# psg_reg_arbiter

psg_reg_arbiter, clock network drawn from the DEF:
(4 px per um)
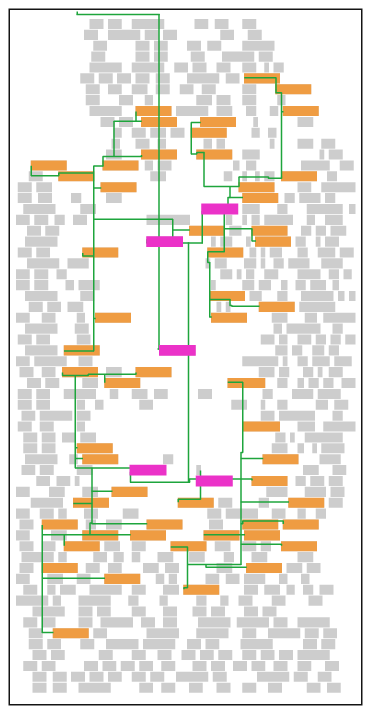

`src/rtl/psg_arb_pkg.sv`:
```
// Shared types for the PSG register-write arbiter: FSM encoding, grant index and counter widths.
// PSG_ARB_LOCK_EN (optional) enables burst locking; LOCK_CNT_W sizes its idle timeout counter.
package psg_arb_pkg;
   localparam int STATE_W    = 2;
   localparam int GRANT_W    = 3;
   localparam int GAP_CNT_W  = 8;
   localparam int LOCK_CNT_W = 16;

   typedef enum logic [STATE_W-1:0] {
      IDLE  = 2'd0,
      WRITE = 2'd1,
      GAP   = 2'd2
   } arb_state_t;
endpackage

```
`src/rtl/psg_arb_rr_pick.sv`:
```
// Rotate-priority picker: first set bit of (req & mask) scanning upward from start, wrapping at NUM_REQ.
// Purely combinational, zero latency; no backpressure of its own.
module psg_arb_rr_pick
   import psg_arb_pkg::*;
#(
   parameter int NUM_REQ = 4
) (
   input  logic [NUM_REQ-1:0] req,
   input  logic [NUM_REQ-1:0] mask,
   input  logic [GRANT_W-1:0] start,
   output logic [NUM_REQ-1:0] sel_oh,
   output logic [GRANT_W-1:0] sel_idx,
   output logic               sel_any
);
   logic [NUM_REQ-1:0] eff;
   logic [NUM_REQ-1:0] rot;
   logic [NUM_REQ-1:0] rot_unused_hi;
   int                 pick;

   assign eff = req & mask;
   // Doubling the vector turns the wrap-around scan into a plain right shift.
   assign {rot_unused_hi, rot} = {eff, eff} >> start;

   always_comb begin
      sel_any = 1'b0;
      pick    = 0;
      for (int k = NUM_REQ - 1; k >= 0; k--) begin
         if (rot[k]) begin
            sel_any = 1'b1;
            pick    = k;
         end
      end
      pick = pick + int'(start);
      if (pick >= NUM_REQ) pick = pick - NUM_REQ;
      sel_idx = GRANT_W'(pick);
      sel_oh  = sel_any ? (NUM_REQ'(1) << sel_idx) : '0;
   end
endmodule

```
`src/rtl/psg_reg_arbiter.sv`:
```
// Round-robin arbiter onto the PSG write port; accept in IDLE, psg_we next cycle until psg_ack, then GAP_CYCLES idle.
// req_ready pulses only in IDLE; requesters hold until accepted. Define PSG_ARB_LOCK_EN for owner burst locking.
module psg_reg_arbiter
   import psg_arb_pkg::*;
#(
   parameter int NUM_REQ      = 4,
   parameter int ADDR_W       = 8,
   parameter int DATA_W       = 32,
   parameter int GAP_CYCLES   = 2,
   parameter int LOCK_TIMEOUT = 64
) (
   input  logic                      clk,
   input  logic                      reset,
   input  logic [NUM_REQ-1:0]        req_valid,
   input  logic [NUM_REQ-1:0]        req_lock,
   input  logic [NUM_REQ*ADDR_W-1:0] req_addr,
   input  logic [NUM_REQ*DATA_W-1:0] req_data,
   output logic [NUM_REQ-1:0]        req_ready,
   output logic                      psg_we,
   output logic [ADDR_W-1:0]         psg_addr,
   output logic [DATA_W-1:0]         psg_data,
   input  logic                      psg_ack,
   output logic [GRANT_W-1:0]        grant_id,
   output logic                      busy
);
   localparam logic [GRANT_W-1:0]   LAST_IDX = GRANT_W'(NUM_REQ - 1);
   localparam logic [GAP_CNT_W-1:0] GAP_LOAD = GAP_CNT_W'((GAP_CYCLES > 0) ? GAP_CYCLES - 1 : 0);

   arb_state_t           state, state_nxt;
   logic [GRANT_W-1:0]   last_grant, start_idx, sel_idx;
   logic [NUM_REQ-1:0]   sel_oh, lock_mask;
   logic                 sel_any, accept;
   logic [GAP_CNT_W-1:0] gap_cnt;
   logic [ADDR_W-1:0]    addr_mux;
   logic [DATA_W-1:0]    data_mux;

   assign start_idx = (last_grant >= LAST_IDX) ? '0 : last_grant + 1'b1;
   assign accept    = (state == IDLE) && sel_any;

   psg_arb_rr_pick #(.NUM_REQ(NUM_REQ)) u_pick (
      .req     (req_valid),
      .mask    (lock_mask),
      .start   (start_idx),
      .sel_oh  (sel_oh),
      .sel_idx (sel_idx),
      .sel_any (sel_any)
   );

   always_comb begin
      addr_mux = '0;
      data_mux = '0;
      for (int i = 0; i < NUM_REQ; i++) begin
         addr_mux = addr_mux | (req_addr[i*ADDR_W +: ADDR_W] & {ADDR_W{sel_oh[i]}});
         data_mux = data_mux | (req_data[i*DATA_W +: DATA_W] & {DATA_W{sel_oh[i]}});
      end
   end

   always_ff @(posedge clk or posedge reset) begin
      if (reset) state <= IDLE;
      else       state <= state_nxt;
   end

   always_comb begin
      state_nxt = state;
      case (state)
         IDLE:    if (sel_any) state_nxt = WRITE;
         WRITE:   if (psg_ack) state_nxt = (GAP_CYCLES > 0) ? GAP : IDLE;
         GAP:     if (gap_cnt == '0) state_nxt = IDLE;
         default: state_nxt = IDLE;
      endcase
   end

   // Strobe and ready decode straight from state so reset drops them without waiting for a clock.
   always_comb begin
      req_ready = '0;
      if (state == IDLE) req_ready = sel_oh;
      psg_we = (state == WRITE);
      busy   = (state != IDLE);
   end

   always_ff @(posedge clk or posedge reset) begin
      if (reset) begin
         psg_addr   <= '0;
         psg_data   <= '0;
         grant_id   <= '0;
         last_grant <= LAST_IDX;
         gap_cnt    <= '0;
      end else begin
         if (accept) begin
            psg_addr   <= addr_mux;
            psg_data   <= data_mux;
            grant_id   <= sel_idx;
            last_grant <= sel_idx;
         end
         if (state == WRITE && psg_ack)            gap_cnt <= GAP_LOAD;
         else if (state == GAP && gap_cnt != '0)   gap_cnt <= gap_cnt - 1'b1;
      end
   end

`ifdef PSG_ARB_LOCK_EN
   logic                  lock_on;
   logic [GRANT_W-1:0]    lock_owner;
   logic [LOCK_CNT_W-1:0] lock_cnt;
   logic [NUM_REQ-1:0]    owner_oh;
   logic                  owner_valid;

   assign owner_oh    = NUM_REQ'(1) << lock_owner;
   assign owner_valid = |(req_valid & owner_oh);
   assign lock_mask   = lock_on ? owner_oh : '1;

   // Timeout counts only IDLE cycles with the owner silent; any owner request restarts it.
   always_ff @(posedge clk or posedge reset) begin
      if (reset) begin
         lock_on    <= 1'b0;
         lock_owner <= '0;
         lock_cnt   <= '0;
      end else if (accept) begin
         lock_on    <= |(req_lock & sel_oh);
         lock_owner <= sel_idx;
         lock_cnt   <= '0;
      end else if (state == IDLE && lock_on && !owner_valid) begin
         if (lock_cnt == LOCK_CNT_W'(LOCK_TIMEOUT - 1)) begin
            lock_on  <= 1'b0;
            lock_cnt <= '0;
         end else begin
            lock_cnt <= lock_cnt + 1'b1;
         end
      end else if (owner_valid) begin
         lock_cnt <= '0;
      end
   end
`else
   localparam int unused_lock_timeout = LOCK_TIMEOUT;
   localparam int unused_lock_cnt_w   = LOCK_CNT_W;
   logic unused_lock;

   assign unused_lock = ^req_lock;
   assign lock_mask   = '1;
`endif
endmodule
```
`config.mk`:
```
export PLATFORM = sky130hd
export DESIGN_NAME = psg_reg_arbiter
export DESIGN_NICKNAME = d
export VERILOG_FILES = /design/src/rtl/psg_arb_pkg.sv /design/src/rtl/psg_arb_rr_pick.sv /design/src/rtl/psg_reg_arbiter.sv
export SDC_FILE = /design/constraint.sdc
export NUM_CORES = 1
export LEC_CHECK = 0
export CAP_MARGIN = 20
export CELL_PAD_IN_SITES_DETAIL_PLACEMENT = 1
export CELL_PAD_IN_SITES_GLOBAL_PLACEMENT = 1
export CORE_ASPECT_RATIO = 2
export CORE_UTILIZATION = 26
export CTS_CLUSTER_SIZE = 10
export DETAILED_ROUTE_END_ITERATION = 8
export GPL_ROUTABILITY_DRIVEN = 1
export PLACE_DENSITY = 0.84
export SYNTH_ARGS = -nofsm -noshare
export SYNTH_HDL_FRONTEND = slang
export SYNTH_SLANG_ARGS = --single-unit
```
`constraint.sdc`:
```
create_clock -name clk -period 4.2 [get_ports clk]
set_clock_uncertainty 0.1 [all_clocks]
set_input_delay 0.63 -clock clk [delete_from_list [all_inputs] [get_ports clk]]
set_output_delay 0.63 -clock clk [all_outputs]
set_load 0.005 [all_outputs]
```
# fib_sweep_flat

[src/rtl/fib_sweep_if.sv]
// fib_sweep_if: signal bundle between the sweep controller, the downstream
// Fibonacci core and the result-stream consumer.
//   Core request : fib_go, fib_n            (controller -> core)
//   Core response: fib_result, fib_overflow,
//                  fib_done                 (core -> controller)
//   Result stream: out_valid, out_n, out_result,
//                  out_overflow             (controller -> consumer)
//                  out_ready                (consumer -> controller)
// Modports:
//   master - the sweep controller side
//   slave  - the environment side (core plus stream consumer)
interface fib_sweep_if #(
  parameter int INPUT_WIDTH  = 6,
  parameter int OUTPUT_WIDTH = 16
);
  logic                    fib_go;
  logic [INPUT_WIDTH-1:0]  fib_n;
  logic [OUTPUT_WIDTH-1:0] fib_result;
  logic                    fib_overflow;
  logic                    fib_done;

  logic                    out_valid;
  logic                    out_ready;
  logic [INPUT_WIDTH-1:0]  out_n;
  logic [OUTPUT_WIDTH-1:0] out_result;
  logic                    out_overflow;

  modport master (
    output fib_go, fib_n,
    input  fib_result, fib_overflow, fib_done,
    output out_valid, out_n, out_result, out_overflow,
    input  out_ready
  );

  modport slave (
    input  fib_go, fib_n,
    output fib_result, fib_overflow, fib_done,
    input  out_valid, out_n, out_result, out_overflow,
    output out_ready
  );
endinterface

[src/rtl/fib_sweep.sv]
// fib_sweep: walks an index from n_first to n_last (inclusive), asks the
// external Fibonacci core for each index one request at a time, and streams
// every result out over a valid/ready handshake. A one-cycle sweep_done pulse
// with the OR of all per-beat overflow flags closes each sweep.
// Ports:
//   clk, rst           clock (rising edge), asynchronous active-high reset
//   start_i            sweep request, sampled only while idle
//   n_first_i/n_last_i inclusive sweep bounds, captured when start is taken
//   busy_o             high whenever the controller is not idle
//   sweep_done_o       one-cycle pulse when a sweep completes
//   sweep_overflow_o   overflow summary of the last sweep
//   bus                fib_sweep_if.master (core request/response + stream)
//
// state  | meaning
// -------+-----------------------------------------------------------
// IDLE   | waiting for start; bounds captured on start
// ISSUE  | fib_go high for this single cycle with fib_n = idx
// SETTLE | one cycle where a stale fib_done is ignored
// WAIT   | waiting for fib_done, result captured into out_* registers
// EMIT   | out_valid held with stable payload until out_ready
// FINISH | produces sweep_done / sweep_overflow, returns to IDLE
module fib_sweep #(
  parameter int INPUT_WIDTH  = 6,
  parameter int OUTPUT_WIDTH = 16
) (
  input  logic                   clk,
  input  logic                   rst,
  input  logic                   start_i,
  input  logic [INPUT_WIDTH-1:0] n_first_i,
  input  logic [INPUT_WIDTH-1:0] n_last_i,
  output logic                   busy_o,
  output logic                   sweep_done_o,
  output logic                   sweep_overflow_o,
  fib_sweep_if.master            bus
);

  typedef enum logic [2:0] {
    IDLE,
    ISSUE,
    SETTLE,
    WAIT,
    EMIT,
    FINISH
  } state_t;

  state_t                  state_q;
  logic [INPUT_WIDTH-1:0]  idx_q;
  logic [INPUT_WIDTH-1:0]  idx_d;
  logic [INPUT_WIDTH-1:0]  n_last_q;
  logic                    acc_q;

  logic                    busy_q;
  logic                    fib_go_q;
  logic [INPUT_WIDTH-1:0]  fib_n_q;
  logic                    out_valid_q;
  logic [INPUT_WIDTH-1:0]  out_n_q;
  logic [OUTPUT_WIDTH-1:0] out_result_q;
  logic                    out_overflow_q;
  logic                    sweep_done_q;
  logic                    sweep_overflow_q;

  // Only used when idx != n_last, so it can never wrap past the top index.
  assign idx_d = idx_q + 1'b1;

  always_ff @(posedge clk or posedge rst) begin
    if (rst) begin
      state_q          <= IDLE;
      idx_q            <= '0;
      n_last_q         <= '0;
      acc_q            <= 1'b0;
      busy_q           <= 1'b0;
      fib_go_q         <= 1'b0;
      fib_n_q          <= '0;
      out_valid_q      <= 1'b0;
      out_n_q          <= '0;
      out_result_q     <= '0;
      out_overflow_q   <= 1'b0;
      sweep_done_q     <= 1'b0;
      sweep_overflow_q <= 1'b0;
    end else begin
      fib_go_q     <= 1'b0;
      sweep_done_q <= 1'b0;

      case (state_q)
        IDLE: begin
          if (start_i) begin
            n_last_q         <= n_last_i;
            idx_q            <= n_first_i;
            acc_q            <= 1'b0;
            sweep_overflow_q <= 1'b0;
            busy_q           <= 1'b1;
            if (n_first_i > n_last_i) begin
              state_q <= FINISH;
            end else begin
              // fib_go / fib_n are loaded here so they are visible during ISSUE.
              fib_go_q <= 1'b1;
              fib_n_q  <= n_first_i;
              state_q  <= ISSUE;
            end
          end
        end

        ISSUE: begin
          state_q <= SETTLE;
        end

        // fib_done is a level that only drops a cycle after fib_go, so the
        // previous request's done may still be high here.
        SETTLE: begin
          state_q <= WAIT;
        end

        WAIT: begin
          if (bus.fib_done) begin
            out_n_q        <= idx_q;
            out_result_q   <= bus.fib_result;
            out_overflow_q <= bus.fib_overflow;
            out_valid_q    <= 1'b1;
            state_q        <= EMIT;
          end
        end

        EMIT: begin
          if (bus.out_ready) begin
            out_valid_q <= 1'b0;
            acc_q       <= acc_q | out_overflow_q;
            if (idx_q == n_last_q) begin
              state_q <= FINISH;
            end else begin
              idx_q    <= idx_d;
              fib_n_q  <= idx_d;
              fib_go_q <= 1'b1;
              state_q  <= ISSUE;
            end
          end
        end

        // sweep_done is registered out of FINISH, so the pulse lands in the
        // cycle after FINISH, together with the final overflow summary.
        FINISH: begin
          sweep_done_q     <= 1'b1;
          sweep_overflow_q <= acc_q;
          busy_q           <= 1'b0;
          state_q          <= IDLE;
        end

        default: begin
          busy_q  <= 1'b0;
          state_q <= IDLE;
        end
      endcase
    end
  end

  assign busy_o           = busy_q;
  assign sweep_done_o     = sweep_done_q;
  assign sweep_overflow_o = sweep_overflow_q;

  assign bus.fib_go       = fib_go_q;
  assign bus.fib_n        = fib_n_q;
  assign bus.out_valid    = out_valid_q;
  assign bus.out_n        = out_n_q;
  assign bus.out_result   = out_result_q;
  assign bus.out_overflow = out_overflow_q;

endmodule

[src/flat_wrapper.sv]
// flat-port wrapper written by rule: the top's interface ports become plain ports
module fib_sweep_flat 
#(
  parameter int INPUT_WIDTH  = 6,
  parameter int OUTPUT_WIDTH = 16
)
  (clk, rst, start_i, n_first_i, n_last_i, busy_o, sweep_done_o, sweep_overflow_o, bus_fib_go, bus_fib_n, bus_fib_result, bus_fib_overflow, bus_fib_done, bus_out_valid, bus_out_n, bus_out_result, bus_out_overflow, bus_out_ready);
  fib_sweep_if #(.INPUT_WIDTH(INPUT_WIDTH), .OUTPUT_WIDTH(OUTPUT_WIDTH)) bus_i ();
  input  logic clk;
  input  logic rst;
  input  logic start_i;
  input  logic [INPUT_WIDTH-1:0] n_first_i;
  input  logic [INPUT_WIDTH-1:0] n_last_i;
  output logic busy_o;
  output logic sweep_done_o;
  output logic sweep_overflow_o;
  output wire logic [$bits(bus_i.fib_go)-1:0] bus_fib_go;
  output wire logic [$bits(bus_i.fib_n)-1:0] bus_fib_n;
  input wire logic [$bits(bus_i.fib_result)-1:0] bus_fib_result;
  input wire logic [$bits(bus_i.fib_overflow)-1:0] bus_fib_overflow;
  input wire logic [$bits(bus_i.fib_done)-1:0] bus_fib_done;
  output wire logic [$bits(bus_i.out_valid)-1:0] bus_out_valid;
  output wire logic [$bits(bus_i.out_n)-1:0] bus_out_n;
  output wire logic [$bits(bus_i.out_result)-1:0] bus_out_result;
  output wire logic [$bits(bus_i.out_overflow)-1:0] bus_out_overflow;
  input wire logic [$bits(bus_i.out_ready)-1:0] bus_out_ready;
  assign bus_fib_go = bus_i.fib_go;
  assign bus_fib_n = bus_i.fib_n;
  assign bus_i.fib_result = bus_fib_result;
  assign bus_i.fib_overflow = bus_fib_overflow;
  assign bus_i.fib_done = bus_fib_done;
  assign bus_out_valid = bus_i.out_valid;
  assign bus_out_n = bus_i.out_n;
  assign bus_out_result = bus_i.out_result;
  assign bus_out_overflow = bus_i.out_overflow;
  assign bus_i.out_ready = bus_out_ready;
  fib_sweep #(.INPUT_WIDTH(INPUT_WIDTH), .OUTPUT_WIDTH(OUTPUT_WIDTH)) u_core (.clk(clk), .rst(rst), .start_i(start_i), .n_first_i(n_first_i), .n_last_i(n_last_i), .busy_o(busy_o), .sweep_done_o(sweep_done_o), .sweep_overflow_o(sweep_overflow_o), .bus(bus_i));
endmodule
[config.mk]
export PLATFORM = sky130hd
export DESIGN_NAME = fib_sweep_flat
export DESIGN_NICKNAME = d
export VERILOG_FILES = /design/src/rtl/fib_sweep_if.sv /design/src/rtl/fib_sweep.sv /design/src/flat_wrapper.sv
export SDC_FILE = /design/constraint.sdc
export NUM_CORES = 1
export LEC_CHECK = 0
export CAP_MARGIN = 10
export CELL_PAD_IN_SITES_DETAIL_PLACEMENT = 0
export CELL_PAD_IN_SITES_GLOBAL_PLACEMENT = 1
export CORE_UTILIZATION = 40
export DETAILED_ROUTE_END_ITERATION = 6
export PLACE_DENSITY_LB_ADDON = 0.1
export SLEW_MARGIN = 10
export SYNTH_ARGS = -nofsm -noshare
export SYNTH_HDL_FRONTEND = slang
export SYNTH_SLANG_ARGS = --single-unit
[constraint.sdc]
create_clock -name clk -period 4.9 [get_ports clk]
set_input_delay 0.98 -clock clk [delete_from_list [all_inputs] [get_ports clk]]
set_output_delay 0.98 -clock clk [all_outputs]
set_load 0.01 [all_outputs]
# type_decode_pipe_flat

<file path="config.mk">
export PLATFORM = sky130hd
export DESIGN_NAME = type_decode_pipe_flat
export DESIGN_NICKNAME = d
export VERILOG_FILES = /design/src/rtl/bulbul_pkg.sv /design/src/rtl/type_decode_pipe_if.sv /design/src/rtl/type_decode_comb.sv /design/src/rtl/type_decode_pipe.sv /design/src/flat_wrapper.sv
export SDC_FILE = /design/constraint.sdc
export NUM_CORES = 1
export LEC_CHECK = 0
export ABC_CLOCK_PERIOD_IN_PS = 3420
export CAP_MARGIN = 20
export CORE_ASPECT_RATIO = 0.75
export CORE_UTILIZATION = 55
export DETAILED_ROUTE_END_ITERATION = 10
export PLACE_DENSITY = 0.9
export RECOVER_POWER = 100
export REMOVE_ABC_BUFFERS = 1
export SKIP_LAST_GASP = 1
export SYNTH_ARGS = -nofsm -noshare
export SYNTH_HDL_FRONTEND = slang
export SYNTH_SLANG_ARGS = --single-unit
</file>
<file path="constraint.sdc">
create_clock -name clk_i -period 3.42 [get_ports clk_i]
set_clock_uncertainty 0.05 [all_clocks]
set_input_delay 0.513 -clock clk_i [delete_from_list [all_inputs] [get_ports clk_i]]
set_output_delay 0.513 -clock clk_i [all_outputs]
set_load 0.01 [all_outputs]
</file>
<file path="src/rtl/bulbul_pkg.sv">
// Shared types for the bulbul RV32 front end: opcodes, type indices,
// decoded bundle and decoder occupancy states.
package bulbul_pkg;

   localparam int NTYPE  = 11;
   localparam int PC_MAX = 32;

   localparam logic [6:0] OPC_R      = 7'b0110011;
   localparam logic [6:0] OPC_I      = 7'b0010011;
   localparam logic [6:0] OPC_LOAD   = 7'b0000011;
   localparam logic [6:0] OPC_STORE  = 7'b0100011;
   localparam logic [6:0] OPC_BRANCH = 7'b1100011;
   localparam logic [6:0] OPC_JALR   = 7'b1100111;
   localparam logic [6:0] OPC_JAL    = 7'b1101111;
   localparam logic [6:0] OPC_LUI    = 7'b0110111;
   localparam logic [6:0] OPC_AUIPC  = 7'b0010111;
   localparam logic [6:0] OPC_FENCE  = 7'b0001111;
   localparam logic [6:0] OPC_SYSTEM = 7'b1110011;

   typedef enum logic [3:0] {
      T_R, T_I, T_LOAD, T_STORE, T_BRANCH, T_JALR,
      T_JAL, T_LUI, T_AUIPC, T_FENCE, T_SYSTEM
   } instr_type_e;

   typedef struct packed {
      logic [NTYPE-1:0]  typ;
      logic              illegal;
      logic [4:0]        rd;
      logic [4:0]        rs1;
      logic [4:0]        rs2;
      logic [2:0]        funct3;
      logic [6:0]        funct7;
      logic [PC_MAX-1:0] pc;
   } decoded_t;

   typedef enum logic [1:0] {EMPTY, ONE, FULL} occ_e;

endpackage

</file>
<file path="src/rtl/type_decode_pipe_if.sv">
// Upstream/downstream handshake bundle of the type decoder.
// illegal_cnt_o exists only with TYPE_DECODE_ILLEGAL_CNT_EN.
interface type_decode_pipe_if #(
   parameter int ILEN  = 32,
   parameter int PC_W  = 32,
   parameter int CNT_W = 16
) ();
   logic             valid_i;
   logic             ready_o;
   logic [ILEN-1:0]  instr_i;
   logic [PC_W-1:0]  pc_i;
   logic             valid_o;
   logic             ready_i;
   logic [10:0]      type_o;
   logic             illegal_o;
   logic [4:0]       rd_o;
   logic [4:0]       rs1_o;
   logic [4:0]       rs2_o;
   logic [2:0]       funct3_o;
   logic [6:0]       funct7_o;
   logic [PC_W-1:0]  pc_o;
`ifdef TYPE_DECODE_ILLEGAL_CNT_EN
   logic [CNT_W-1:0] illegal_cnt_o;

   modport slave (
      input  valid_i, instr_i, pc_i, ready_i,
      output ready_o, valid_o, type_o, illegal_o,
      output rd_o, rs1_o, rs2_o, funct3_o, funct7_o,
      output pc_o, illegal_cnt_o
   );
   modport master (
      output valid_i, instr_i, pc_i, ready_i,
      input  ready_o, valid_o, type_o, illegal_o,
      input  rd_o, rs1_o, rs2_o, funct3_o, funct7_o,
      input  pc_o, illegal_cnt_o
   );
`else
   modport slave (
      input  valid_i, instr_i, pc_i, ready_i,
      output ready_o, valid_o, type_o, illegal_o,
      output rd_o, rs1_o, rs2_o, funct3_o, funct7_o,
      output pc_o
   );
   modport master (
      output valid_i, instr_i, pc_i, ready_i,
      input  ready_o, valid_o, type_o, illegal_o,
      input  rd_o, rs1_o, rs2_o, funct3_o, funct7_o,
      input  pc_o
   );
`endif

   if (CNT_W < 1) begin : g_cnt_chk
      $error("CNT_W must be at least 1");
   end

endinterface

</file>
<file path="src/rtl/type_decode_comb.sv">
// Pure combinational RV32 opcode classifier producing a decoded_t.
module type_decode_comb
   import bulbul_pkg::*;
#(
   parameter bit EXT_EN = 1'b1,
   parameter int PC_W   = 32
) (
   input  logic [31:0]   instr,
   input  logic [PC_W-1:0] pc,
   output decoded_t      dec
);

   logic [6:0]       opc;
   logic [NTYPE-1:0] hit;

   assign opc = instr[6:0];

   // every listed opcode ends in 2'b11, so a bad
   // low pair can never match and falls to illegal
   always_comb begin
      hit = '0;
      unique case (1'b1)
         opc == OPC_R:      hit[T_R]      = 1'b1;
         opc == OPC_I:      hit[T_I]      = 1'b1;
         opc == OPC_LOAD:   hit[T_LOAD]   = 1'b1;
         opc == OPC_STORE:  hit[T_STORE]  = 1'b1;
         opc == OPC_BRANCH: hit[T_BRANCH] = 1'b1;
         opc == OPC_JALR:   hit[T_JALR]   = (instr[14:12] == 3'b000);
         opc == OPC_JAL:    hit[T_JAL]    = 1'b1;
         opc == OPC_LUI:    hit[T_LUI]    = 1'b1;
         opc == OPC_AUIPC:  hit[T_AUIPC]  = EXT_EN;
         opc == OPC_FENCE:  hit[T_FENCE]  = EXT_EN;
         opc == OPC_SYSTEM: hit[T_SYSTEM] = EXT_EN;
         default: hit = '0;
      endcase
   end

   always_comb begin
      dec         = '0;
      dec.typ     = hit;
      dec.illegal = (hit == '0);
      dec.rd      = instr[11:7];
      dec.rs1     = instr[19:15];
      dec.rs2     = instr[24:20];
      dec.funct3  = instr[14:12];
      dec.funct7  = instr[31:25];
      dec.pc      = PC_MAX'(pc);
   end

endmodule

</file>
<file path="src/rtl/type_decode_pipe.sv">
// Registered instruction-type decoder with a two-entry skid buffer.
// Optional illegal counter: define TYPE_DECODE_ILLEGAL_CNT_EN.
module type_decode_pipe
   import bulbul_pkg::*;
#(
   parameter int ILEN   = 32,
   parameter int PC_W   = 32,
   parameter bit EXT_EN = 1'b1,
   parameter int CNT_W  = 16
) (
   input logic clk_i,
   input logic rst_ni,
   input logic flush_i,
   type_decode_pipe_if.slave bus
);

   if (ILEN != 32) begin : g_ilen_chk
      $error("ILEN must be 32");
   end
   if (PC_W > PC_MAX || CNT_W < 1) begin : g_w_chk
      $error("PC_W or CNT_W out of range");
   end

   occ_e     state_q;
   decoded_t head_q;
   decoded_t tail_q;
   decoded_t dec;
   logic     acc;
   logic     pop;

   type_decode_comb #(
      .EXT_EN (EXT_EN),
      .PC_W   (PC_W)
   ) u_comb (
      .instr (bus.instr_i),
      .pc    (bus.pc_i),
      .dec   (dec)
   );

   assign acc = bus.valid_i && (state_q != FULL);
   assign pop = bus.ready_i && (state_q != EMPTY);

   always_ff @(posedge clk_i or negedge rst_ni) begin
      if (!rst_ni) begin
         state_q <= EMPTY;
         head_q  <= '0;
         tail_q  <= '0;
      end else if (flush_i) begin
         state_q <= EMPTY;
      end else begin
         unique case (state_q)
            EMPTY: if (acc) begin
               head_q  <= dec;
               state_q <= ONE;
            end
            ONE: begin
               if (acc && !pop) begin
                  tail_q  <= dec;
                  state_q <= FULL;
               end else if (acc && pop) begin
                  head_q  <= dec;
               end else if (pop) begin
                  state_q <= EMPTY;
               end
            end
            FULL: if (pop) begin
               head_q  <= tail_q;
               state_q <= ONE;
            end
            default: state_q <= EMPTY;
         endcase
      end
   end

   assign bus.ready_o   = (state_q != FULL);
   assign bus.valid_o   = (state_q != EMPTY);
   assign bus.type_o    = head_q.typ;
   assign bus.illegal_o = head_q.illegal;
   assign bus.rd_o      = head_q.rd;
   assign bus.rs1_o     = head_q.rs1;
   assign bus.rs2_o     = head_q.rs2;
   assign bus.funct3_o  = head_q.funct3;
   assign bus.funct7_o  = head_q.funct7;
   assign bus.pc_o      = head_q.pc[PC_W-1:0];

`ifdef TYPE_DECODE_ILLEGAL_CNT_EN
   logic [CNT_W-1:0] cnt_q;

   // saturating; flush leaves it alone
   always_ff @(posedge clk_i or negedge rst_ni) begin
      if (!rst_ni) begin
         cnt_q <= '0;
      end else if (acc && !flush_i && dec.illegal && cnt_q != '1) begin
         cnt_q <= cnt_q + 1'b1;
      end
   end

   assign bus.illegal_cnt_o = cnt_q;
`endif

endmodule

</file>
<file path="src/flat_wrapper.sv">
// flat-port wrapper written by rule: the top's interface ports become plain ports
module type_decode_pipe_flat import bulbul_pkg::*;
#(
   parameter int ILEN   = 32,
   parameter int PC_W   = 32,
   parameter bit EXT_EN = 1'b1,
   parameter int CNT_W  = 16
)
  (clk_i, rst_ni, flush_i, bus_valid_i, bus_instr_i, bus_pc_i, bus_ready_i, bus_ready_o, bus_valid_o, bus_type_o, bus_illegal_o, bus_rd_o, bus_rs1_o, bus_rs2_o, bus_funct3_o, bus_funct7_o, bus_pc_o);
  type_decode_pipe_if #(.ILEN(ILEN), .PC_W(PC_W), .CNT_W(CNT_W)) bus_i ();
  input logic clk_i;
  input logic rst_ni;
  input logic flush_i;
  input wire logic [$bits(bus_i.valid_i)-1:0] bus_valid_i;
  input wire logic [$bits(bus_i.instr_i)-1:0] bus_instr_i;
  input wire logic [$bits(bus_i.pc_i)-1:0] bus_pc_i;
  input wire logic [$bits(bus_i.ready_i)-1:0] bus_ready_i;
  output wire logic [$bits(bus_i.ready_o)-1:0] bus_ready_o;
  output wire logic [$bits(bus_i.valid_o)-1:0] bus_valid_o;
  output wire logic [$bits(bus_i.type_o)-1:0] bus_type_o;
  output wire logic [$bits(bus_i.illegal_o)-1:0] bus_illegal_o;
  output wire logic [$bits(bus_i.rd_o)-1:0] bus_rd_o;
  output wire logic [$bits(bus_i.rs1_o)-1:0] bus_rs1_o;
  output wire logic [$bits(bus_i.rs2_o)-1:0] bus_rs2_o;
  output wire logic [$bits(bus_i.funct3_o)-1:0] bus_funct3_o;
  output wire logic [$bits(bus_i.funct7_o)-1:0] bus_funct7_o;
  output wire logic [$bits(bus_i.pc_o)-1:0] bus_pc_o;
  assign bus_i.valid_i = bus_valid_i;
  assign bus_i.instr_i = bus_instr_i;
  assign bus_i.pc_i = bus_pc_i;
  assign bus_i.ready_i = bus_ready_i;
  assign bus_ready_o = bus_i.ready_o;
  assign bus_valid_o = bus_i.valid_o;
  assign bus_type_o = bus_i.type_o;
  assign bus_illegal_o = bus_i.illegal_o;
  assign bus_rd_o = bus_i.rd_o;
  assign bus_rs1_o = bus_i.rs1_o;
  assign bus_rs2_o = bus_i.rs2_o;
  assign bus_funct3_o = bus_i.funct3_o;
  assign bus_funct7_o = bus_i.funct7_o;
  assign bus_pc_o = bus_i.pc_o;
  type_decode_pipe #(.ILEN(ILEN), .PC_W(PC_W), .EXT_EN(EXT_EN), .CNT_W(CNT_W)) u_core (.clk_i(clk_i), .rst_ni(rst_ni), .flush_i(flush_i), .bus(bus_i));
endmodule
</file>
# int_sequencer

`src/rtl/int_sequencer.sv`:
```
// Interrupt sequencer for the 5-stage pipeline.
// Detects a rising edge on int_in and waits until the pipeline is at a safe
// boundary. It then drains the front end, pushes the return PC (high word,
// then low word) and the CCR flags, and redirects the PC to the ISR vector.
// Further interrupts stay masked until RTI executes.
// Every output is decoded from registered state only, so none of them has a
// combinational path from an input.
module int_sequencer #(
  parameter int              PC_W     = 32,
  parameter int              DATA_W   = 16,
  parameter int              FLAG_W   = 4,
  parameter logic [PC_W-1:0] ISR_ADDR = 32'h0000_0002
) (
  input  logic              clk,
  input  logic              rst,
  input  logic              int_in,
  input  logic [PC_W-1:0]   pc_resume,
  input  logic [FLAG_W-1:0] flags_in,
  input  logic              ldu_stall,
  input  logic              ctrl_flow,
  input  logic              mem_busy,
  input  logic              rti_exec,
  output logic              stall_pc,
  output logic              flush_fd,
  output logic              flush_de,
  output logic              push_en,
  output logic [DATA_W-1:0] push_data,
  output logic              pc_load,
  output logic [PC_W-1:0]   pc_load_val,
  output logic              in_isr
);

  typedef enum logic [2:0] {
    IDLE     = 3'd0,
    DRAIN    = 3'd1,
    PUSH_HI  = 3'd2,
    PUSH_LO  = 3'd3,
    PUSH_FLG = 3'd4,
    JUMP     = 3'd5,
    ISR      = 3'd6
  } state_t;

  state_t            state_reg, state_next;
  logic              int_prev_reg;
  logic              pending_reg, pending_next;
  logic [PC_W-1:0]   saved_pc_reg;
  logic [FLAG_W-1:0] saved_flags_reg;
  logic              int_edge;
  logic              accept;
  logic [DATA_W-1:0] flags_ext;

  assign int_edge = int_in & ~int_prev_reg;
  // A request is taken only in IDLE, and only when no load-use stall and no
  // redirect is in execute. Otherwise the saved PC would be wrong.
  assign accept   = (state_reg == IDLE) & pending_reg & ~ldu_stall & ~ctrl_flow;

  // Pending request. The clear on accept wins over a coincident edge, and
  // any number of further edges collapse into one request.
  always_comb begin
    pending_next = pending_reg | int_edge;
    if (accept) begin
      pending_next = 1'b0;
    end
  end

  // Next-state logic. The push states hold while memory is busy, so each
  // word is written exactly once.
  always_comb begin
    state_next = state_reg;
    case (state_reg)
      IDLE:     if (accept)    state_next = DRAIN;
      DRAIN:                   state_next = PUSH_HI;
      PUSH_HI:  if (!mem_busy) state_next = PUSH_LO;
      PUSH_LO:  if (!mem_busy) state_next = PUSH_FLG;
      PUSH_FLG: if (!mem_busy) state_next = JUMP;
      JUMP:                    state_next = ISR;
      ISR:      if (rti_exec)  state_next = IDLE;
      default:                 state_next = IDLE;
    endcase
  end

  // State, edge history, pending latch and the context captured on accept.
  always_ff @(posedge clk or posedge rst) begin
    if (rst) begin
      state_reg       <= IDLE;
      int_prev_reg    <= 1'b0;
      pending_reg     <= 1'b0;
      saved_pc_reg    <= '0;
      saved_flags_reg <= '0;
    end else begin
      state_reg    <= state_next;
      int_prev_reg <= int_in;
      pending_reg  <= pending_next;
      if (accept) begin
        saved_pc_reg    <= pc_resume;
        saved_flags_reg <= flags_in;
      end
    end
  end

  // Zero-extend the saved flags to one stack word. This also works when
  // FLAG_W equals DATA_W.
  always_comb begin
    flags_ext                 = '0;
    flags_ext[FLAG_W-1:0]     = saved_flags_reg;
  end

  // Moore output decode. Data buses are forced to zero whenever their
  // enable is low.
  always_comb begin
    stall_pc    = 1'b0;
    flush_fd    = 1'b0;
    flush_de    = 1'b0;
    push_en     = 1'b0;
    push_data   = '0;
    pc_load     = 1'b0;
    pc_load_val = '0;
    in_isr      = 1'b0;
    case (state_reg)
      DRAIN: begin
        stall_pc = 1'b1;
        flush_fd = 1'b1;
        flush_de = 1'b1;
      end
      PUSH_HI: begin
        stall_pc  = 1'b1;
        flush_fd  = 1'b1;
        push_en   = 1'b1;
        push_data = saved_pc_reg[PC_W-1:DATA_W];
      end
      PUSH_LO: begin
        stall_pc  = 1'b1;
        flush_fd  = 1'b1;
        push_en   = 1'b1;
        push_data = saved_pc_reg[DATA_W-1:0];
      end
      PUSH_FLG: begin
        stall_pc  = 1'b1;
        flush_fd  = 1'b1;
        push_en   = 1'b1;
        push_data = flags_ext;
      end
      JUMP: begin
        flush_fd    = 1'b1;
        pc_load     = 1'b1;
        pc_load_val = ISR_ADDR;
      end
      ISR: begin
        in_isr = 1'b1;
      end
      default: begin
      end
    endcase
  end

endmodule

```
`config.mk`:
```
export PLATFORM = sky130hd
export DESIGN_NAME = int_sequencer
export DESIGN_NICKNAME = d
export VERILOG_FILES = /design/src/rtl/int_sequencer.sv
export SDC_FILE = /design/constraint.sdc
export NUM_CORES = 1
export LEC_CHECK = 0
export CELL_PAD_IN_SITES_DETAIL_PLACEMENT = 1
export CELL_PAD_IN_SITES_GLOBAL_PLACEMENT = 2
export CORE_AREA = 2 2 96 98
export CTS_CLUSTER_DIAMETER = 120
export DETAILED_ROUTE_END_ITERATION = 8
export DIE_AREA = 0 0 98 100
export PLACE_DENSITY = 0.78
export SYNTH_ARGS = -nofsm -noshare
export SYNTH_HDL_FRONTEND = slang
export SYNTH_SLANG_ARGS = --single-unit
export TNS_END_PERCENT = 20
```
`constraint.sdc`:
```
create_clock -name clk -period 1.6 [get_ports clk]
set_input_delay 0.4 -clock clk [delete_from_list [all_inputs] [get_ports clk]]
set_output_delay 0.4 -clock clk [all_outputs]
set_load 0.02 [all_outputs]
```
fib_sweep_flat, cell classes on the final placement:
(6 px per um) Fill, decap, tap and diode cells in grey.
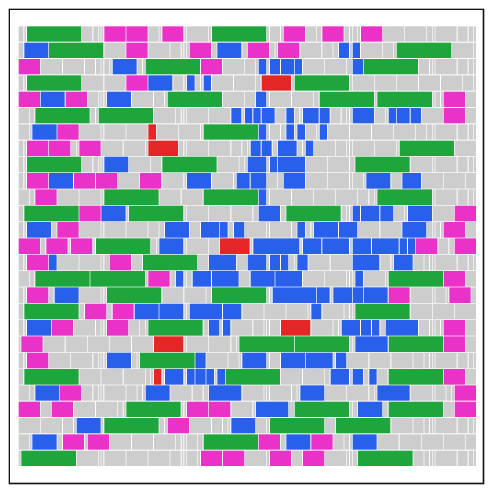
| colour | class | cells |
|---|---|---|
| magenta | remaining buffers and delay cells | 67 |
| green | registers | 50 |
| red | clock drivers and dummy loads | 7 |
| blue | remaining logic cells | 130 |

fib_sweep_flat, congestion heat map:
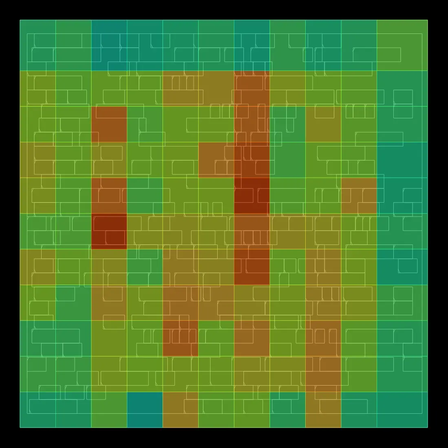
grt peak-use layer: met2
DR WL/cell: 15.0 um

==> results.py, fib_sweep_flat <==
# Generated from Yosys and OpenROAD reports
metrics = {
    "worst_setup_path": {
        "required_ns": 5.09,
        "start_kind": "input port",
        "cp.arrival_ns": 3.08,
    },
    "placement": {
        "gp_congestion": 0.824,
        "dpl-instance-area_um2": 3090,
        "io_buffers": 67,
    },
    "route": {
        "drt_iter0_markers": 77,
        "highest_layer": "met4",
        "route.met2.wl_mm": 2.14,
        "met1Wirelength_mm": 2.32,
    },
    "synthesis": {
        "synth_stat.cells": 186,
        "yosys-mux-area-fraction_pct": 20.9,
        "yosys_area_um2": 2360,
    },
    "cts": {
        "cts_resized": 0,
        "clockBufferDepth": 2,
        "cts.sinks": 50,
    },
    "min_path": {
        "whs_path_depth": 2,
    },
    "cells_and_area": {
        "nNetsFinal": 295,
        "final_area_um2": 3160,
        "regArea_um2": 1250,
    },
    "floorplanning": {
        "ios": 68,
        "num_rows": 27,
    },
    "global_routing": {
        "grt-ovfl-total": 0,
        "grt_pass1_vias": 1577,
        "grtUsageMet3_pct": 6.21,
    },
    "run": {
        "drv_cap": 0,
    },
    "outcome": {
        "status": "finished clean",
    },
    "final_timing": {
        "rsz0062_at_grt": "no",
    },
}
fib_sweep_flat: power by group:
| part | internal, mW | switching, mW |
|---|---|---|
| logic | 0.536 | 0.327 |
| clock network | 0.0987 | 0.128 |
| registers | 0.611 | 0.161 |
| total | 1.25 | 0.616 |
fib_sweep_flat: synth_stat cells, drive strengths merged:
cell,n,share of area (%)
a31oi,2,1.2
nor3,1,0.21
nand3,4,0.85
nand2,15,2.4
nor2,9,2.1
inv,8,1.3
xor2,8,3.0
a21o,1,0.37
dfrtp,50,53
o22ai,1,0.27
and2b,1,0.37
a311o,2,0.90
o22a,1,0.37
o21ai,11,2.3
mux2i,1,0.42
clkbuf,4,0.69
ha,7,3.7
and3,2,0.58
nor3b,1,0.53
buf,2,0.69
or2,1,0.37
xnor2,2,0.74
nor2b,1,0.27
and3b,1,0.42
mux2,41,21
nand2b,1,0.27
and4,1,0.37
nor4,1,0.27
a21oi,4,0.85
o311ai,1,0.37
o21a,1,0.32
fib_sweep_flat: cell type report:
type                       count  area share (%)
tap                           72            2.85
multi-input combinational    122            33.1
sequential                    50            39.5
clock buffer                   7            2.41
inverter                       8           0.949
timing repair buffer          67            21.2
int_sequencer, cell classes on the final placement:
(4 px per um) Fill, decap, tap and diode cells in grey.
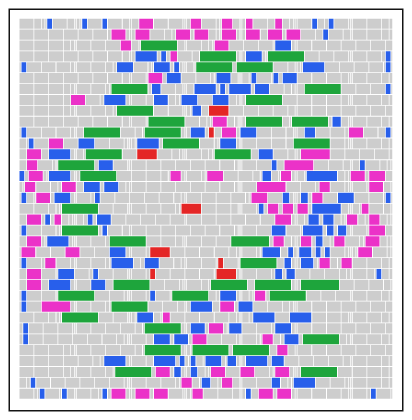
| colour | class | cells |
|---|---|---|
| magenta | remaining buffers and delay cells | 83 |
| green | registers | 41 |
| red | clock drivers and dummy loads | 8 |
| blue | remaining logic cells | 130 |
Placement Rows: 35
fraction of area in registers: 33.3%
Final Cell Area: 3090 um2

==> results.py, int_sequencer <==
# Generated from Yosys and OpenROAD reports
metrics = {
    "outcome": {
        "status": "complete, but fails checks",
        "violations": "negative setup slack",
    },
    "synthesis": {
        "aoi_share_pct": 3.31,
        "synthesis.area_um2": 2230,
        "ys_sh_adder_pct": 0,
        "ys_sh_xor_pct": 0.393,
        "yosys_area_um2": 2230,
        "top_area_cell": "dfrtp_1",
        "syn_avg_cell_area_um2": 12.1,
        "top_area_share_pct": 46.0,
    },
    "floorplanning": {
        "fp_util_pct": 25.1,
        "ios": 97,
        "taps": 111,
        "chipHeight_um": 100,
    },
    "cells_and_area": {
        "clk_share_pct": 2.60,
        "nClkBuffers": 8,
        "most-common-layout-cells": "42 x clkdlybuf4s50_1, 39 x dfrtp_1, 31 x conb_1, 26 x buf_4",
        "instances_no_fill": 373,
        "lay_top_count": "clkdlybuf4s50_1",
        "nNetsFinal": 304,
        "buffer_area_share_pct": 25.3,
        "largest_register_ffs": 32,
    },
    "cts": {
        "cts_resized": 125,
        "cts-hold-fix-buffers": 0,
    },
    "global_routing": {
        "grtUsageMet3_pct": 2.37,
        "use_met2_pct": 17.2,
    },
    "worst_setup_path": {
        "crit_buf_inv": 2,
        "critical_path_class": "flop to primary output",
        "cp_slowest_cell": "dfrtp_2",
    },
    "final_timing": {
        "setup_viol": 22,
        "setup_slack_ns": -0.189,
        "rsz0062_at_grt": "yes",
        "fmax_ghz": 0.559,
    },
    "route": {
        "vias": 1500,
        "drc_errors": 0,
        "dr.pass1.iters": 3,
        "drt_iter0_markers": 27,
    },
    "min_path": {
        "min_path_type": "input port to asynchronous set/reset pin",
    },
    "placement": {
        "gp_congestion": 0.751,
        "dpl-instance-area_um2": 2990,
        "dp_cells": 364,
    },
    "power": {
        "p_sw_share_pct": 38.2,
    },
}
-- int_sequencer: metal layers --
metal	wire, um	part of all wire, %
met1	2170	44
met2	2420	49
met3	260	5.3
met4	82	1.7
met5	0	0
-- int_sequencer: final timing paths --
kind / startpoint / endpoint / slack [ns] / depth (start not counted)
min in group clk: saved_pc_reg[19] / saved_pc_reg[19] / 0.51 / 1
max in group asynchronous: rst / state_reg[1] / 0.92 / 3
worst min-delay path: rst / saved_pc_reg[4] / 0.46 / 3
worst max-delay path: state_reg[1] / push_data[1] / -0.19 / 5
worst max register to register: state_reg[1] / saved_flags_reg[1] / 0.02 / 6
worst min register to register: saved_pc_reg[19] / saved_pc_reg[19] / 0.51 / 1
-- int_sequencer: cell usage after synthesis (2+ instances only) --
| library cell | n |
|---|---|
| dfrtp_1 | 41 |
| buf_4 | 33 |
| mux2_2 | 18 |
| mux2_4 | 18 |
| mux2i_1 | 16 |
| nor2_1 | 15 |
| nand2_1 | 8 |
| o21ai_0 | 6 |
| a21oi_1 | 4 |
| buf_2 | 4 |
| buf_6 | 4 |
| clkbuf_1 | 2 |
| nand2b_1 | 2 |
| nor3b_1 | 2 |
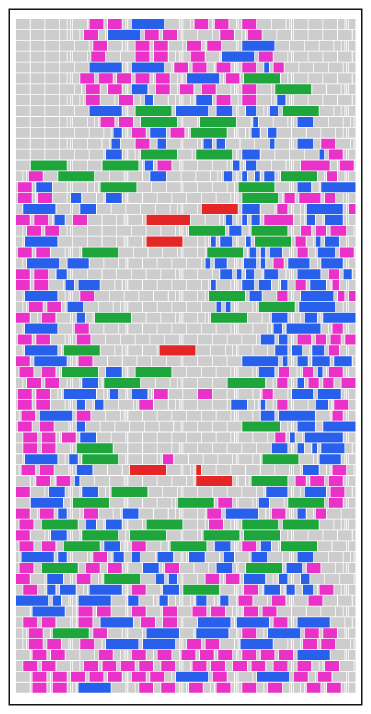
psg_reg_arbiter: cell classes on the final placement
(4 px per um) Fill, decap, tap and diode cells in grey.
| colour | class | cells |
|---|---|---|
| green | registers | 55 |
| magenta | remaining buffers and delay cells | 249 |
| blue | remaining logic cells | 211 |
| red | clock drivers and dummy loads | 7 |

## Picture notes: 'clock network drawn from the DEF' of psg_reg_arbiter
[magenta] clock-net drivers | count: 5
[orange] flip-flops | count: 55
[green] clock wires | length: 836 um
routed clock nets: 6

==> results.py, psg_reg_arbiter <==
# Generated from Yosys and OpenROAD reports
metrics = {
    "synthesis": {
        "synth.area.top_cells": "dfrtp_1 35%, mux4_2 24%, mux2_2 11%",
        "aoi_share_pct": 3.47,
        "ys_warn_count": 0,
        "yosys.area_share.simple_pct": 13.6,
        "top_area_cell": "dfrtp_1",
    },
    "final_timing": {
        "fmax_ghz": 0.232,
        "period_used_pct": 103,
        "tns_ns": -0.177,
        "setup_viol": 3,
        "setup_slack_ns": -0.109,
        "slew_viol_final": 0,
        "slew_headroom_pct": 30.7,
    },
    "worst_setup_path": {
        "cp_common_cell": "ha_4",
        "rrSetupSlack_ns": 0.14,
        "reg2reg_to": "psg_data[14]",
        "critPathMaxFanout": 4,
    },
    "cells_and_area": {
        "comb_share_pct": 36.6,
        "seq_share_pct": 20.5,
        "logic_area_um2": 2460,
        "drive_above_1_share_pct": 30.8,
        "antennaDiodeCount": 0,
        "buffer_area_share_pct": 36.1,
        "regArea_um2": 1380,
        "nNetsFinal": 700,
    },
    "outcome": {
        "violations": "negative setup slack",
        "status": "complete, but fails checks",
    },
    "min_path": {
        "whs_path_depth": 1,
    },
    "cts": {
        "clockBufferDepth": 2,
        "insertion_delay_ns": 0.29,
    },
    "placement": {
        "dpl-instance-area_um2": 6290,
        "dp.final_hpwl_mm": 10.8,
        "gp_congestion": 0.806,
    },
    "global_routing": {
        "grt_start_max_net_pins": 47,
    },
    "power": {
        "power.leakage_nw": 2.65,
        "total_power_mw": 7.90,
        "power_frac_seq_pct": 12.8,
    },
    "run": {
        "drv_cap": 0,
    },
    "route": {
        "drt_iter0_markers": 72,
        "ant_nets": 0,
        "vias": 3407,
    },
}
-- psg_reg_arbiter: power groups by stage --
stage	Clock [mW]	Sequential, mW	Combinational, mW
final	0.468	1.01	6.43
after global routing	0.505	1.04	6.95
after CTS	0.486	1.01	6.37
after detailed placement	0	1.01	6.04
after global placement	0	0.995	5.80
after floorplan	0	1.01	4.20
-- psg_reg_arbiter: worst reg2reg max path: cells and delay by family (launching register included) --
family                   cells  cell delay, ns
adder cells (fa/ha/maj)      4            1.08
multiplexers                 3            0.91
AND/OR/NAND/NOR              3            0.72
buffers and inverters        4            0.52
flip-flops                   1            0.39
AND-OR/OR-AND                2            0.23
-- psg_reg_arbiter: metal layers --
layer	routed length, um	up-vias	GRT usage, %
li1	-	1537	-
met5	0	-	0
met3	569	33	2.95
met4	531	0	9.02
met2	8440	122	37.3
met1	4360	1715	17.7
-- psg_reg_arbiter: sequential cells by signal, summed over array words and instances (netlist names) --
register,flops
psg_data,32
gap_cnt,8
psg_addr,8
grant_id,3
last_grant,2
state,2
-- psg_reg_arbiter: repair_timing --
item,CTS,global route
pin swaps,14,7
gates resized,43,13
setup buffers,11,2
setup endpoints to repair,35,35
type_decode_pipe_flat, clock network drawn from the DEF:
(4 px per um)
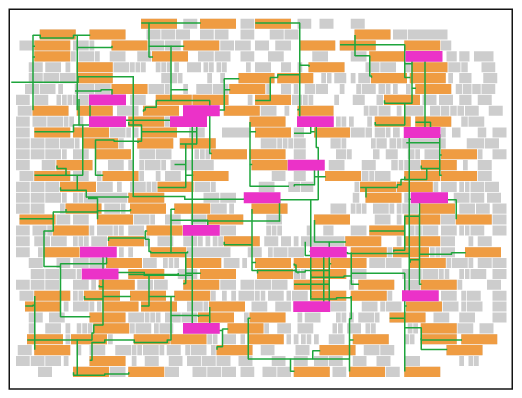
[green] clock wires | length: 1,680 um
[orange] flip-flops | count: 140
[magenta] clock-net drivers | count: 17
routed clock nets: 18
flops lie: widely spread

==> results.py, type_decode_pipe_flat <==
# Generated from Yosys and OpenROAD reports
metrics = {
    "cts": {
        "postCtsSetupBuffers": 0,
        "ctsRootBufferMaster": "clkbuf_16",
        "cts_max_level": 4,
    },
    "outcome": {
        "violations": "design-rule violations, max-capacitance violations, max-slew violations",
        "status": "complete, but fails checks",
    },
    "worst_setup_path": {
        "start_kind": "input port",
        "crit_buf_inv": 2,
        "timing.rr.start": "u_core.state_q[1]",
        "cp_cell_sequence": "dlygate4sd3_1 > nand2b_1 > or3b_1 > buf_16 > o41ai_1",
        "reg2reg_to": "u_core.tail_q[66]",
    },
    "route": {
        "ant_nets": 0,
        "drc_errors": 9,
        "dr_wl_met3_um": 738,
        "drt_iter0_markers": 289,
    },
    "final_timing": {
        "slew_viol_final": 93,
        "fin_crit_ns": 2.73,
    },
    "power": {
        "p_per_area_nw_per_um2": 614,
        "total_power_mw": 5.13,
        "p_comb_uw": 875,
    },
    "cells_and_area": {
        "area_growth_pct": 33.0,
    },
    "run": {
        "drv_cap": 1,
    },
    "synthesis": {
        "synth.area.top_cells": "dfrtp_1 56%, mux2_2 12%, nand2_1 12%",
        "ff_type": "dfrtp_1",
        "ys_warn_count": 0,
        "synthCells": 556,
        "async_flop_share_pct": 100,
        "syn_avg_cell_area_um2": 11.3,
    },
    "global_routing": {
        "grt_pass1_vias": 4759,
        "met1_usage_pct": 35.6,
    },
}
-- type_decode_pipe_flat: cell usage in the layout, fill, tap and decap left out, types with 2 or more instances in the layout --
master and instances:
nand2_1 202, dfrtp_1 140, dlygate4sd3_1 72, mux2_2 69, clkdlybuf4s50_1 66, mux2_1 56
clkbuf_16 17, o21ai_0 11, o41ai_1 8, o31ai_1 6, bufinv_16 5, clkbuf_8 4
a21oi_1 3, o211ai_1 3, and3b_1 2, inv_1 2, nor2_1 2, nor3_1 2
clkinv_2 2, clkinvlp_4 2, buf_4 2
-- type_decode_pipe_flat: metrics by stage --
step / setup TNS [ns] / hold WS, ns / instances / utilization, % / worst slack [ns]
2_1_floorplan: -94.97 / 0.167 / 523 / - / -1.55
3_3_place_gp: 0 / 0.410 / 806 / 70.0 / 0.645
3_5_place_dp: 0 / 0.419 / 806 / 70.0 / 0.595
4_1_cts: 0 / 0.171 / 838 / 76.1 / 1.02
5_1_grt: 0 / 0.458 / 839 / 75.8 / 0.551
6_report: 0 / 0.430 / 839 / 75.8 / 0.686
-- type_decode_pipe_flat: worst min-delay path, cell delays in order (launching register included) --
cell and delay, ns:
dfrtp_1 0.34, nand2_1 0.05, o41ai_1 0.05

## Gallery

Supply network.
shot_01.png
(4 px per um) Pins as bars on the die edge.
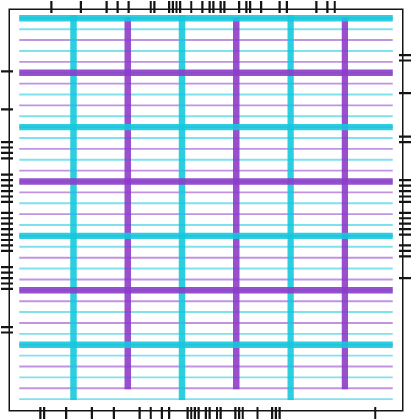
shot_02.png
(3 px per um) Pins as bars on the die edge.
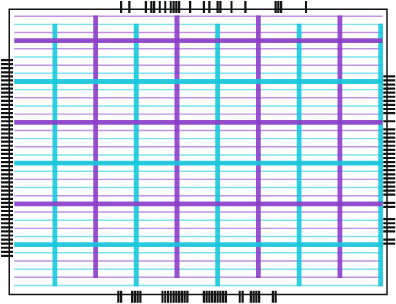
shot_03.png
(3 px per um) Pins as bars on the die edge.
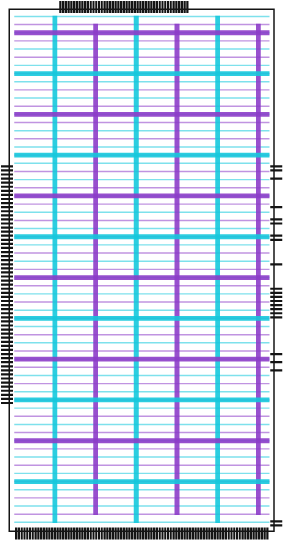
shot_04.png
(4 px per um) Pins as bars on the die edge.
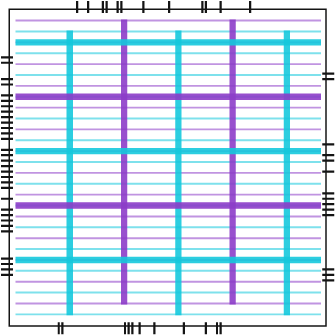
- type_decode_pipe_flat = shot_02.png
- int_sequencer = shot_01.png
- psg_reg_arbiter = shot_03.png
- fib_sweep_flat = shot_04.png
The one with the most pins is shot_03.png.

Key to shot_01.png:
| colour | net |
|---|---|
| cyan | VSS |
| purple | VDD |
signal pins: 97
rows: 35
met5 straps: 7
met4 straps: 6


# bitwise_gate_pipe

bitwise_gate_pipe, sequential cells coloured by netlist name:
(4 px per um)
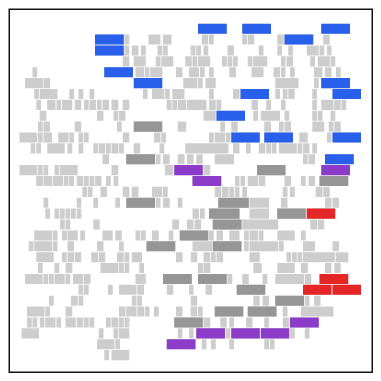

## config.mk

```make
export PLATFORM = sky130hd
export DESIGN_NAME = bitwise_gate_pipe
export DESIGN_NICKNAME = d
export VERILOG_FILES = /design/src/rtl/gate_pkg.sv /design/src/rtl/popcount_n.sv /design/src/rtl/bitwise_gate_pipe.sv
export SDC_FILE = /design/constraint.sdc
export NUM_CORES = 1
export LEC_CHECK = 0
export ABC_AREA = 1
export CELL_PAD_IN_SITES_DETAIL_PLACEMENT = 0
export CELL_PAD_IN_SITES_GLOBAL_PLACEMENT = 1
export CORE_MARGIN = 2
export CORE_UTILIZATION = 40
export CTS_BUF_LIST = sky130_fd_sc_hd__clkbuf_4 sky130_fd_sc_hd__clkbuf_8
export CTS_CLUSTER_SIZE = 8
export DETAILED_ROUTE_END_ITERATION = 8
export DONT_BUFFER_PORTS = 1
export PLACE_DENSITY_LB_ADDON = 0.1
export SYNTH_ARGS = -nofsm -noshare
export SYNTH_HDL_FRONTEND = slang
export SYNTH_SLANG_ARGS = --single-unit
```

## constraint.sdc

```tcl
create_clock -name clk -period 2.4 [get_ports clk]
set_input_delay 0.48 -clock clk [delete_from_list [all_inputs] [get_ports clk]]
set_output_delay 0.48 -clock clk [all_outputs]
set_load 0.005 [all_outputs]
```

## src/rtl/gate_pkg.sv

```systemverilog
// gate_pkg: gate op encodings and the shared bitwise gate evaluation
package gate_pkg;
  typedef enum logic [2:0] {
    OP_AND, OP_OR, OP_XOR, OP_XNOR, OP_NAND, OP_NOR, OP_NOTA, OP_BUFA
  } op_t;
  localparam int MAX_W = 64;
  function automatic logic [MAX_W-1:0] gate_fn(input op_t op, input logic [MAX_W-1:0] a, input logic [MAX_W-1:0] b);
    return op == OP_AND  ? a & b    :
           op == OP_OR   ? a | b    :
           op == OP_XOR  ? a ^ b    :
           op == OP_XNOR ? ~(a ^ b) :
           op == OP_NAND ? ~(a & b) :
           op == OP_NOR  ? ~(a | b) :
           op == OP_NOTA ? ~a       : a;
  endfunction
endpackage

```

## src/rtl/popcount_n.sv

```systemverilog
// popcount_n: combinational count of set bits in a WIDTH-bit vector
module popcount_n #(
  parameter  int WIDTH = 8,
  localparam int CW    = $clog2(WIDTH + 1)
) (
  input  logic [WIDTH-1:0] i_v,
  output logic [CW-1:0]    o_cnt
);
  always_comb begin
    o_cnt = '0;
    for (int i = 0; i < WIDTH; i++) o_cnt = o_cnt + CW'(i_v[i]);
  end
endmodule

```

## src/rtl/bitwise_gate_pipe.sv

```systemverilog
// bitwise_gate_pipe: two-stage valid/ready pipeline computing a bitwise gate plus operand-equality statistics
module bitwise_gate_pipe
  import gate_pkg::*;
#(
  parameter  int WIDTH = 8,
  parameter  int CNT_W = 16,
  localparam int MW    = $clog2(WIDTH + 1)
) (
  input  logic             clk,
  input  logic             rst,
  input  logic             in_valid,
  output logic             in_ready,
  input  logic [WIDTH-1:0] a,
  input  logic [WIDTH-1:0] b,
  input  logic [2:0]       op,
  output logic             out_valid,
  input  logic             out_ready,
  output logic [WIDTH-1:0] y,
  output logic [MW-1:0]    match_cnt,
  output logic             all_eq,
  input  logic             stat_clr,
  output logic [CNT_W-1:0] eq_count
);
  logic             r_s1_valid, r_s2_valid, r_eq;
  logic [WIDTH-1:0] r_s1_y, r_s1_xn, r_y;
  logic [MW-1:0]    r_cnt;
  logic [CNT_W-1:0] r_eq_count;
  logic [WIDTH-1:0] w_y;
  logic [MW-1:0]    w_cnt;
  logic             w_s2_moves, w_s1_moves, w_accept;
  assign w_y        = WIDTH'(gate_fn(op_t'(op), MAX_W'(a), MAX_W'(b)));
  assign w_s2_moves = r_s2_valid & out_ready;
  assign w_s1_moves = r_s1_valid & (~r_s2_valid | w_s2_moves);
  assign in_ready   = ~rst & (~r_s1_valid | w_s1_moves);
  assign w_accept   = in_valid & in_ready;
  popcount_n #(.WIDTH(WIDTH)) u_pop (.i_v(r_s1_xn), .o_cnt(w_cnt));
  always_ff @(posedge clk) begin
    if (rst) begin
      r_s1_valid <= 1'b0;
      r_s1_y     <= '0;
      r_s1_xn    <= '0;
      r_s2_valid <= 1'b0;
      r_y        <= '0;
      r_cnt      <= '0;
      r_eq       <= 1'b0;
      r_eq_count <= '0;
    end else begin
      r_s1_valid <= w_accept ? 1'b1 : (w_s1_moves ? 1'b0 : r_s1_valid);
      r_s2_valid <= w_s1_moves ? 1'b1 : (w_s2_moves ? 1'b0 : r_s2_valid);
      if (w_accept) begin
        r_s1_y  <= w_y;
        r_s1_xn <= ~(a ^ b);
      end
      if (w_s1_moves) begin
        r_y   <= r_s1_y;
        r_cnt <= w_cnt;
        r_eq  <= &r_s1_xn;
      end
      r_eq_count <= stat_clr ? '0 :
                    (w_s2_moves && r_eq && r_eq_count != '1) ? r_eq_count + 1'b1 : r_eq_count;
    end
  end
  assign out_valid = r_s2_valid;
  assign y         = r_y;
  assign match_cnt = r_cnt;
  assign all_eq    = r_eq;
  assign eq_count  = r_eq_count;
endmodule

```

# counter_bank

$ cat config.mk
export PLATFORM = sky130hd
export DESIGN_NAME = counter_bank
export DESIGN_NICKNAME = d
export VERILOG_FILES = /design/src/rtl/counter_bank.sv
export SDC_FILE = /design/constraint.sdc
export NUM_CORES = 1
export LEC_CHECK = 0
export CELL_PAD_IN_SITES_DETAIL_PLACEMENT = 1
export CELL_PAD_IN_SITES_GLOBAL_PLACEMENT = 1
export CORE_MARGIN = 2
export CORE_UTILIZATION = 33
export DETAILED_ROUTE_END_ITERATION = 10
export PLACE_DENSITY_LB_ADDON = 0.1
export RECOVER_POWER = 50
export SYNTH_ARGS = -nofsm -noshare
export SYNTH_HDL_FRONTEND = slang
export SYNTH_SLANG_ARGS = --single-unit
export TNS_END_PERCENT = 20
$ cat constraint.sdc
create_clock -name clk -period 4 [get_ports clk]
set_clock_uncertainty 0.2 [all_clocks]
set_input_delay 0.8 -clock clk [delete_from_list [all_inputs] [get_ports clk]]
set_output_delay 0.8 -clock clk [all_outputs]
set_load 0.01 [all_outputs]
$ cat src/rtl/counter_bank.sv
`default_nettype none
// ============================================================================
// counter_bank : button-driven bank of counters with selection and auto-repeat
// Revision     : 1.0
// ============================================================================
module counter_bank #(
  parameter int NUM_CNTRS     = 8,
  parameter int CNTR_WIDTH    = 16,
  parameter int WRAP_MODE     = 1,
  parameter int HOLD_CYCLES   = 25000000,
  parameter int REPEAT_CYCLES = 5000000,
  localparam int IDX_W        = $clog2(NUM_CNTRS)
) (
  input  logic                            clk,
  input  logic                            rst_n,
  input  logic                            sel_in,
  input  logic                            inc_in,
  input  logic                            rev_in,
  input  logic                            clr_in,
  input  logic [NUM_CNTRS*CNTR_WIDTH-1:0] cntr_def,
  output logic [NUM_CNTRS*CNTR_WIDTH-1:0] cntrs,
  output logic [CNTR_WIDTH-1:0]           cntr_sel,
  output logic [IDX_W-1:0]                cntr_cur,
  output logic [NUM_CNTRS-1:0]            cntr_ind
);

  localparam int TMR_MAX = (HOLD_CYCLES > REPEAT_CYCLES) ? HOLD_CYCLES : REPEAT_CYCLES;
  localparam int TMR_W   = $clog2(TMR_MAX + 1);
  localparam logic [TMR_W-1:0]      C_HOLD_LAST = TMR_W'(HOLD_CYCLES - 1);
  localparam logic [TMR_W-1:0]      C_REP_LAST  = TMR_W'(REPEAT_CYCLES - 1);
  localparam logic [TMR_W-1:0]      C_TMR_ONE   = TMR_W'(1);
  localparam logic [IDX_W-1:0]      C_IDX_LAST  = IDX_W'(NUM_CNTRS - 1);
  localparam logic [IDX_W-1:0]      C_IDX_ONE   = IDX_W'(1);
  localparam logic [CNTR_WIDTH-1:0] C_CNT_ONE   = CNTR_WIDTH'(1);

  typedef enum logic [1:0] {
    S_INIT   = 2'd0,
    S_IDLE   = 2'd1,
    S_HOLD   = 2'd2,
    S_REPEAT = 2'd3
  } state_e;

  // Bit order in the synchroniser vectors: 0 sel, 1 inc, 2 clr, 3 rev.
  logic [3:0] sync1_q, sync2_q;
  logic [2:0] edge_q;

  state_e                 state_q;
  logic [TMR_W-1:0]       tmr_q;
  logic [IDX_W-1:0]       cur_q;
  logic [CNTR_WIDTH-1:0]  cnt_q [NUM_CNTRS];
  logic [CNTR_WIDTH-1:0]  def_w [NUM_CNTRS];

  logic                   clr_ev, sel_ev, inc_ev;
  logic                   inc_s, rev_s;
  logic [CNTR_WIDTH-1:0]  cur_val;
  logic [CNTR_WIDTH-1:0]  step_d;
  logic [IDX_W-1:0]       cur_d;

  always_ff @(posedge clk or negedge rst_n) begin
    if (!rst_n) begin
      sync1_q <= '0;
      sync2_q <= '0;
      edge_q  <= '0;
    end else begin
      sync1_q <= {rev_in, clr_in, inc_in, sel_in};
      sync2_q <= sync1_q;
      edge_q  <= sync2_q[2:0];
    end
  end

  assign inc_s  = sync2_q[1];
  assign rev_s  = sync2_q[3];
  assign clr_ev = sync2_q[2] & ~edge_q[2];
  assign sel_ev = sync2_q[0] & ~edge_q[0] & ~clr_ev;
  assign inc_ev = sync2_q[1] & ~edge_q[1] & ~clr_ev & ~sel_ev;

  assign cur_val = cnt_q[cur_q];

  // Saturation only blocks the step that would cross the range limit.
  always_comb begin
    step_d = cur_val;
    if (rev_s) begin
      if ((cur_val != '0) || (WRAP_MODE != 0)) step_d = cur_val - C_CNT_ONE;
    end else begin
      if ((cur_val != '1) || (WRAP_MODE != 0)) step_d = cur_val + C_CNT_ONE;
    end
  end

  always_comb begin
    cur_d = cur_q;
    if (rev_s) cur_d = (cur_q == '0) ? C_IDX_LAST : cur_q - C_IDX_ONE;
    else       cur_d = (cur_q == C_IDX_LAST) ? '0 : cur_q + C_IDX_ONE;
  end

  always_ff @(posedge clk or negedge rst_n) begin
    if (!rst_n) begin
      state_q <= S_INIT;
      tmr_q   <= '0;
      cur_q   <= '0;
      for (int i = 0; i < NUM_CNTRS; i++) cnt_q[i] <= '0;
    end else if (state_q == S_INIT) begin
      for (int i = 0; i < NUM_CNTRS; i++) cnt_q[i] <= def_w[i];
      state_q <= S_IDLE;
    end else if (clr_ev) begin
      cnt_q[cur_q] <= def_w[cur_q];
      tmr_q        <= '0;
      state_q      <= S_IDLE;
    end else if (sel_ev) begin
      cur_q   <= cur_d;
      tmr_q   <= '0;
      state_q <= S_IDLE;
    end else begin
      case (state_q)
        S_IDLE: begin
          if (inc_ev) begin
            cnt_q[cur_q] <= step_d;
            tmr_q        <= '0;
            state_q      <= S_HOLD;
          end
        end
        S_HOLD: begin
          if (!inc_s) begin
            state_q <= S_IDLE;
          end else if (tmr_q == C_HOLD_LAST) begin
            cnt_q[cur_q] <= step_d;
            tmr_q        <= '0;
            state_q      <= S_REPEAT;
          end else begin
            tmr_q <= tmr_q + C_TMR_ONE;
          end
        end
        S_REPEAT: begin
          if (!inc_s) begin
            state_q <= S_IDLE;
          end else if (tmr_q == C_REP_LAST) begin
            cnt_q[cur_q] <= step_d;
            tmr_q        <= '0;
          end else begin
            tmr_q <= tmr_q + C_TMR_ONE;
          end
        end
        default: state_q <= S_IDLE;
      endcase
    end
  end

  for (genvar g = 0; g < NUM_CNTRS; g++) begin : g_pack
    assign def_w[g]                             = cntr_def[g*CNTR_WIDTH +: CNTR_WIDTH];
    assign cntrs[g*CNTR_WIDTH +: CNTR_WIDTH]    = cnt_q[g];
    assign cntr_ind[g]                          = (cur_q == IDX_W'(g));
  end

  assign cntr_sel = cur_val;
  assign cntr_cur = cur_q;

endmodule
`default_nettype wire

# reaction_controller

===== config.mk =====
export PLATFORM = sky130hd
export DESIGN_NAME = reaction_controller
export DESIGN_NICKNAME = d
export VERILOG_FILES = /design/src/rtl/reaction_controller.sv
export SDC_FILE = /design/constraint.sdc
export NUM_CORES = 1
export LEC_CHECK = 0
export CAP_MARGIN = 40
export CORE_AREA = 10 10 126 128
export DETAILED_ROUTE_END_ITERATION = 10
export DIE_AREA = 0 0 136 138
export GPL_TIMING_DRIVEN = 1
export PLACE_DENSITY = 0.62
export REMOVE_ABC_BUFFERS = 1
export SETUP_SLACK_MARGIN = 0.05
export SLEW_MARGIN = 20
export SYNTH_ARGS = -nofsm -noshare
export SYNTH_HDL_FRONTEND = slang
export SYNTH_SLANG_ARGS = --single-unit

===== constraint.sdc =====
create_clock -name clk -period 3.3 [get_ports clk]
set_clock_uncertainty 0.05 [all_clocks]
set_input_delay 0.66 -clock clk [delete_from_list [all_inputs] [get_ports clk]]
set_output_delay 0.66 -clock clk [all_outputs]
set_load 0.005 [all_outputs]

===== src/rtl/reaction_controller.sv =====
// reaction_controller: 3-2-1 countdown, random hold-off, then timed reaction measurement.
// Revision: 1.0
`default_nettype none

module reaction_controller #(
  parameter int COUNT_MS   = 3000,
  parameter int RAND_MIN   = 2000,
  parameter int RAND_MAX   = 5000,
  parameter int TIMEOUT_MS = 9999
) (
  input  logic        clk,
  input  logic        rst_n,
  input  logic        tick_ms,
  input  logic        btn_start,
  input  logic        btn_react,
  output logic [2:0]  fState,
  output logic [1:0]  digit,
  output logic        stim_led,
  output logic [13:0] reaction_ms,
  output logic        result_valid,
  output logic [13:0] best_ms
);

  localparam int CD_W = (COUNT_MS < 2) ? 1 : $clog2(COUNT_MS + 1);

  localparam logic [CD_W-1:0] CD_LOAD = CD_W'(COUNT_MS);
  localparam logic [CD_W-1:0] CD_TH3  = CD_W'(2 * COUNT_MS / 3);
  localparam logic [CD_W-1:0] CD_TH2  = CD_W'(COUNT_MS / 3);
  localparam logic [12:0]     RND_LO  = 13'(RAND_MIN);
  localparam logic [12:0]     RND_HI  = 13'(RAND_MAX);
  localparam logic [13:0]     TMO     = 14'(TIMEOUT_MS);

  typedef enum logic [2:0] {
    IDLE    = 3'b000,
    PREP    = 3'b001,
    TEST    = 3'b010,
    RESULT  = 3'b011,
    FAULT   = 3'b100,
    TIMEOUT = 3'b101
  } state_t;

  state_t          state;
  logic [CD_W-1:0] cd_cnt;
  logic [12:0]     wait_cnt;
  logic [12:0]     rnd;

  function automatic logic [1:0] digit_of(input logic [CD_W-1:0] cnt);
    logic [1:0] d;
    if (cnt > CD_TH3)
      d = 2'd3;
    else if (cnt > CD_TH2)
      d = 2'd2;
    else if (cnt != '0)
      d = 2'd1;
    else
      d = 2'd0;
    return d;
  endfunction

  // Free-running pseudo-random source; its value at the start press sets the hold-off.
  always_ff @(posedge clk) begin
    if (!rst_n)
      rnd <= RND_LO;
    else if (rnd >= RND_HI)
      rnd <= RND_LO;
    else
      rnd <= rnd + 13'd1;
  end

  always_ff @(posedge clk) begin
    if (!rst_n) begin
      state        <= IDLE;
      digit        <= 2'd0;
      stim_led     <= 1'b0;
      reaction_ms  <= 14'd0;
      result_valid <= 1'b0;
      best_ms      <= TMO;
      cd_cnt       <= '0;
      wait_cnt     <= 13'd0;
    end else begin
      result_valid <= 1'b0;
      case (state)
        IDLE: begin
          if (btn_start) begin
            state       <= PREP;
            cd_cnt      <= CD_LOAD;
            wait_cnt    <= rnd;
            reaction_ms <= 14'd0;
            digit       <= digit_of(CD_LOAD);
          end
        end

        PREP: begin
          // A press here is a false start, even on the tick that would light the lamp.
          if (btn_react) begin
            state <= FAULT;
            digit <= 2'd0;
          end else if (tick_ms) begin
            if (cd_cnt != '0) begin
              cd_cnt <= cd_cnt - 1'b1;
              digit  <= digit_of(cd_cnt - 1'b1);
            end else if (wait_cnt > 13'd1) begin
              wait_cnt <= wait_cnt - 13'd1;
            end else begin
              wait_cnt    <= 13'd0;
              state       <= TEST;
              stim_led    <= 1'b1;
              reaction_ms <= 14'd0;
              digit       <= 2'd0;
            end
          end
        end

        TEST: begin
          // Reaction takes priority over a coincident tick so the shown time is pre-tick.
          if (btn_react) begin
            state        <= RESULT;
            stim_led     <= 1'b0;
            result_valid <= 1'b1;
            if (reaction_ms < best_ms)
              best_ms <= reaction_ms;
          end else if (tick_ms) begin
            if ({1'b0, reaction_ms} + 15'd1 >= {1'b0, TMO}) begin
              state       <= TIMEOUT;
              stim_led    <= 1'b0;
              reaction_ms <= TMO;
            end else begin
              reaction_ms <= reaction_ms + 14'd1;
            end
          end
        end

        RESULT, FAULT, TIMEOUT: begin
          if (btn_start)
            state <= IDLE;
        end

        default: begin
          state    <= IDLE;
          digit    <= 2'd0;
          stim_led <= 1'b0;
        end
      endcase
    end
  end

  assign fState = state;

endmodule

`default_nettype wire


# pipe_stage_reg_flat

### config.mk
export PLATFORM = sky130hd
export DESIGN_NAME = pipe_stage_reg_flat
export DESIGN_NICKNAME = d
export VERILOG_FILES = /design/src/rtl/pipe_stage_reg_if.sv /design/src/rtl/pipe_stage_reg.sv /design/src/flat_wrapper.sv
export SDC_FILE = /design/constraint.sdc
export NUM_CORES = 1
export LEC_CHECK = 0
export CORE_MARGIN = 2
export CORE_UTILIZATION = 50
export DETAILED_ROUTE_END_ITERATION = 10
export PLACE_DENSITY = 0.86
export SYNTH_ARGS = -nofsm -noshare
export SYNTH_HDL_FRONTEND = slang
export SYNTH_SLANG_ARGS = --single-unit
### constraint.sdc
create_clock -name clk -period 2.2 [get_ports clk]
set_input_delay 0.66 -clock clk [delete_from_list [all_inputs] [get_ports clk]]
set_output_delay 0.66 -clock clk [all_outputs]
set_load 0.01 [all_outputs]
### src/rtl/pipe_stage_reg_if.sv
`default_nettype none
// ============================================================================
// Module      : pipe_stage_reg_if
// Description : Valid/ready stream carrying a control and a data payload.
// Revision    : 1.0 - initial release
// ============================================================================
interface pipe_stage_reg_if #(
    parameter int DATA_W = 32,
    parameter int CTRL_W = 8
) ();
    logic              valid;
    logic              ready;
    logic [CTRL_W-1:0] ctrl;
    logic [DATA_W-1:0] data;

    modport master (output valid, output ctrl, output data, input  ready);
    modport slave  (input  valid, input  ctrl, input  data, output ready);
endinterface
`default_nettype wire

### src/rtl/pipe_stage_reg.sv
`default_nettype none
// ============================================================================
// Module      : pipe_stage_reg
// Description : Two-entry (main + skid) pipeline stage with registered ready,
//               flush and bubble control encoding.
// Revision    : 1.0 - initial release
// ============================================================================
module pipe_stage_reg #(
    parameter int                DATA_W   = 32,
    parameter int                CTRL_W   = 8,
    parameter logic [CTRL_W-1:0] CTRL_RST = '0
) (
    input  wire                  clk,
    input  wire                  reset,
    input  wire                  flush,
    pipe_stage_reg_if.slave      in_if,
    pipe_stage_reg_if.master     out_if,
    output logic [1:0]           occupancy
);

    typedef enum logic [1:0] {
        S_EMPTY = 2'd0,
        S_ONE   = 2'd1,
        S_FULL  = 2'd2
    } state_t;

    state_t            r_state      = S_EMPTY;
    logic              r_in_ready   = 1'b1;
    logic              r_main_valid = 1'b0;
    logic [CTRL_W-1:0] r_main_ctrl  = CTRL_RST;
    logic [DATA_W-1:0] r_main_data  = '0;
    logic              r_skid_valid = 1'b0;
    logic [CTRL_W-1:0] r_skid_ctrl  = CTRL_RST;
    logic [DATA_W-1:0] r_skid_data  = '0;

    state_t            w_state;
    logic              w_main_valid;
    logic [CTRL_W-1:0] w_main_ctrl;
    logic [DATA_W-1:0] w_main_data;
    logic              w_skid_valid;
    logic [CTRL_W-1:0] w_skid_ctrl;
    logic [DATA_W-1:0] w_skid_data;
    logic              w_accept;
    logic              w_drain;

    assign w_accept = in_if.valid && r_in_ready;
    assign w_drain  = r_main_valid && out_if.ready;

    always_comb begin
        w_state      = r_state;
        w_main_valid = r_main_valid;
        w_main_ctrl  = r_main_ctrl;
        w_main_data  = r_main_data;
        w_skid_valid = r_skid_valid;
        w_skid_ctrl  = r_skid_ctrl;
        w_skid_data  = r_skid_data;

        if (flush) begin
            // Data registers are left alone; only validity and control are killed.
            w_state      = S_EMPTY;
            w_main_valid = 1'b0;
            w_main_ctrl  = CTRL_RST;
            w_skid_valid = 1'b0;
            w_skid_ctrl  = CTRL_RST;
        end else begin
            case (r_state)
                S_EMPTY: begin
                    if (w_accept) begin
                        w_state      = S_ONE;
                        w_main_valid = 1'b1;
                        w_main_ctrl  = in_if.ctrl;
                        w_main_data  = in_if.data;
                    end
                end
                S_ONE: begin
                    if (w_accept && w_drain) begin
                        w_main_ctrl = in_if.ctrl;
                        w_main_data = in_if.data;
                    end else if (w_accept) begin
                        w_state      = S_FULL;
                        w_skid_valid = 1'b1;
                        w_skid_ctrl  = in_if.ctrl;
                        w_skid_data  = in_if.data;
                    end else if (w_drain) begin
                        w_state      = S_EMPTY;
                        w_main_valid = 1'b0;
                        w_main_ctrl  = CTRL_RST;
                    end
                end
                S_FULL: begin
                    // Oldest entry sits in main; the skid entry is promoted behind it.
                    if (w_drain) begin
                        w_state      = S_ONE;
                        w_main_valid = 1'b1;
                        w_main_ctrl  = r_skid_ctrl;
                        w_main_data  = r_skid_data;
                        w_skid_valid = 1'b0;
                        w_skid_ctrl  = CTRL_RST;
                    end
                end
                default: begin
                    w_state      = S_EMPTY;
                    w_main_valid = 1'b0;
                    w_main_ctrl  = CTRL_RST;
                    w_skid_valid = 1'b0;
                    w_skid_ctrl  = CTRL_RST;
                end
            endcase
        end
    end

    always_ff @(posedge clk) begin
        if (reset) begin
            r_state      <= S_EMPTY;
            r_in_ready   <= 1'b1;
            r_main_valid <= 1'b0;
            r_main_ctrl  <= CTRL_RST;
            r_main_data  <= '0;
            r_skid_valid <= 1'b0;
            r_skid_ctrl  <= CTRL_RST;
            r_skid_data  <= '0;
        end else begin
            r_state      <= w_state;
            r_in_ready   <= (w_state != S_FULL);
            r_main_valid <= w_main_valid;
            r_main_ctrl  <= w_main_ctrl;
            r_main_data  <= w_main_data;
            r_skid_valid <= w_skid_valid;
            r_skid_ctrl  <= w_skid_ctrl;
            r_skid_data  <= w_skid_data;
        end
    end

    assign in_if.ready  = r_in_ready;
    assign out_if.valid = r_main_valid;
    assign out_if.ctrl  = r_main_ctrl;
    assign out_if.data  = r_main_data;
    assign occupancy    = r_state;

endmodule
`default_nettype wire

### src/flat_wrapper.sv
// flat-port wrapper written by rule: the top's interface ports become plain ports
module pipe_stage_reg_flat 
#(
    parameter int                DATA_W   = 32,
    parameter int                CTRL_W   = 8,
    parameter logic [CTRL_W-1:0] CTRL_RST = '0
)
  (clk, reset, flush, occupancy, in_if_valid, in_if_ctrl, in_if_data, in_if_ready, out_if_valid, out_if_ctrl, out_if_data, out_if_ready);
  pipe_stage_reg_if #(.DATA_W(DATA_W), .CTRL_W(CTRL_W)) in_if_i ();
  pipe_stage_reg_if #(.DATA_W(DATA_W), .CTRL_W(CTRL_W)) out_if_i ();
  input  wire clk;
  input  wire reset;
  input  wire flush;
  output logic [1:0] occupancy;
  input wire logic [$bits(in_if_i.valid)-1:0] in_if_valid;
  input wire logic [$bits(in_if_i.ctrl)-1:0] in_if_ctrl;
  input wire logic [$bits(in_if_i.data)-1:0] in_if_data;
  output wire logic [$bits(in_if_i.ready)-1:0] in_if_ready;
  output wire logic [$bits(out_if_i.valid)-1:0] out_if_valid;
  output wire logic [$bits(out_if_i.ctrl)-1:0] out_if_ctrl;
  output wire logic [$bits(out_if_i.data)-1:0] out_if_data;
  input wire logic [$bits(out_if_i.ready)-1:0] out_if_ready;
  assign in_if_i.valid = in_if_valid;
  assign in_if_i.ctrl = in_if_ctrl;
  assign in_if_i.data = in_if_data;
  assign in_if_ready = in_if_i.ready;
  assign out_if_valid = out_if_i.valid;
  assign out_if_ctrl = out_if_i.ctrl;
  assign out_if_data = out_if_i.data;
  assign out_if_i.ready = out_if_ready;
  pipe_stage_reg #(.DATA_W(DATA_W), .CTRL_W(CTRL_W), .CTRL_RST(CTRL_RST)) u_core (.clk(clk), .reset(reset), .flush(flush), .in_if(in_if_i), .out_if(out_if_i), .occupancy(occupancy));
endmodule
counter_bank, supply network:
(2 px per um) Pins as bars on the die edge.
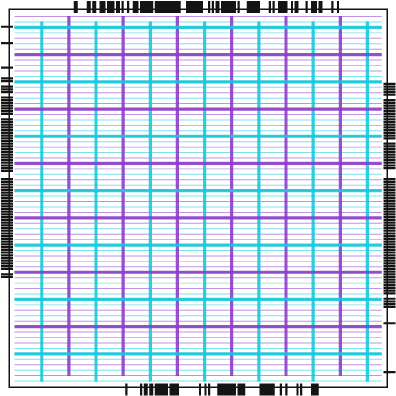
| colour | net |
|---|---|
| purple | VDD |
| cyan | VSS |
met1 rails: 68
rows: 67
met5 straps: 13
signal pins: 289
met4 straps: 13

counter_bank, sequential cells coloured by netlist name:
(2 px per um)
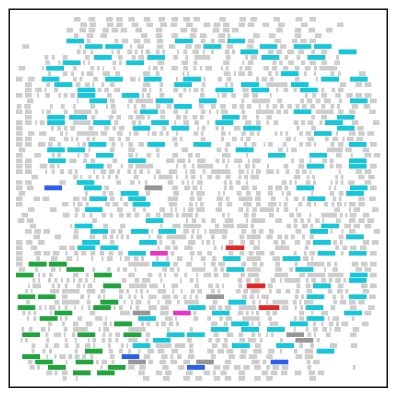
| colour | signal | flops |
|---|---|---|
| blue | sync1_q | 4 |
| cyan | cntrs | 128 |
| red | cntr_cur | 3 |
| green | tmr_q | 25 |
| magenta | state_q | 2 |

==> results.py, counter_bank <==
# Generated from Yosys and OpenROAD reports
metrics = {
    "outcome": {
        "status": "complete, but fails checks",
        "violations": "max-capacitance violations, max-slew violations",
    },
    "worst_setup_path": {
        "cp_slowest_cell": "dfrtp_4",
        "cp.arrival_ns": 3.97,
        "path_delay_family": "AND-OR/OR-AND gates",
    },
    "power": {
        "p_per_area_nw_per_um2": 978,
        "internal_power_mw": 7.82,
        "power_frac_seq_pct": 20.0,
        "power.leakage_nw": 6.08,
        "p_comb_mw": 10.6,
    },
    "placement": {
        "gp_congestion": 0.906,
    },
    "cells_and_area": {
        "antennaDiodeCount": 0,
        "logic_area_um2": 6670,
        "final_area_um2": 15800,
    },
    "final_timing": {
        "hold_violations": 0,
        "slew_viol_final": 158,
        "fin_crit_ns": 3.88,
        "holdWs_ns": 0.153,
        "setup_slack_ns": 0.119,
    },
    "cts": {
        "insertion_delay_ns": 0.46,
        "clockBufferDepth": 2,
        "cts_resized": 5,
    },
    "floorplanning": {
        "core_area_um2": 33400,
    },
    "run": {
        "drv_cap": 3,
    },
    "synthesis": {
        "ys_warn_count": 0,
        "yosys-mux-area-fraction_pct": 4.21,
        "synth_stat.cells": 1273,
        "ys_sh_xor_pct": 1.09,
        "edf_count": 0,
    },
    "route": {
        "dr_wl_met3_mm": 4.80,
    },
    "global_routing": {
        "met1_usage_pct": 44.3,
    },
}
counter_bank: cell usage after synthesis (3+ instances only):
cell         n
a31oi_1     17
or3_1       19
inv_1       13
o221ai_1     9
nand2b_1     7
nand2_1    125
a22oi_1     95
buf_2       10
o21ai_0     89
and3_1      71
xor2_1       4
nand3_1     41
a21oi_1     86
a41oi_1      3
o21ai_2      4
nand4_1     19
or2_2        4
o211ai_1    59
nor3b_1      3
nand3b_1     4
buf_1       13
mux2i_1     19
a221oi_1    46
a221o_1     14
or4_1        5
and2_1       9
nor4_1       4
o41ai_1      5
o2111ai_1    4
clkbuf_1    75
o21ai_1      6
mux4_2       7
o31ai_1     19
ha_1        30
a211oi_1    11
nor3_1      11
mux2_2      11
a21o_1       5
nor2_1      67
xnor2_1     10
nor2b_1     14
dfrtp_1    169
counter_bank: through the flow:
| step | utilization (%) | TNS (ns) |
|---|---|---|
| 3_5_place_dp | 45.1 | -4.92 |
| 4_1_cts | 47.1 | -0.263 |
| 6_report | 47.3 | 0 |
| 2_1_floorplan | - | 0 |
| 5_1_grt | 47.3 | -0.197 |
| 3_3_place_gp | 45.1 | -0.0126 |
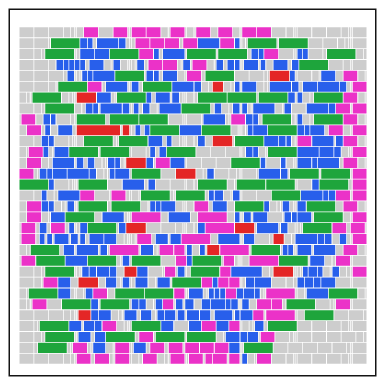
pipe_stage_reg_flat: cell classes on the final placement
(4 px per um) Fill, decap, tap and diode cells in grey.
| colour | class | cells |
|---|---|---|
| red | clock drivers and dummy loads | 16 |
| green | registers | 84 |
| magenta | remaining buffers and delay cells | 112 |
| blue | remaining logic cells | 266 |

==> results.py, pipe_stage_reg_flat <==
# Generated from Yosys and OpenROAD reports
metrics = {
    "outcome": {
        "status": "finished clean",
    },
    "worst_setup_path": {
        "cp_slowest_cell": "clkdlybuf4s50_1",
        "endpoint": "u_core.out_if.data[28]",
        "path_delay_family": "buffers and inverters",
        "startpoint": "out_if_ready",
        "max_stage_delay_ns": 0.47,
        "required_ns": 2.41,
    },
    "cts": {
        "cts_buffers": 9,
        "cts-hold-fix-buffers": 0,
        "ctsRootBufferMaster": "clkbuf_8",
        "cts_max_level": 3,
        "postCtsSetupBuffers": 0,
        "insertion_delay_ns": 0.36,
    },
    "global_routing": {
        "grt-ovfl-total": 0,
        "grt_pass1_vias": 3267,
    },
    "floorplanning": {
        "fp_util_pct": 51.9,
        "num_rows": 31,
    },
    "final_timing": {
        "slew_headroom_pct": 43.2,
        "hold_violations": 0,
        "fin_skew_ns": 0.00823,
        "tns_ns": 0,
    },
    "power": {
        "p_sw_share_pct": 27.1,
        "peakVddDrop_v": 0.000446,
        "p_per_area_nw_per_um2": 654,
        "comb_power_share_pct": 17.6,
        "power_leader": "registers",
        "power_frac_seq_pct": 48.9,
        "p_seq_mw": 1.62,
        "pg_clk_mw": 1.11,
    },
    "synthesis": {
        "yosysSeqAreaShare_pct": 44.2,
        "ys_types": 36,
        "edf_count": 0,
    },
    "route": {
        "drc_errors": 0,
        "dr_wl_met3_um": 447,
        "wirelength_mm": 9.36,
        "wl_per_cell_um": 16.2,
        "met1Wirelength_mm": 4.03,
    },
    "cells_and_area": {
        "fillCellCount": 558,
        "antennaDiodeCount": 0,
    },
    "placement": {
        "dpl-instance-area_um2": 4860,
        "dp.final_hpwl_mm": 6.13,
    },
}
## pipe_stage_reg_flat: layout by cell type (no fill, tap or decap), types with 8 or more instances in the layout
cell type        netlist  final
clkdlybuf4s50_1        0     87
mux2i_1               32     32
nand2_1               65     65
buf_12                 0      9
buf_4                  2     15
dfxtp_1               84     84
a21oi_1               74     74
o21ai_0                8      8
nand4b_1               8      8
clkbuf_8               0      9
o2bb2ai_1              8      8
a311oi_2              32     32
a22oi_1                8      8
## pipe_stage_reg_flat: cell type report
| type | instances | area share [%] |
|---|---|---|
| clock buffers | 9 | 2.45 |
| inverters | 2 | 0.148 |
| repair buffers | 112 | 23.1 |
| flip-flops and latches | 84 | 33.3 |
| well taps | 99 | 2.45 |
| clock inverters | 7 | 1.51 |
| multi-input cells | 264 | 37.1 |
## pipe_stage_reg_flat: logic make-up (layout without fill, tap and decap cells)
| family | after synthesis | after routing | synth area share [%] |
|---|---|---|---|
| AND-OR/OR-AND | 137 | 137 | 28.2 |
| AND/OR/NAND/NOR | 95 | 95 | 12.5 |
| flip-flops | 84 | 84 | 44.2 |
| buffers and inverters | 40 | 130 | 6.70 |
| multiplexers | 32 | 32 | 8.41 |
reaction_controller, cell classes on the final placement:
(3 px per um) Fill, decap, tap and diode cells in grey.
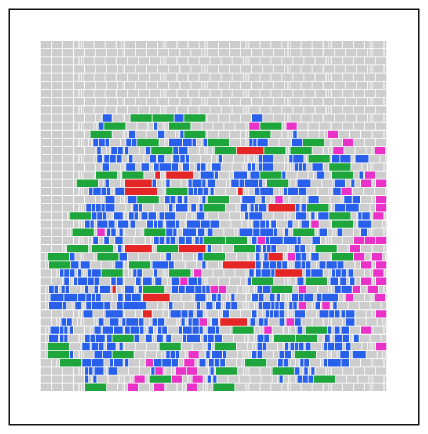
| colour | class | cells |
|---|---|---|
| green | registers | 73 |
| red | clock drivers and dummy loads | 16 |
| magenta | remaining buffers and delay cells | 58 |
| blue | remaining logic cells | 490 |
fraction of area in registers: 26.5%
Final Cell Area: 5520 um2
Core Area: 13,500 um2

==> results.py, reaction_controller <==
# Generated from Yosys and OpenROAD reports
metrics = {
    "placement": {
        "dp_cells": 800,
        "pre_cts_slack_ns": 0.365,
    },
    "power": {
        "comb_power_share_pct": 37.8,
    },
    "synthesis": {
        "aoi_share_pct": 25.1,
        "ys_sh_xor_pct": 3.04,
        "synth_stat.cells": 597,
        "top_area_cell": "dfxtp_1",
    },
    "global_routing": {
        "busiest_layer": "met2",
        "use_met2_pct": 22.0,
        "grt-ovfl-total": 0,
        "grt_start_max_net_pins": 19,
    },
    "worst_setup_path": {
        "max_stage_delay_ns": 0.57,
    },
    "final_timing": {
        "holdWs_ns": 0.427,
        "fmax_ghz": 0.348,
    },
    "route": {
        "ant_nets": 0,
    },
    "cts": {
        "insertion_delay_ns": 0.34,
    },
    "outcome": {
        "status": "finished clean",
    },
    "floorplanning": {
        "fp_util_pct": 34.1,
    },
    "min_path": {
        "min-delay-start": "best_ms[4]",
    },
}
-- reaction_controller: worst min-delay path by stage --
stage	end	cells after the start	slack (ns)
final	best_ms[4]	2	0.43
after global routing	best_ms[6]	2	0.46
after CTS	best_ms[4]	2	0.43
after detailed placement	best_ms[4]	2	0.42
after global placement	best_ms[5]	2	0.41
after floorplan	wait_cnt[9]	2	0.40
-- reaction_controller: sequential cells by signal, summed over array words and instances (netlist names) --
| name | flops |
|---|---|
| cd_cnt | 12 |
| wait_cnt | 13 |
| reaction_ms | 14 |
| digit | 2 |
| stim_led | 1 |
| best_ms | 14 |
| fState | 3 |
| result_valid | 1 |
| rnd | 13 |
-- reaction_controller: worst register-to-register path: stages (launching register included) --
cell and delay (ns):
dfxtp_1 0.57, ha_1 0.49, nand2_1 0.10, o22a_1 0.19, o32ai_1 0.24, nand2_1 0.10
a221oi_2 0.44, a21o_1 0.24, nand2_1 0.08, a32o_1 0.26
-- reaction_controller: cell type report --
cell class,instances,share of cell area [%]
clock buffers,11,4.40
repair buffers,58,9.65
inverters,33,2.24
clock inverters,5,1.43
multi-input cells,457,51.7
flip-flops and latches,73,26.5
well taps,180,4.08
bitwise_gate_pipe, clock network drawn from the DEF:
(6 px per um)
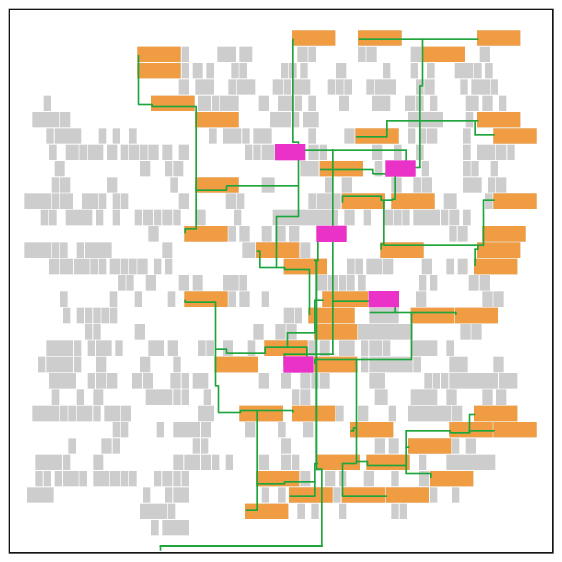
[orange] flip-flops | count: 47
[green] clock wires | length: 648 um
[magenta] clock-net drivers | count: 5
routed clock nets: 6
P_clk: 611 uW
Latency at later pin: 0.30 ns
Clk pwr share: 35.9%
Final Skew: 0.00843 ns

Notes on 'sequential cells coloured by netlist name' of bitwise_gate_pipe above:
| colour | signal | flops |
|---|---|---|
| blue | eq_count | 16 |
| red | match_cnt | 4 |
| purple | y | 8 |

==> results.py, bitwise_gate_pipe <==
# Generated from Yosys and OpenROAD reports
metrics = {
    "outcome": {
        "status": "complete, but fails checks",
        "violations": "negative setup slack",
    },
    "min_path": {
        "min_path_type": "input port to flop",
        "min-delay-start": "rst",
    },
    "final_timing": {
        "hold_violations": 0,
        "setup_viol": 2,
        "setup_slack_ns": -0.240,
        "rsz0062_at_grt": "yes",
    },
    "synthesis": {
        "synthTopCellsByCount": "94 x nand2_1, 62 x inv_1, 52 x a21oi_1",
        "top_area_share_pct": 31.5,
        "syn_avg_cell_area_um2": 6.83,
        "ys_types": 28,
        "yosysMostFrequentCell": "nand2_1",
    },
    "power": {
        "p_switching_uw": 450,
        "power.leakage_nw": 1.35,
        "p_sw_share_pct": 26.4,
        "total_power_mw": 1.70,
    },
    "route": {
        "highest_layer": "met4",
        "ant_nets": 0,
        "wl_per_cell_um": 13.1,
        "drt_iter0_markers": 143,
        "dr_wl_met3_um": 473,
    },
    "cells_and_area": {
        "final_util_pct": 44.5,
        "most-common-layout-cells": "94 x nand2_1, 61 x inv_1, 51 x a21oi_1, 45 x dfxtp_1, 36 x nor2_1",
        "logic_gate_count": 311,
        "nClkBuffers": 6,
        "drive_above_1_share_pct": 7.78,
        "final_area_um2": 3220,
        "seq_cell_count": 47,
    },
    "floorplanning": {
        "core_area_um2": 7250,
        "die-area_um2": 8160,
        "ios": 55,
        "taps": 99,
        "chipWidth_um": 90.4,
    },
    "global_routing": {
        "grt-ovfl-total": 0,
        "grt_pass1_vias": 2557,
        "antenna_found_initial": 0,
    },
    "cts": {
        "clockBufferDepth": 2,
        "cts_max_level": 2,
        "ctsRootBufferMaster": "clkbuf_8",
        "path_clk_slew_ns": 0.09,
    },
    "worst_setup_path": {
        "start_kind": "flop",
    },
}
bitwise_gate_pipe: power groups by stage:
| stage | clock network (mW) | logic, mW | registers (mW) |
|---|---|---|---|
| 6_report | 0.611 | 0.261 | 0.830 |
| 5_1_grt | 0.661 | 0.309 | 0.834 |
| 4_1_cts | 0.626 | 0.264 | 0.831 |
| 3_5_place_dp | 0 | 0.258 | 0.847 |
| 3_3_place_gp | 0 | 0.254 | 0.846 |
| 2_1_floorplan | 0 | 0.206 | 0.843 |
bitwise_gate_pipe: flip-flops by register name (all words and copies together) (netlist names):
signal,flops
all_eq,1
eq_count,16
match_cnt,4
out_valid,1
r_s1_valid,1
r_s1_xn,8
r_s1_y,8
y,8
bitwise_gate_pipe: final timing paths:
check | slack, ns | cells past startpoint | end
setup / recovery | -0.24 | 7 | match_cnt[1]
hold / removal | 0.23 | 1 | r_s1_valid
setup reg to reg | -0.24 | 7 | match_cnt[1]
hold reg to reg | 0.46 | 2 | y[0]
bitwise_gate_pipe: timing repair:
action / CTS / global route
endpoints found under the setup margin: 2 / 3
pin swaps: 1 / 1
resized: 6 / 0
buffers inserted: 0 / 0


==> screenshots <==
Clock network drawn from the DEF.
image #1
(8 px per um)
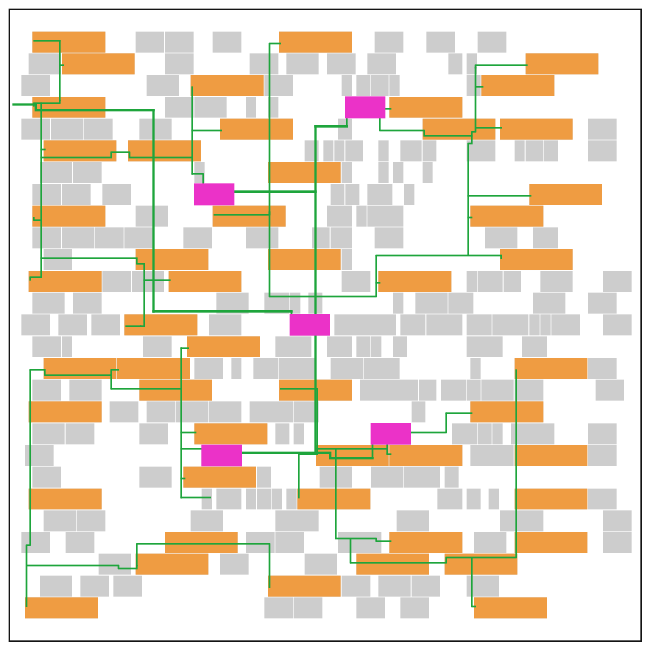
image #2
(4 px per um)
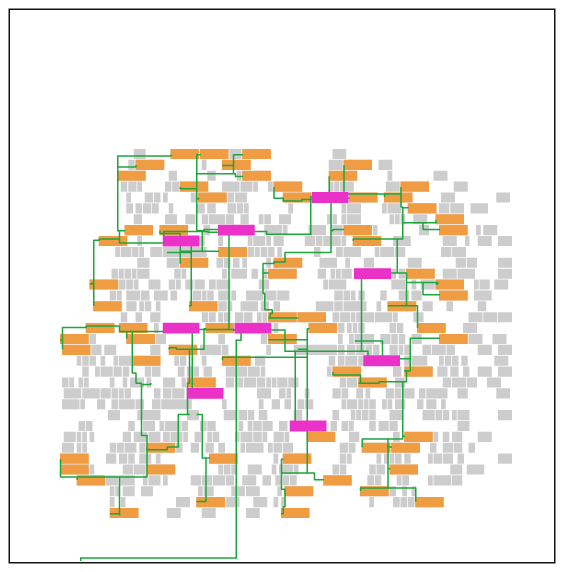
image #3
(6 px per um)
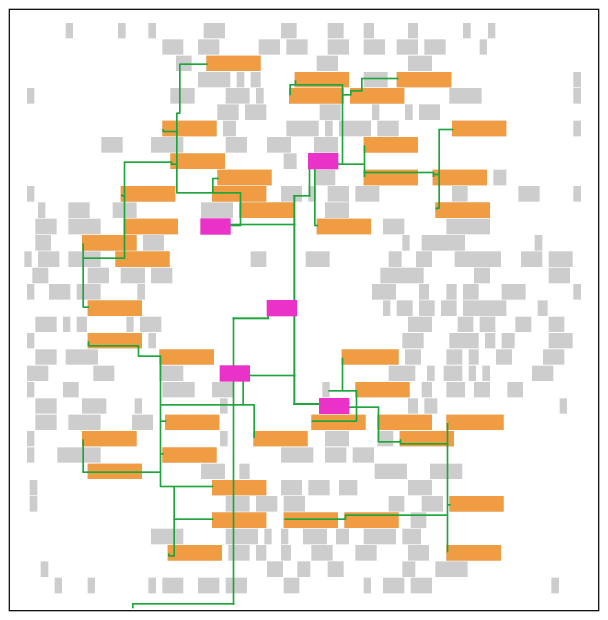
image #4
(6 px per um)
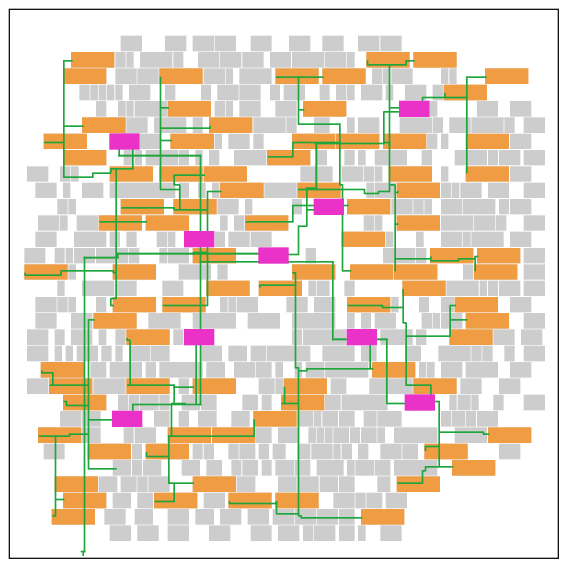
image #5
(3 px per um)
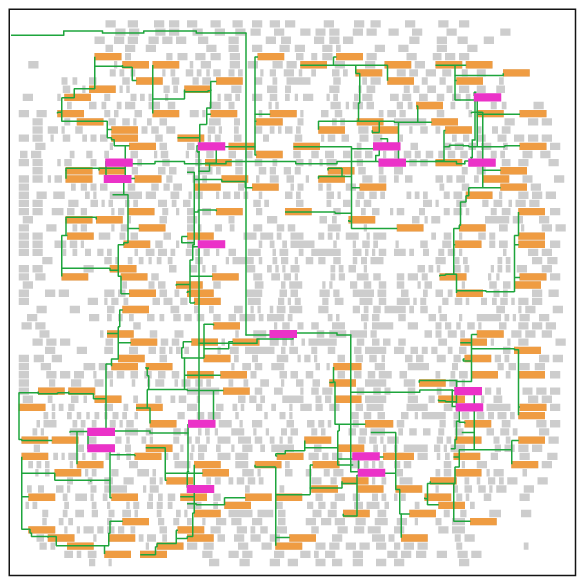
reaction_controller: image #2
counter_bank: image #5
fib_sweep_flat: image #1
pipe_stage_reg_flat: image #4
int_sequencer: image #3

Key to image #5:
[magenta] clock-net drivers | count: 17
[orange] flip-flops | count: 169
[green] clock wires | length: 2,660 um
flops lie: widely spread
routed clock nets: 18


==> screenshots <==
Sequential cells coloured by netlist name.
picture 1
(4 px per um)
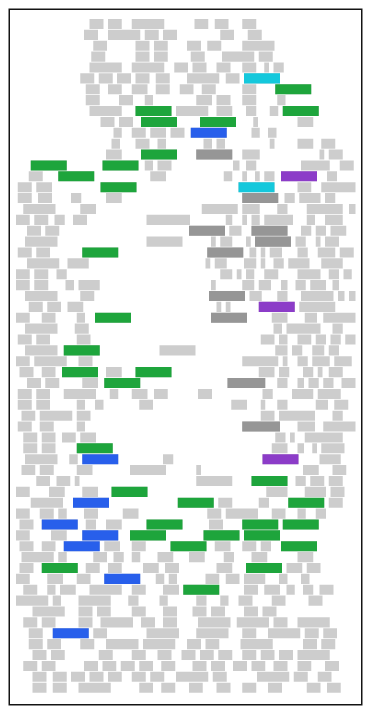
picture 2
(4 px per um)
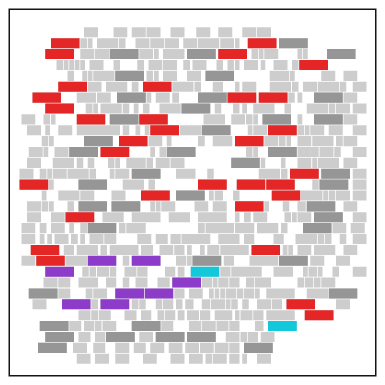
picture 3
(3 px per um)
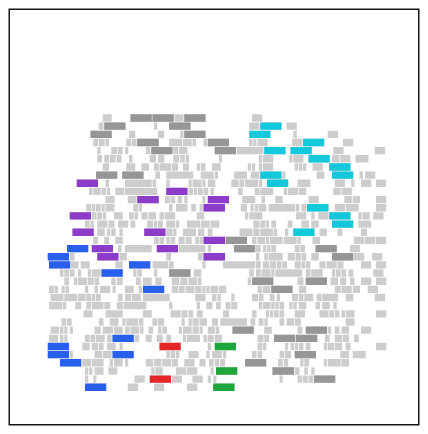
picture 4
(4 px per um)
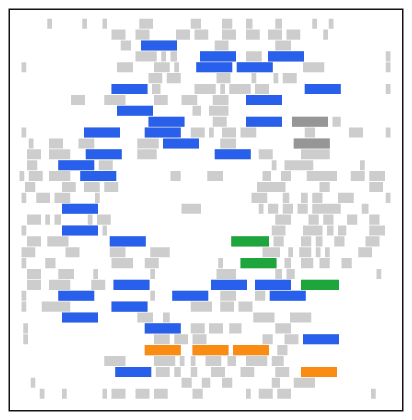
picture 5
(4 px per um)
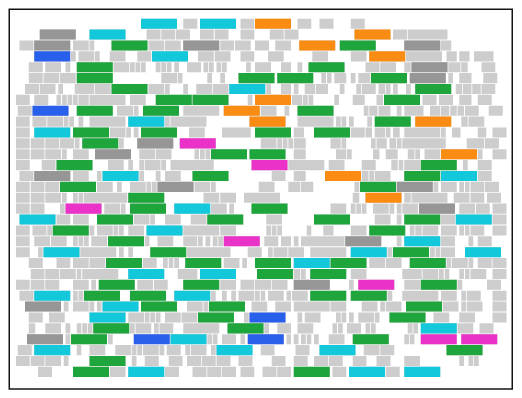
picture 6
(6 px per um)
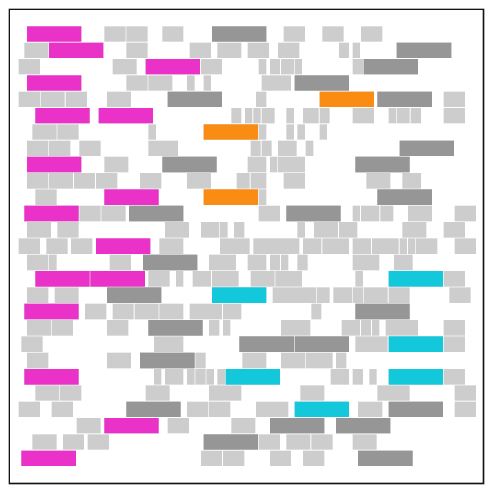
- most sequential cells: picture 5
- smallest die: picture 6
Picture 1 is psg_reg_arbiter.
Picture 2 is pipe_stage_reg_flat.
Picture 4 is int_sequencer.
Picture 5 is type_decode_pipe_flat.
Picture 3 is reaction_controller.
Picture 6 is fib_sweep_flat.

Power is estimated from default activity; no workload was simulated.
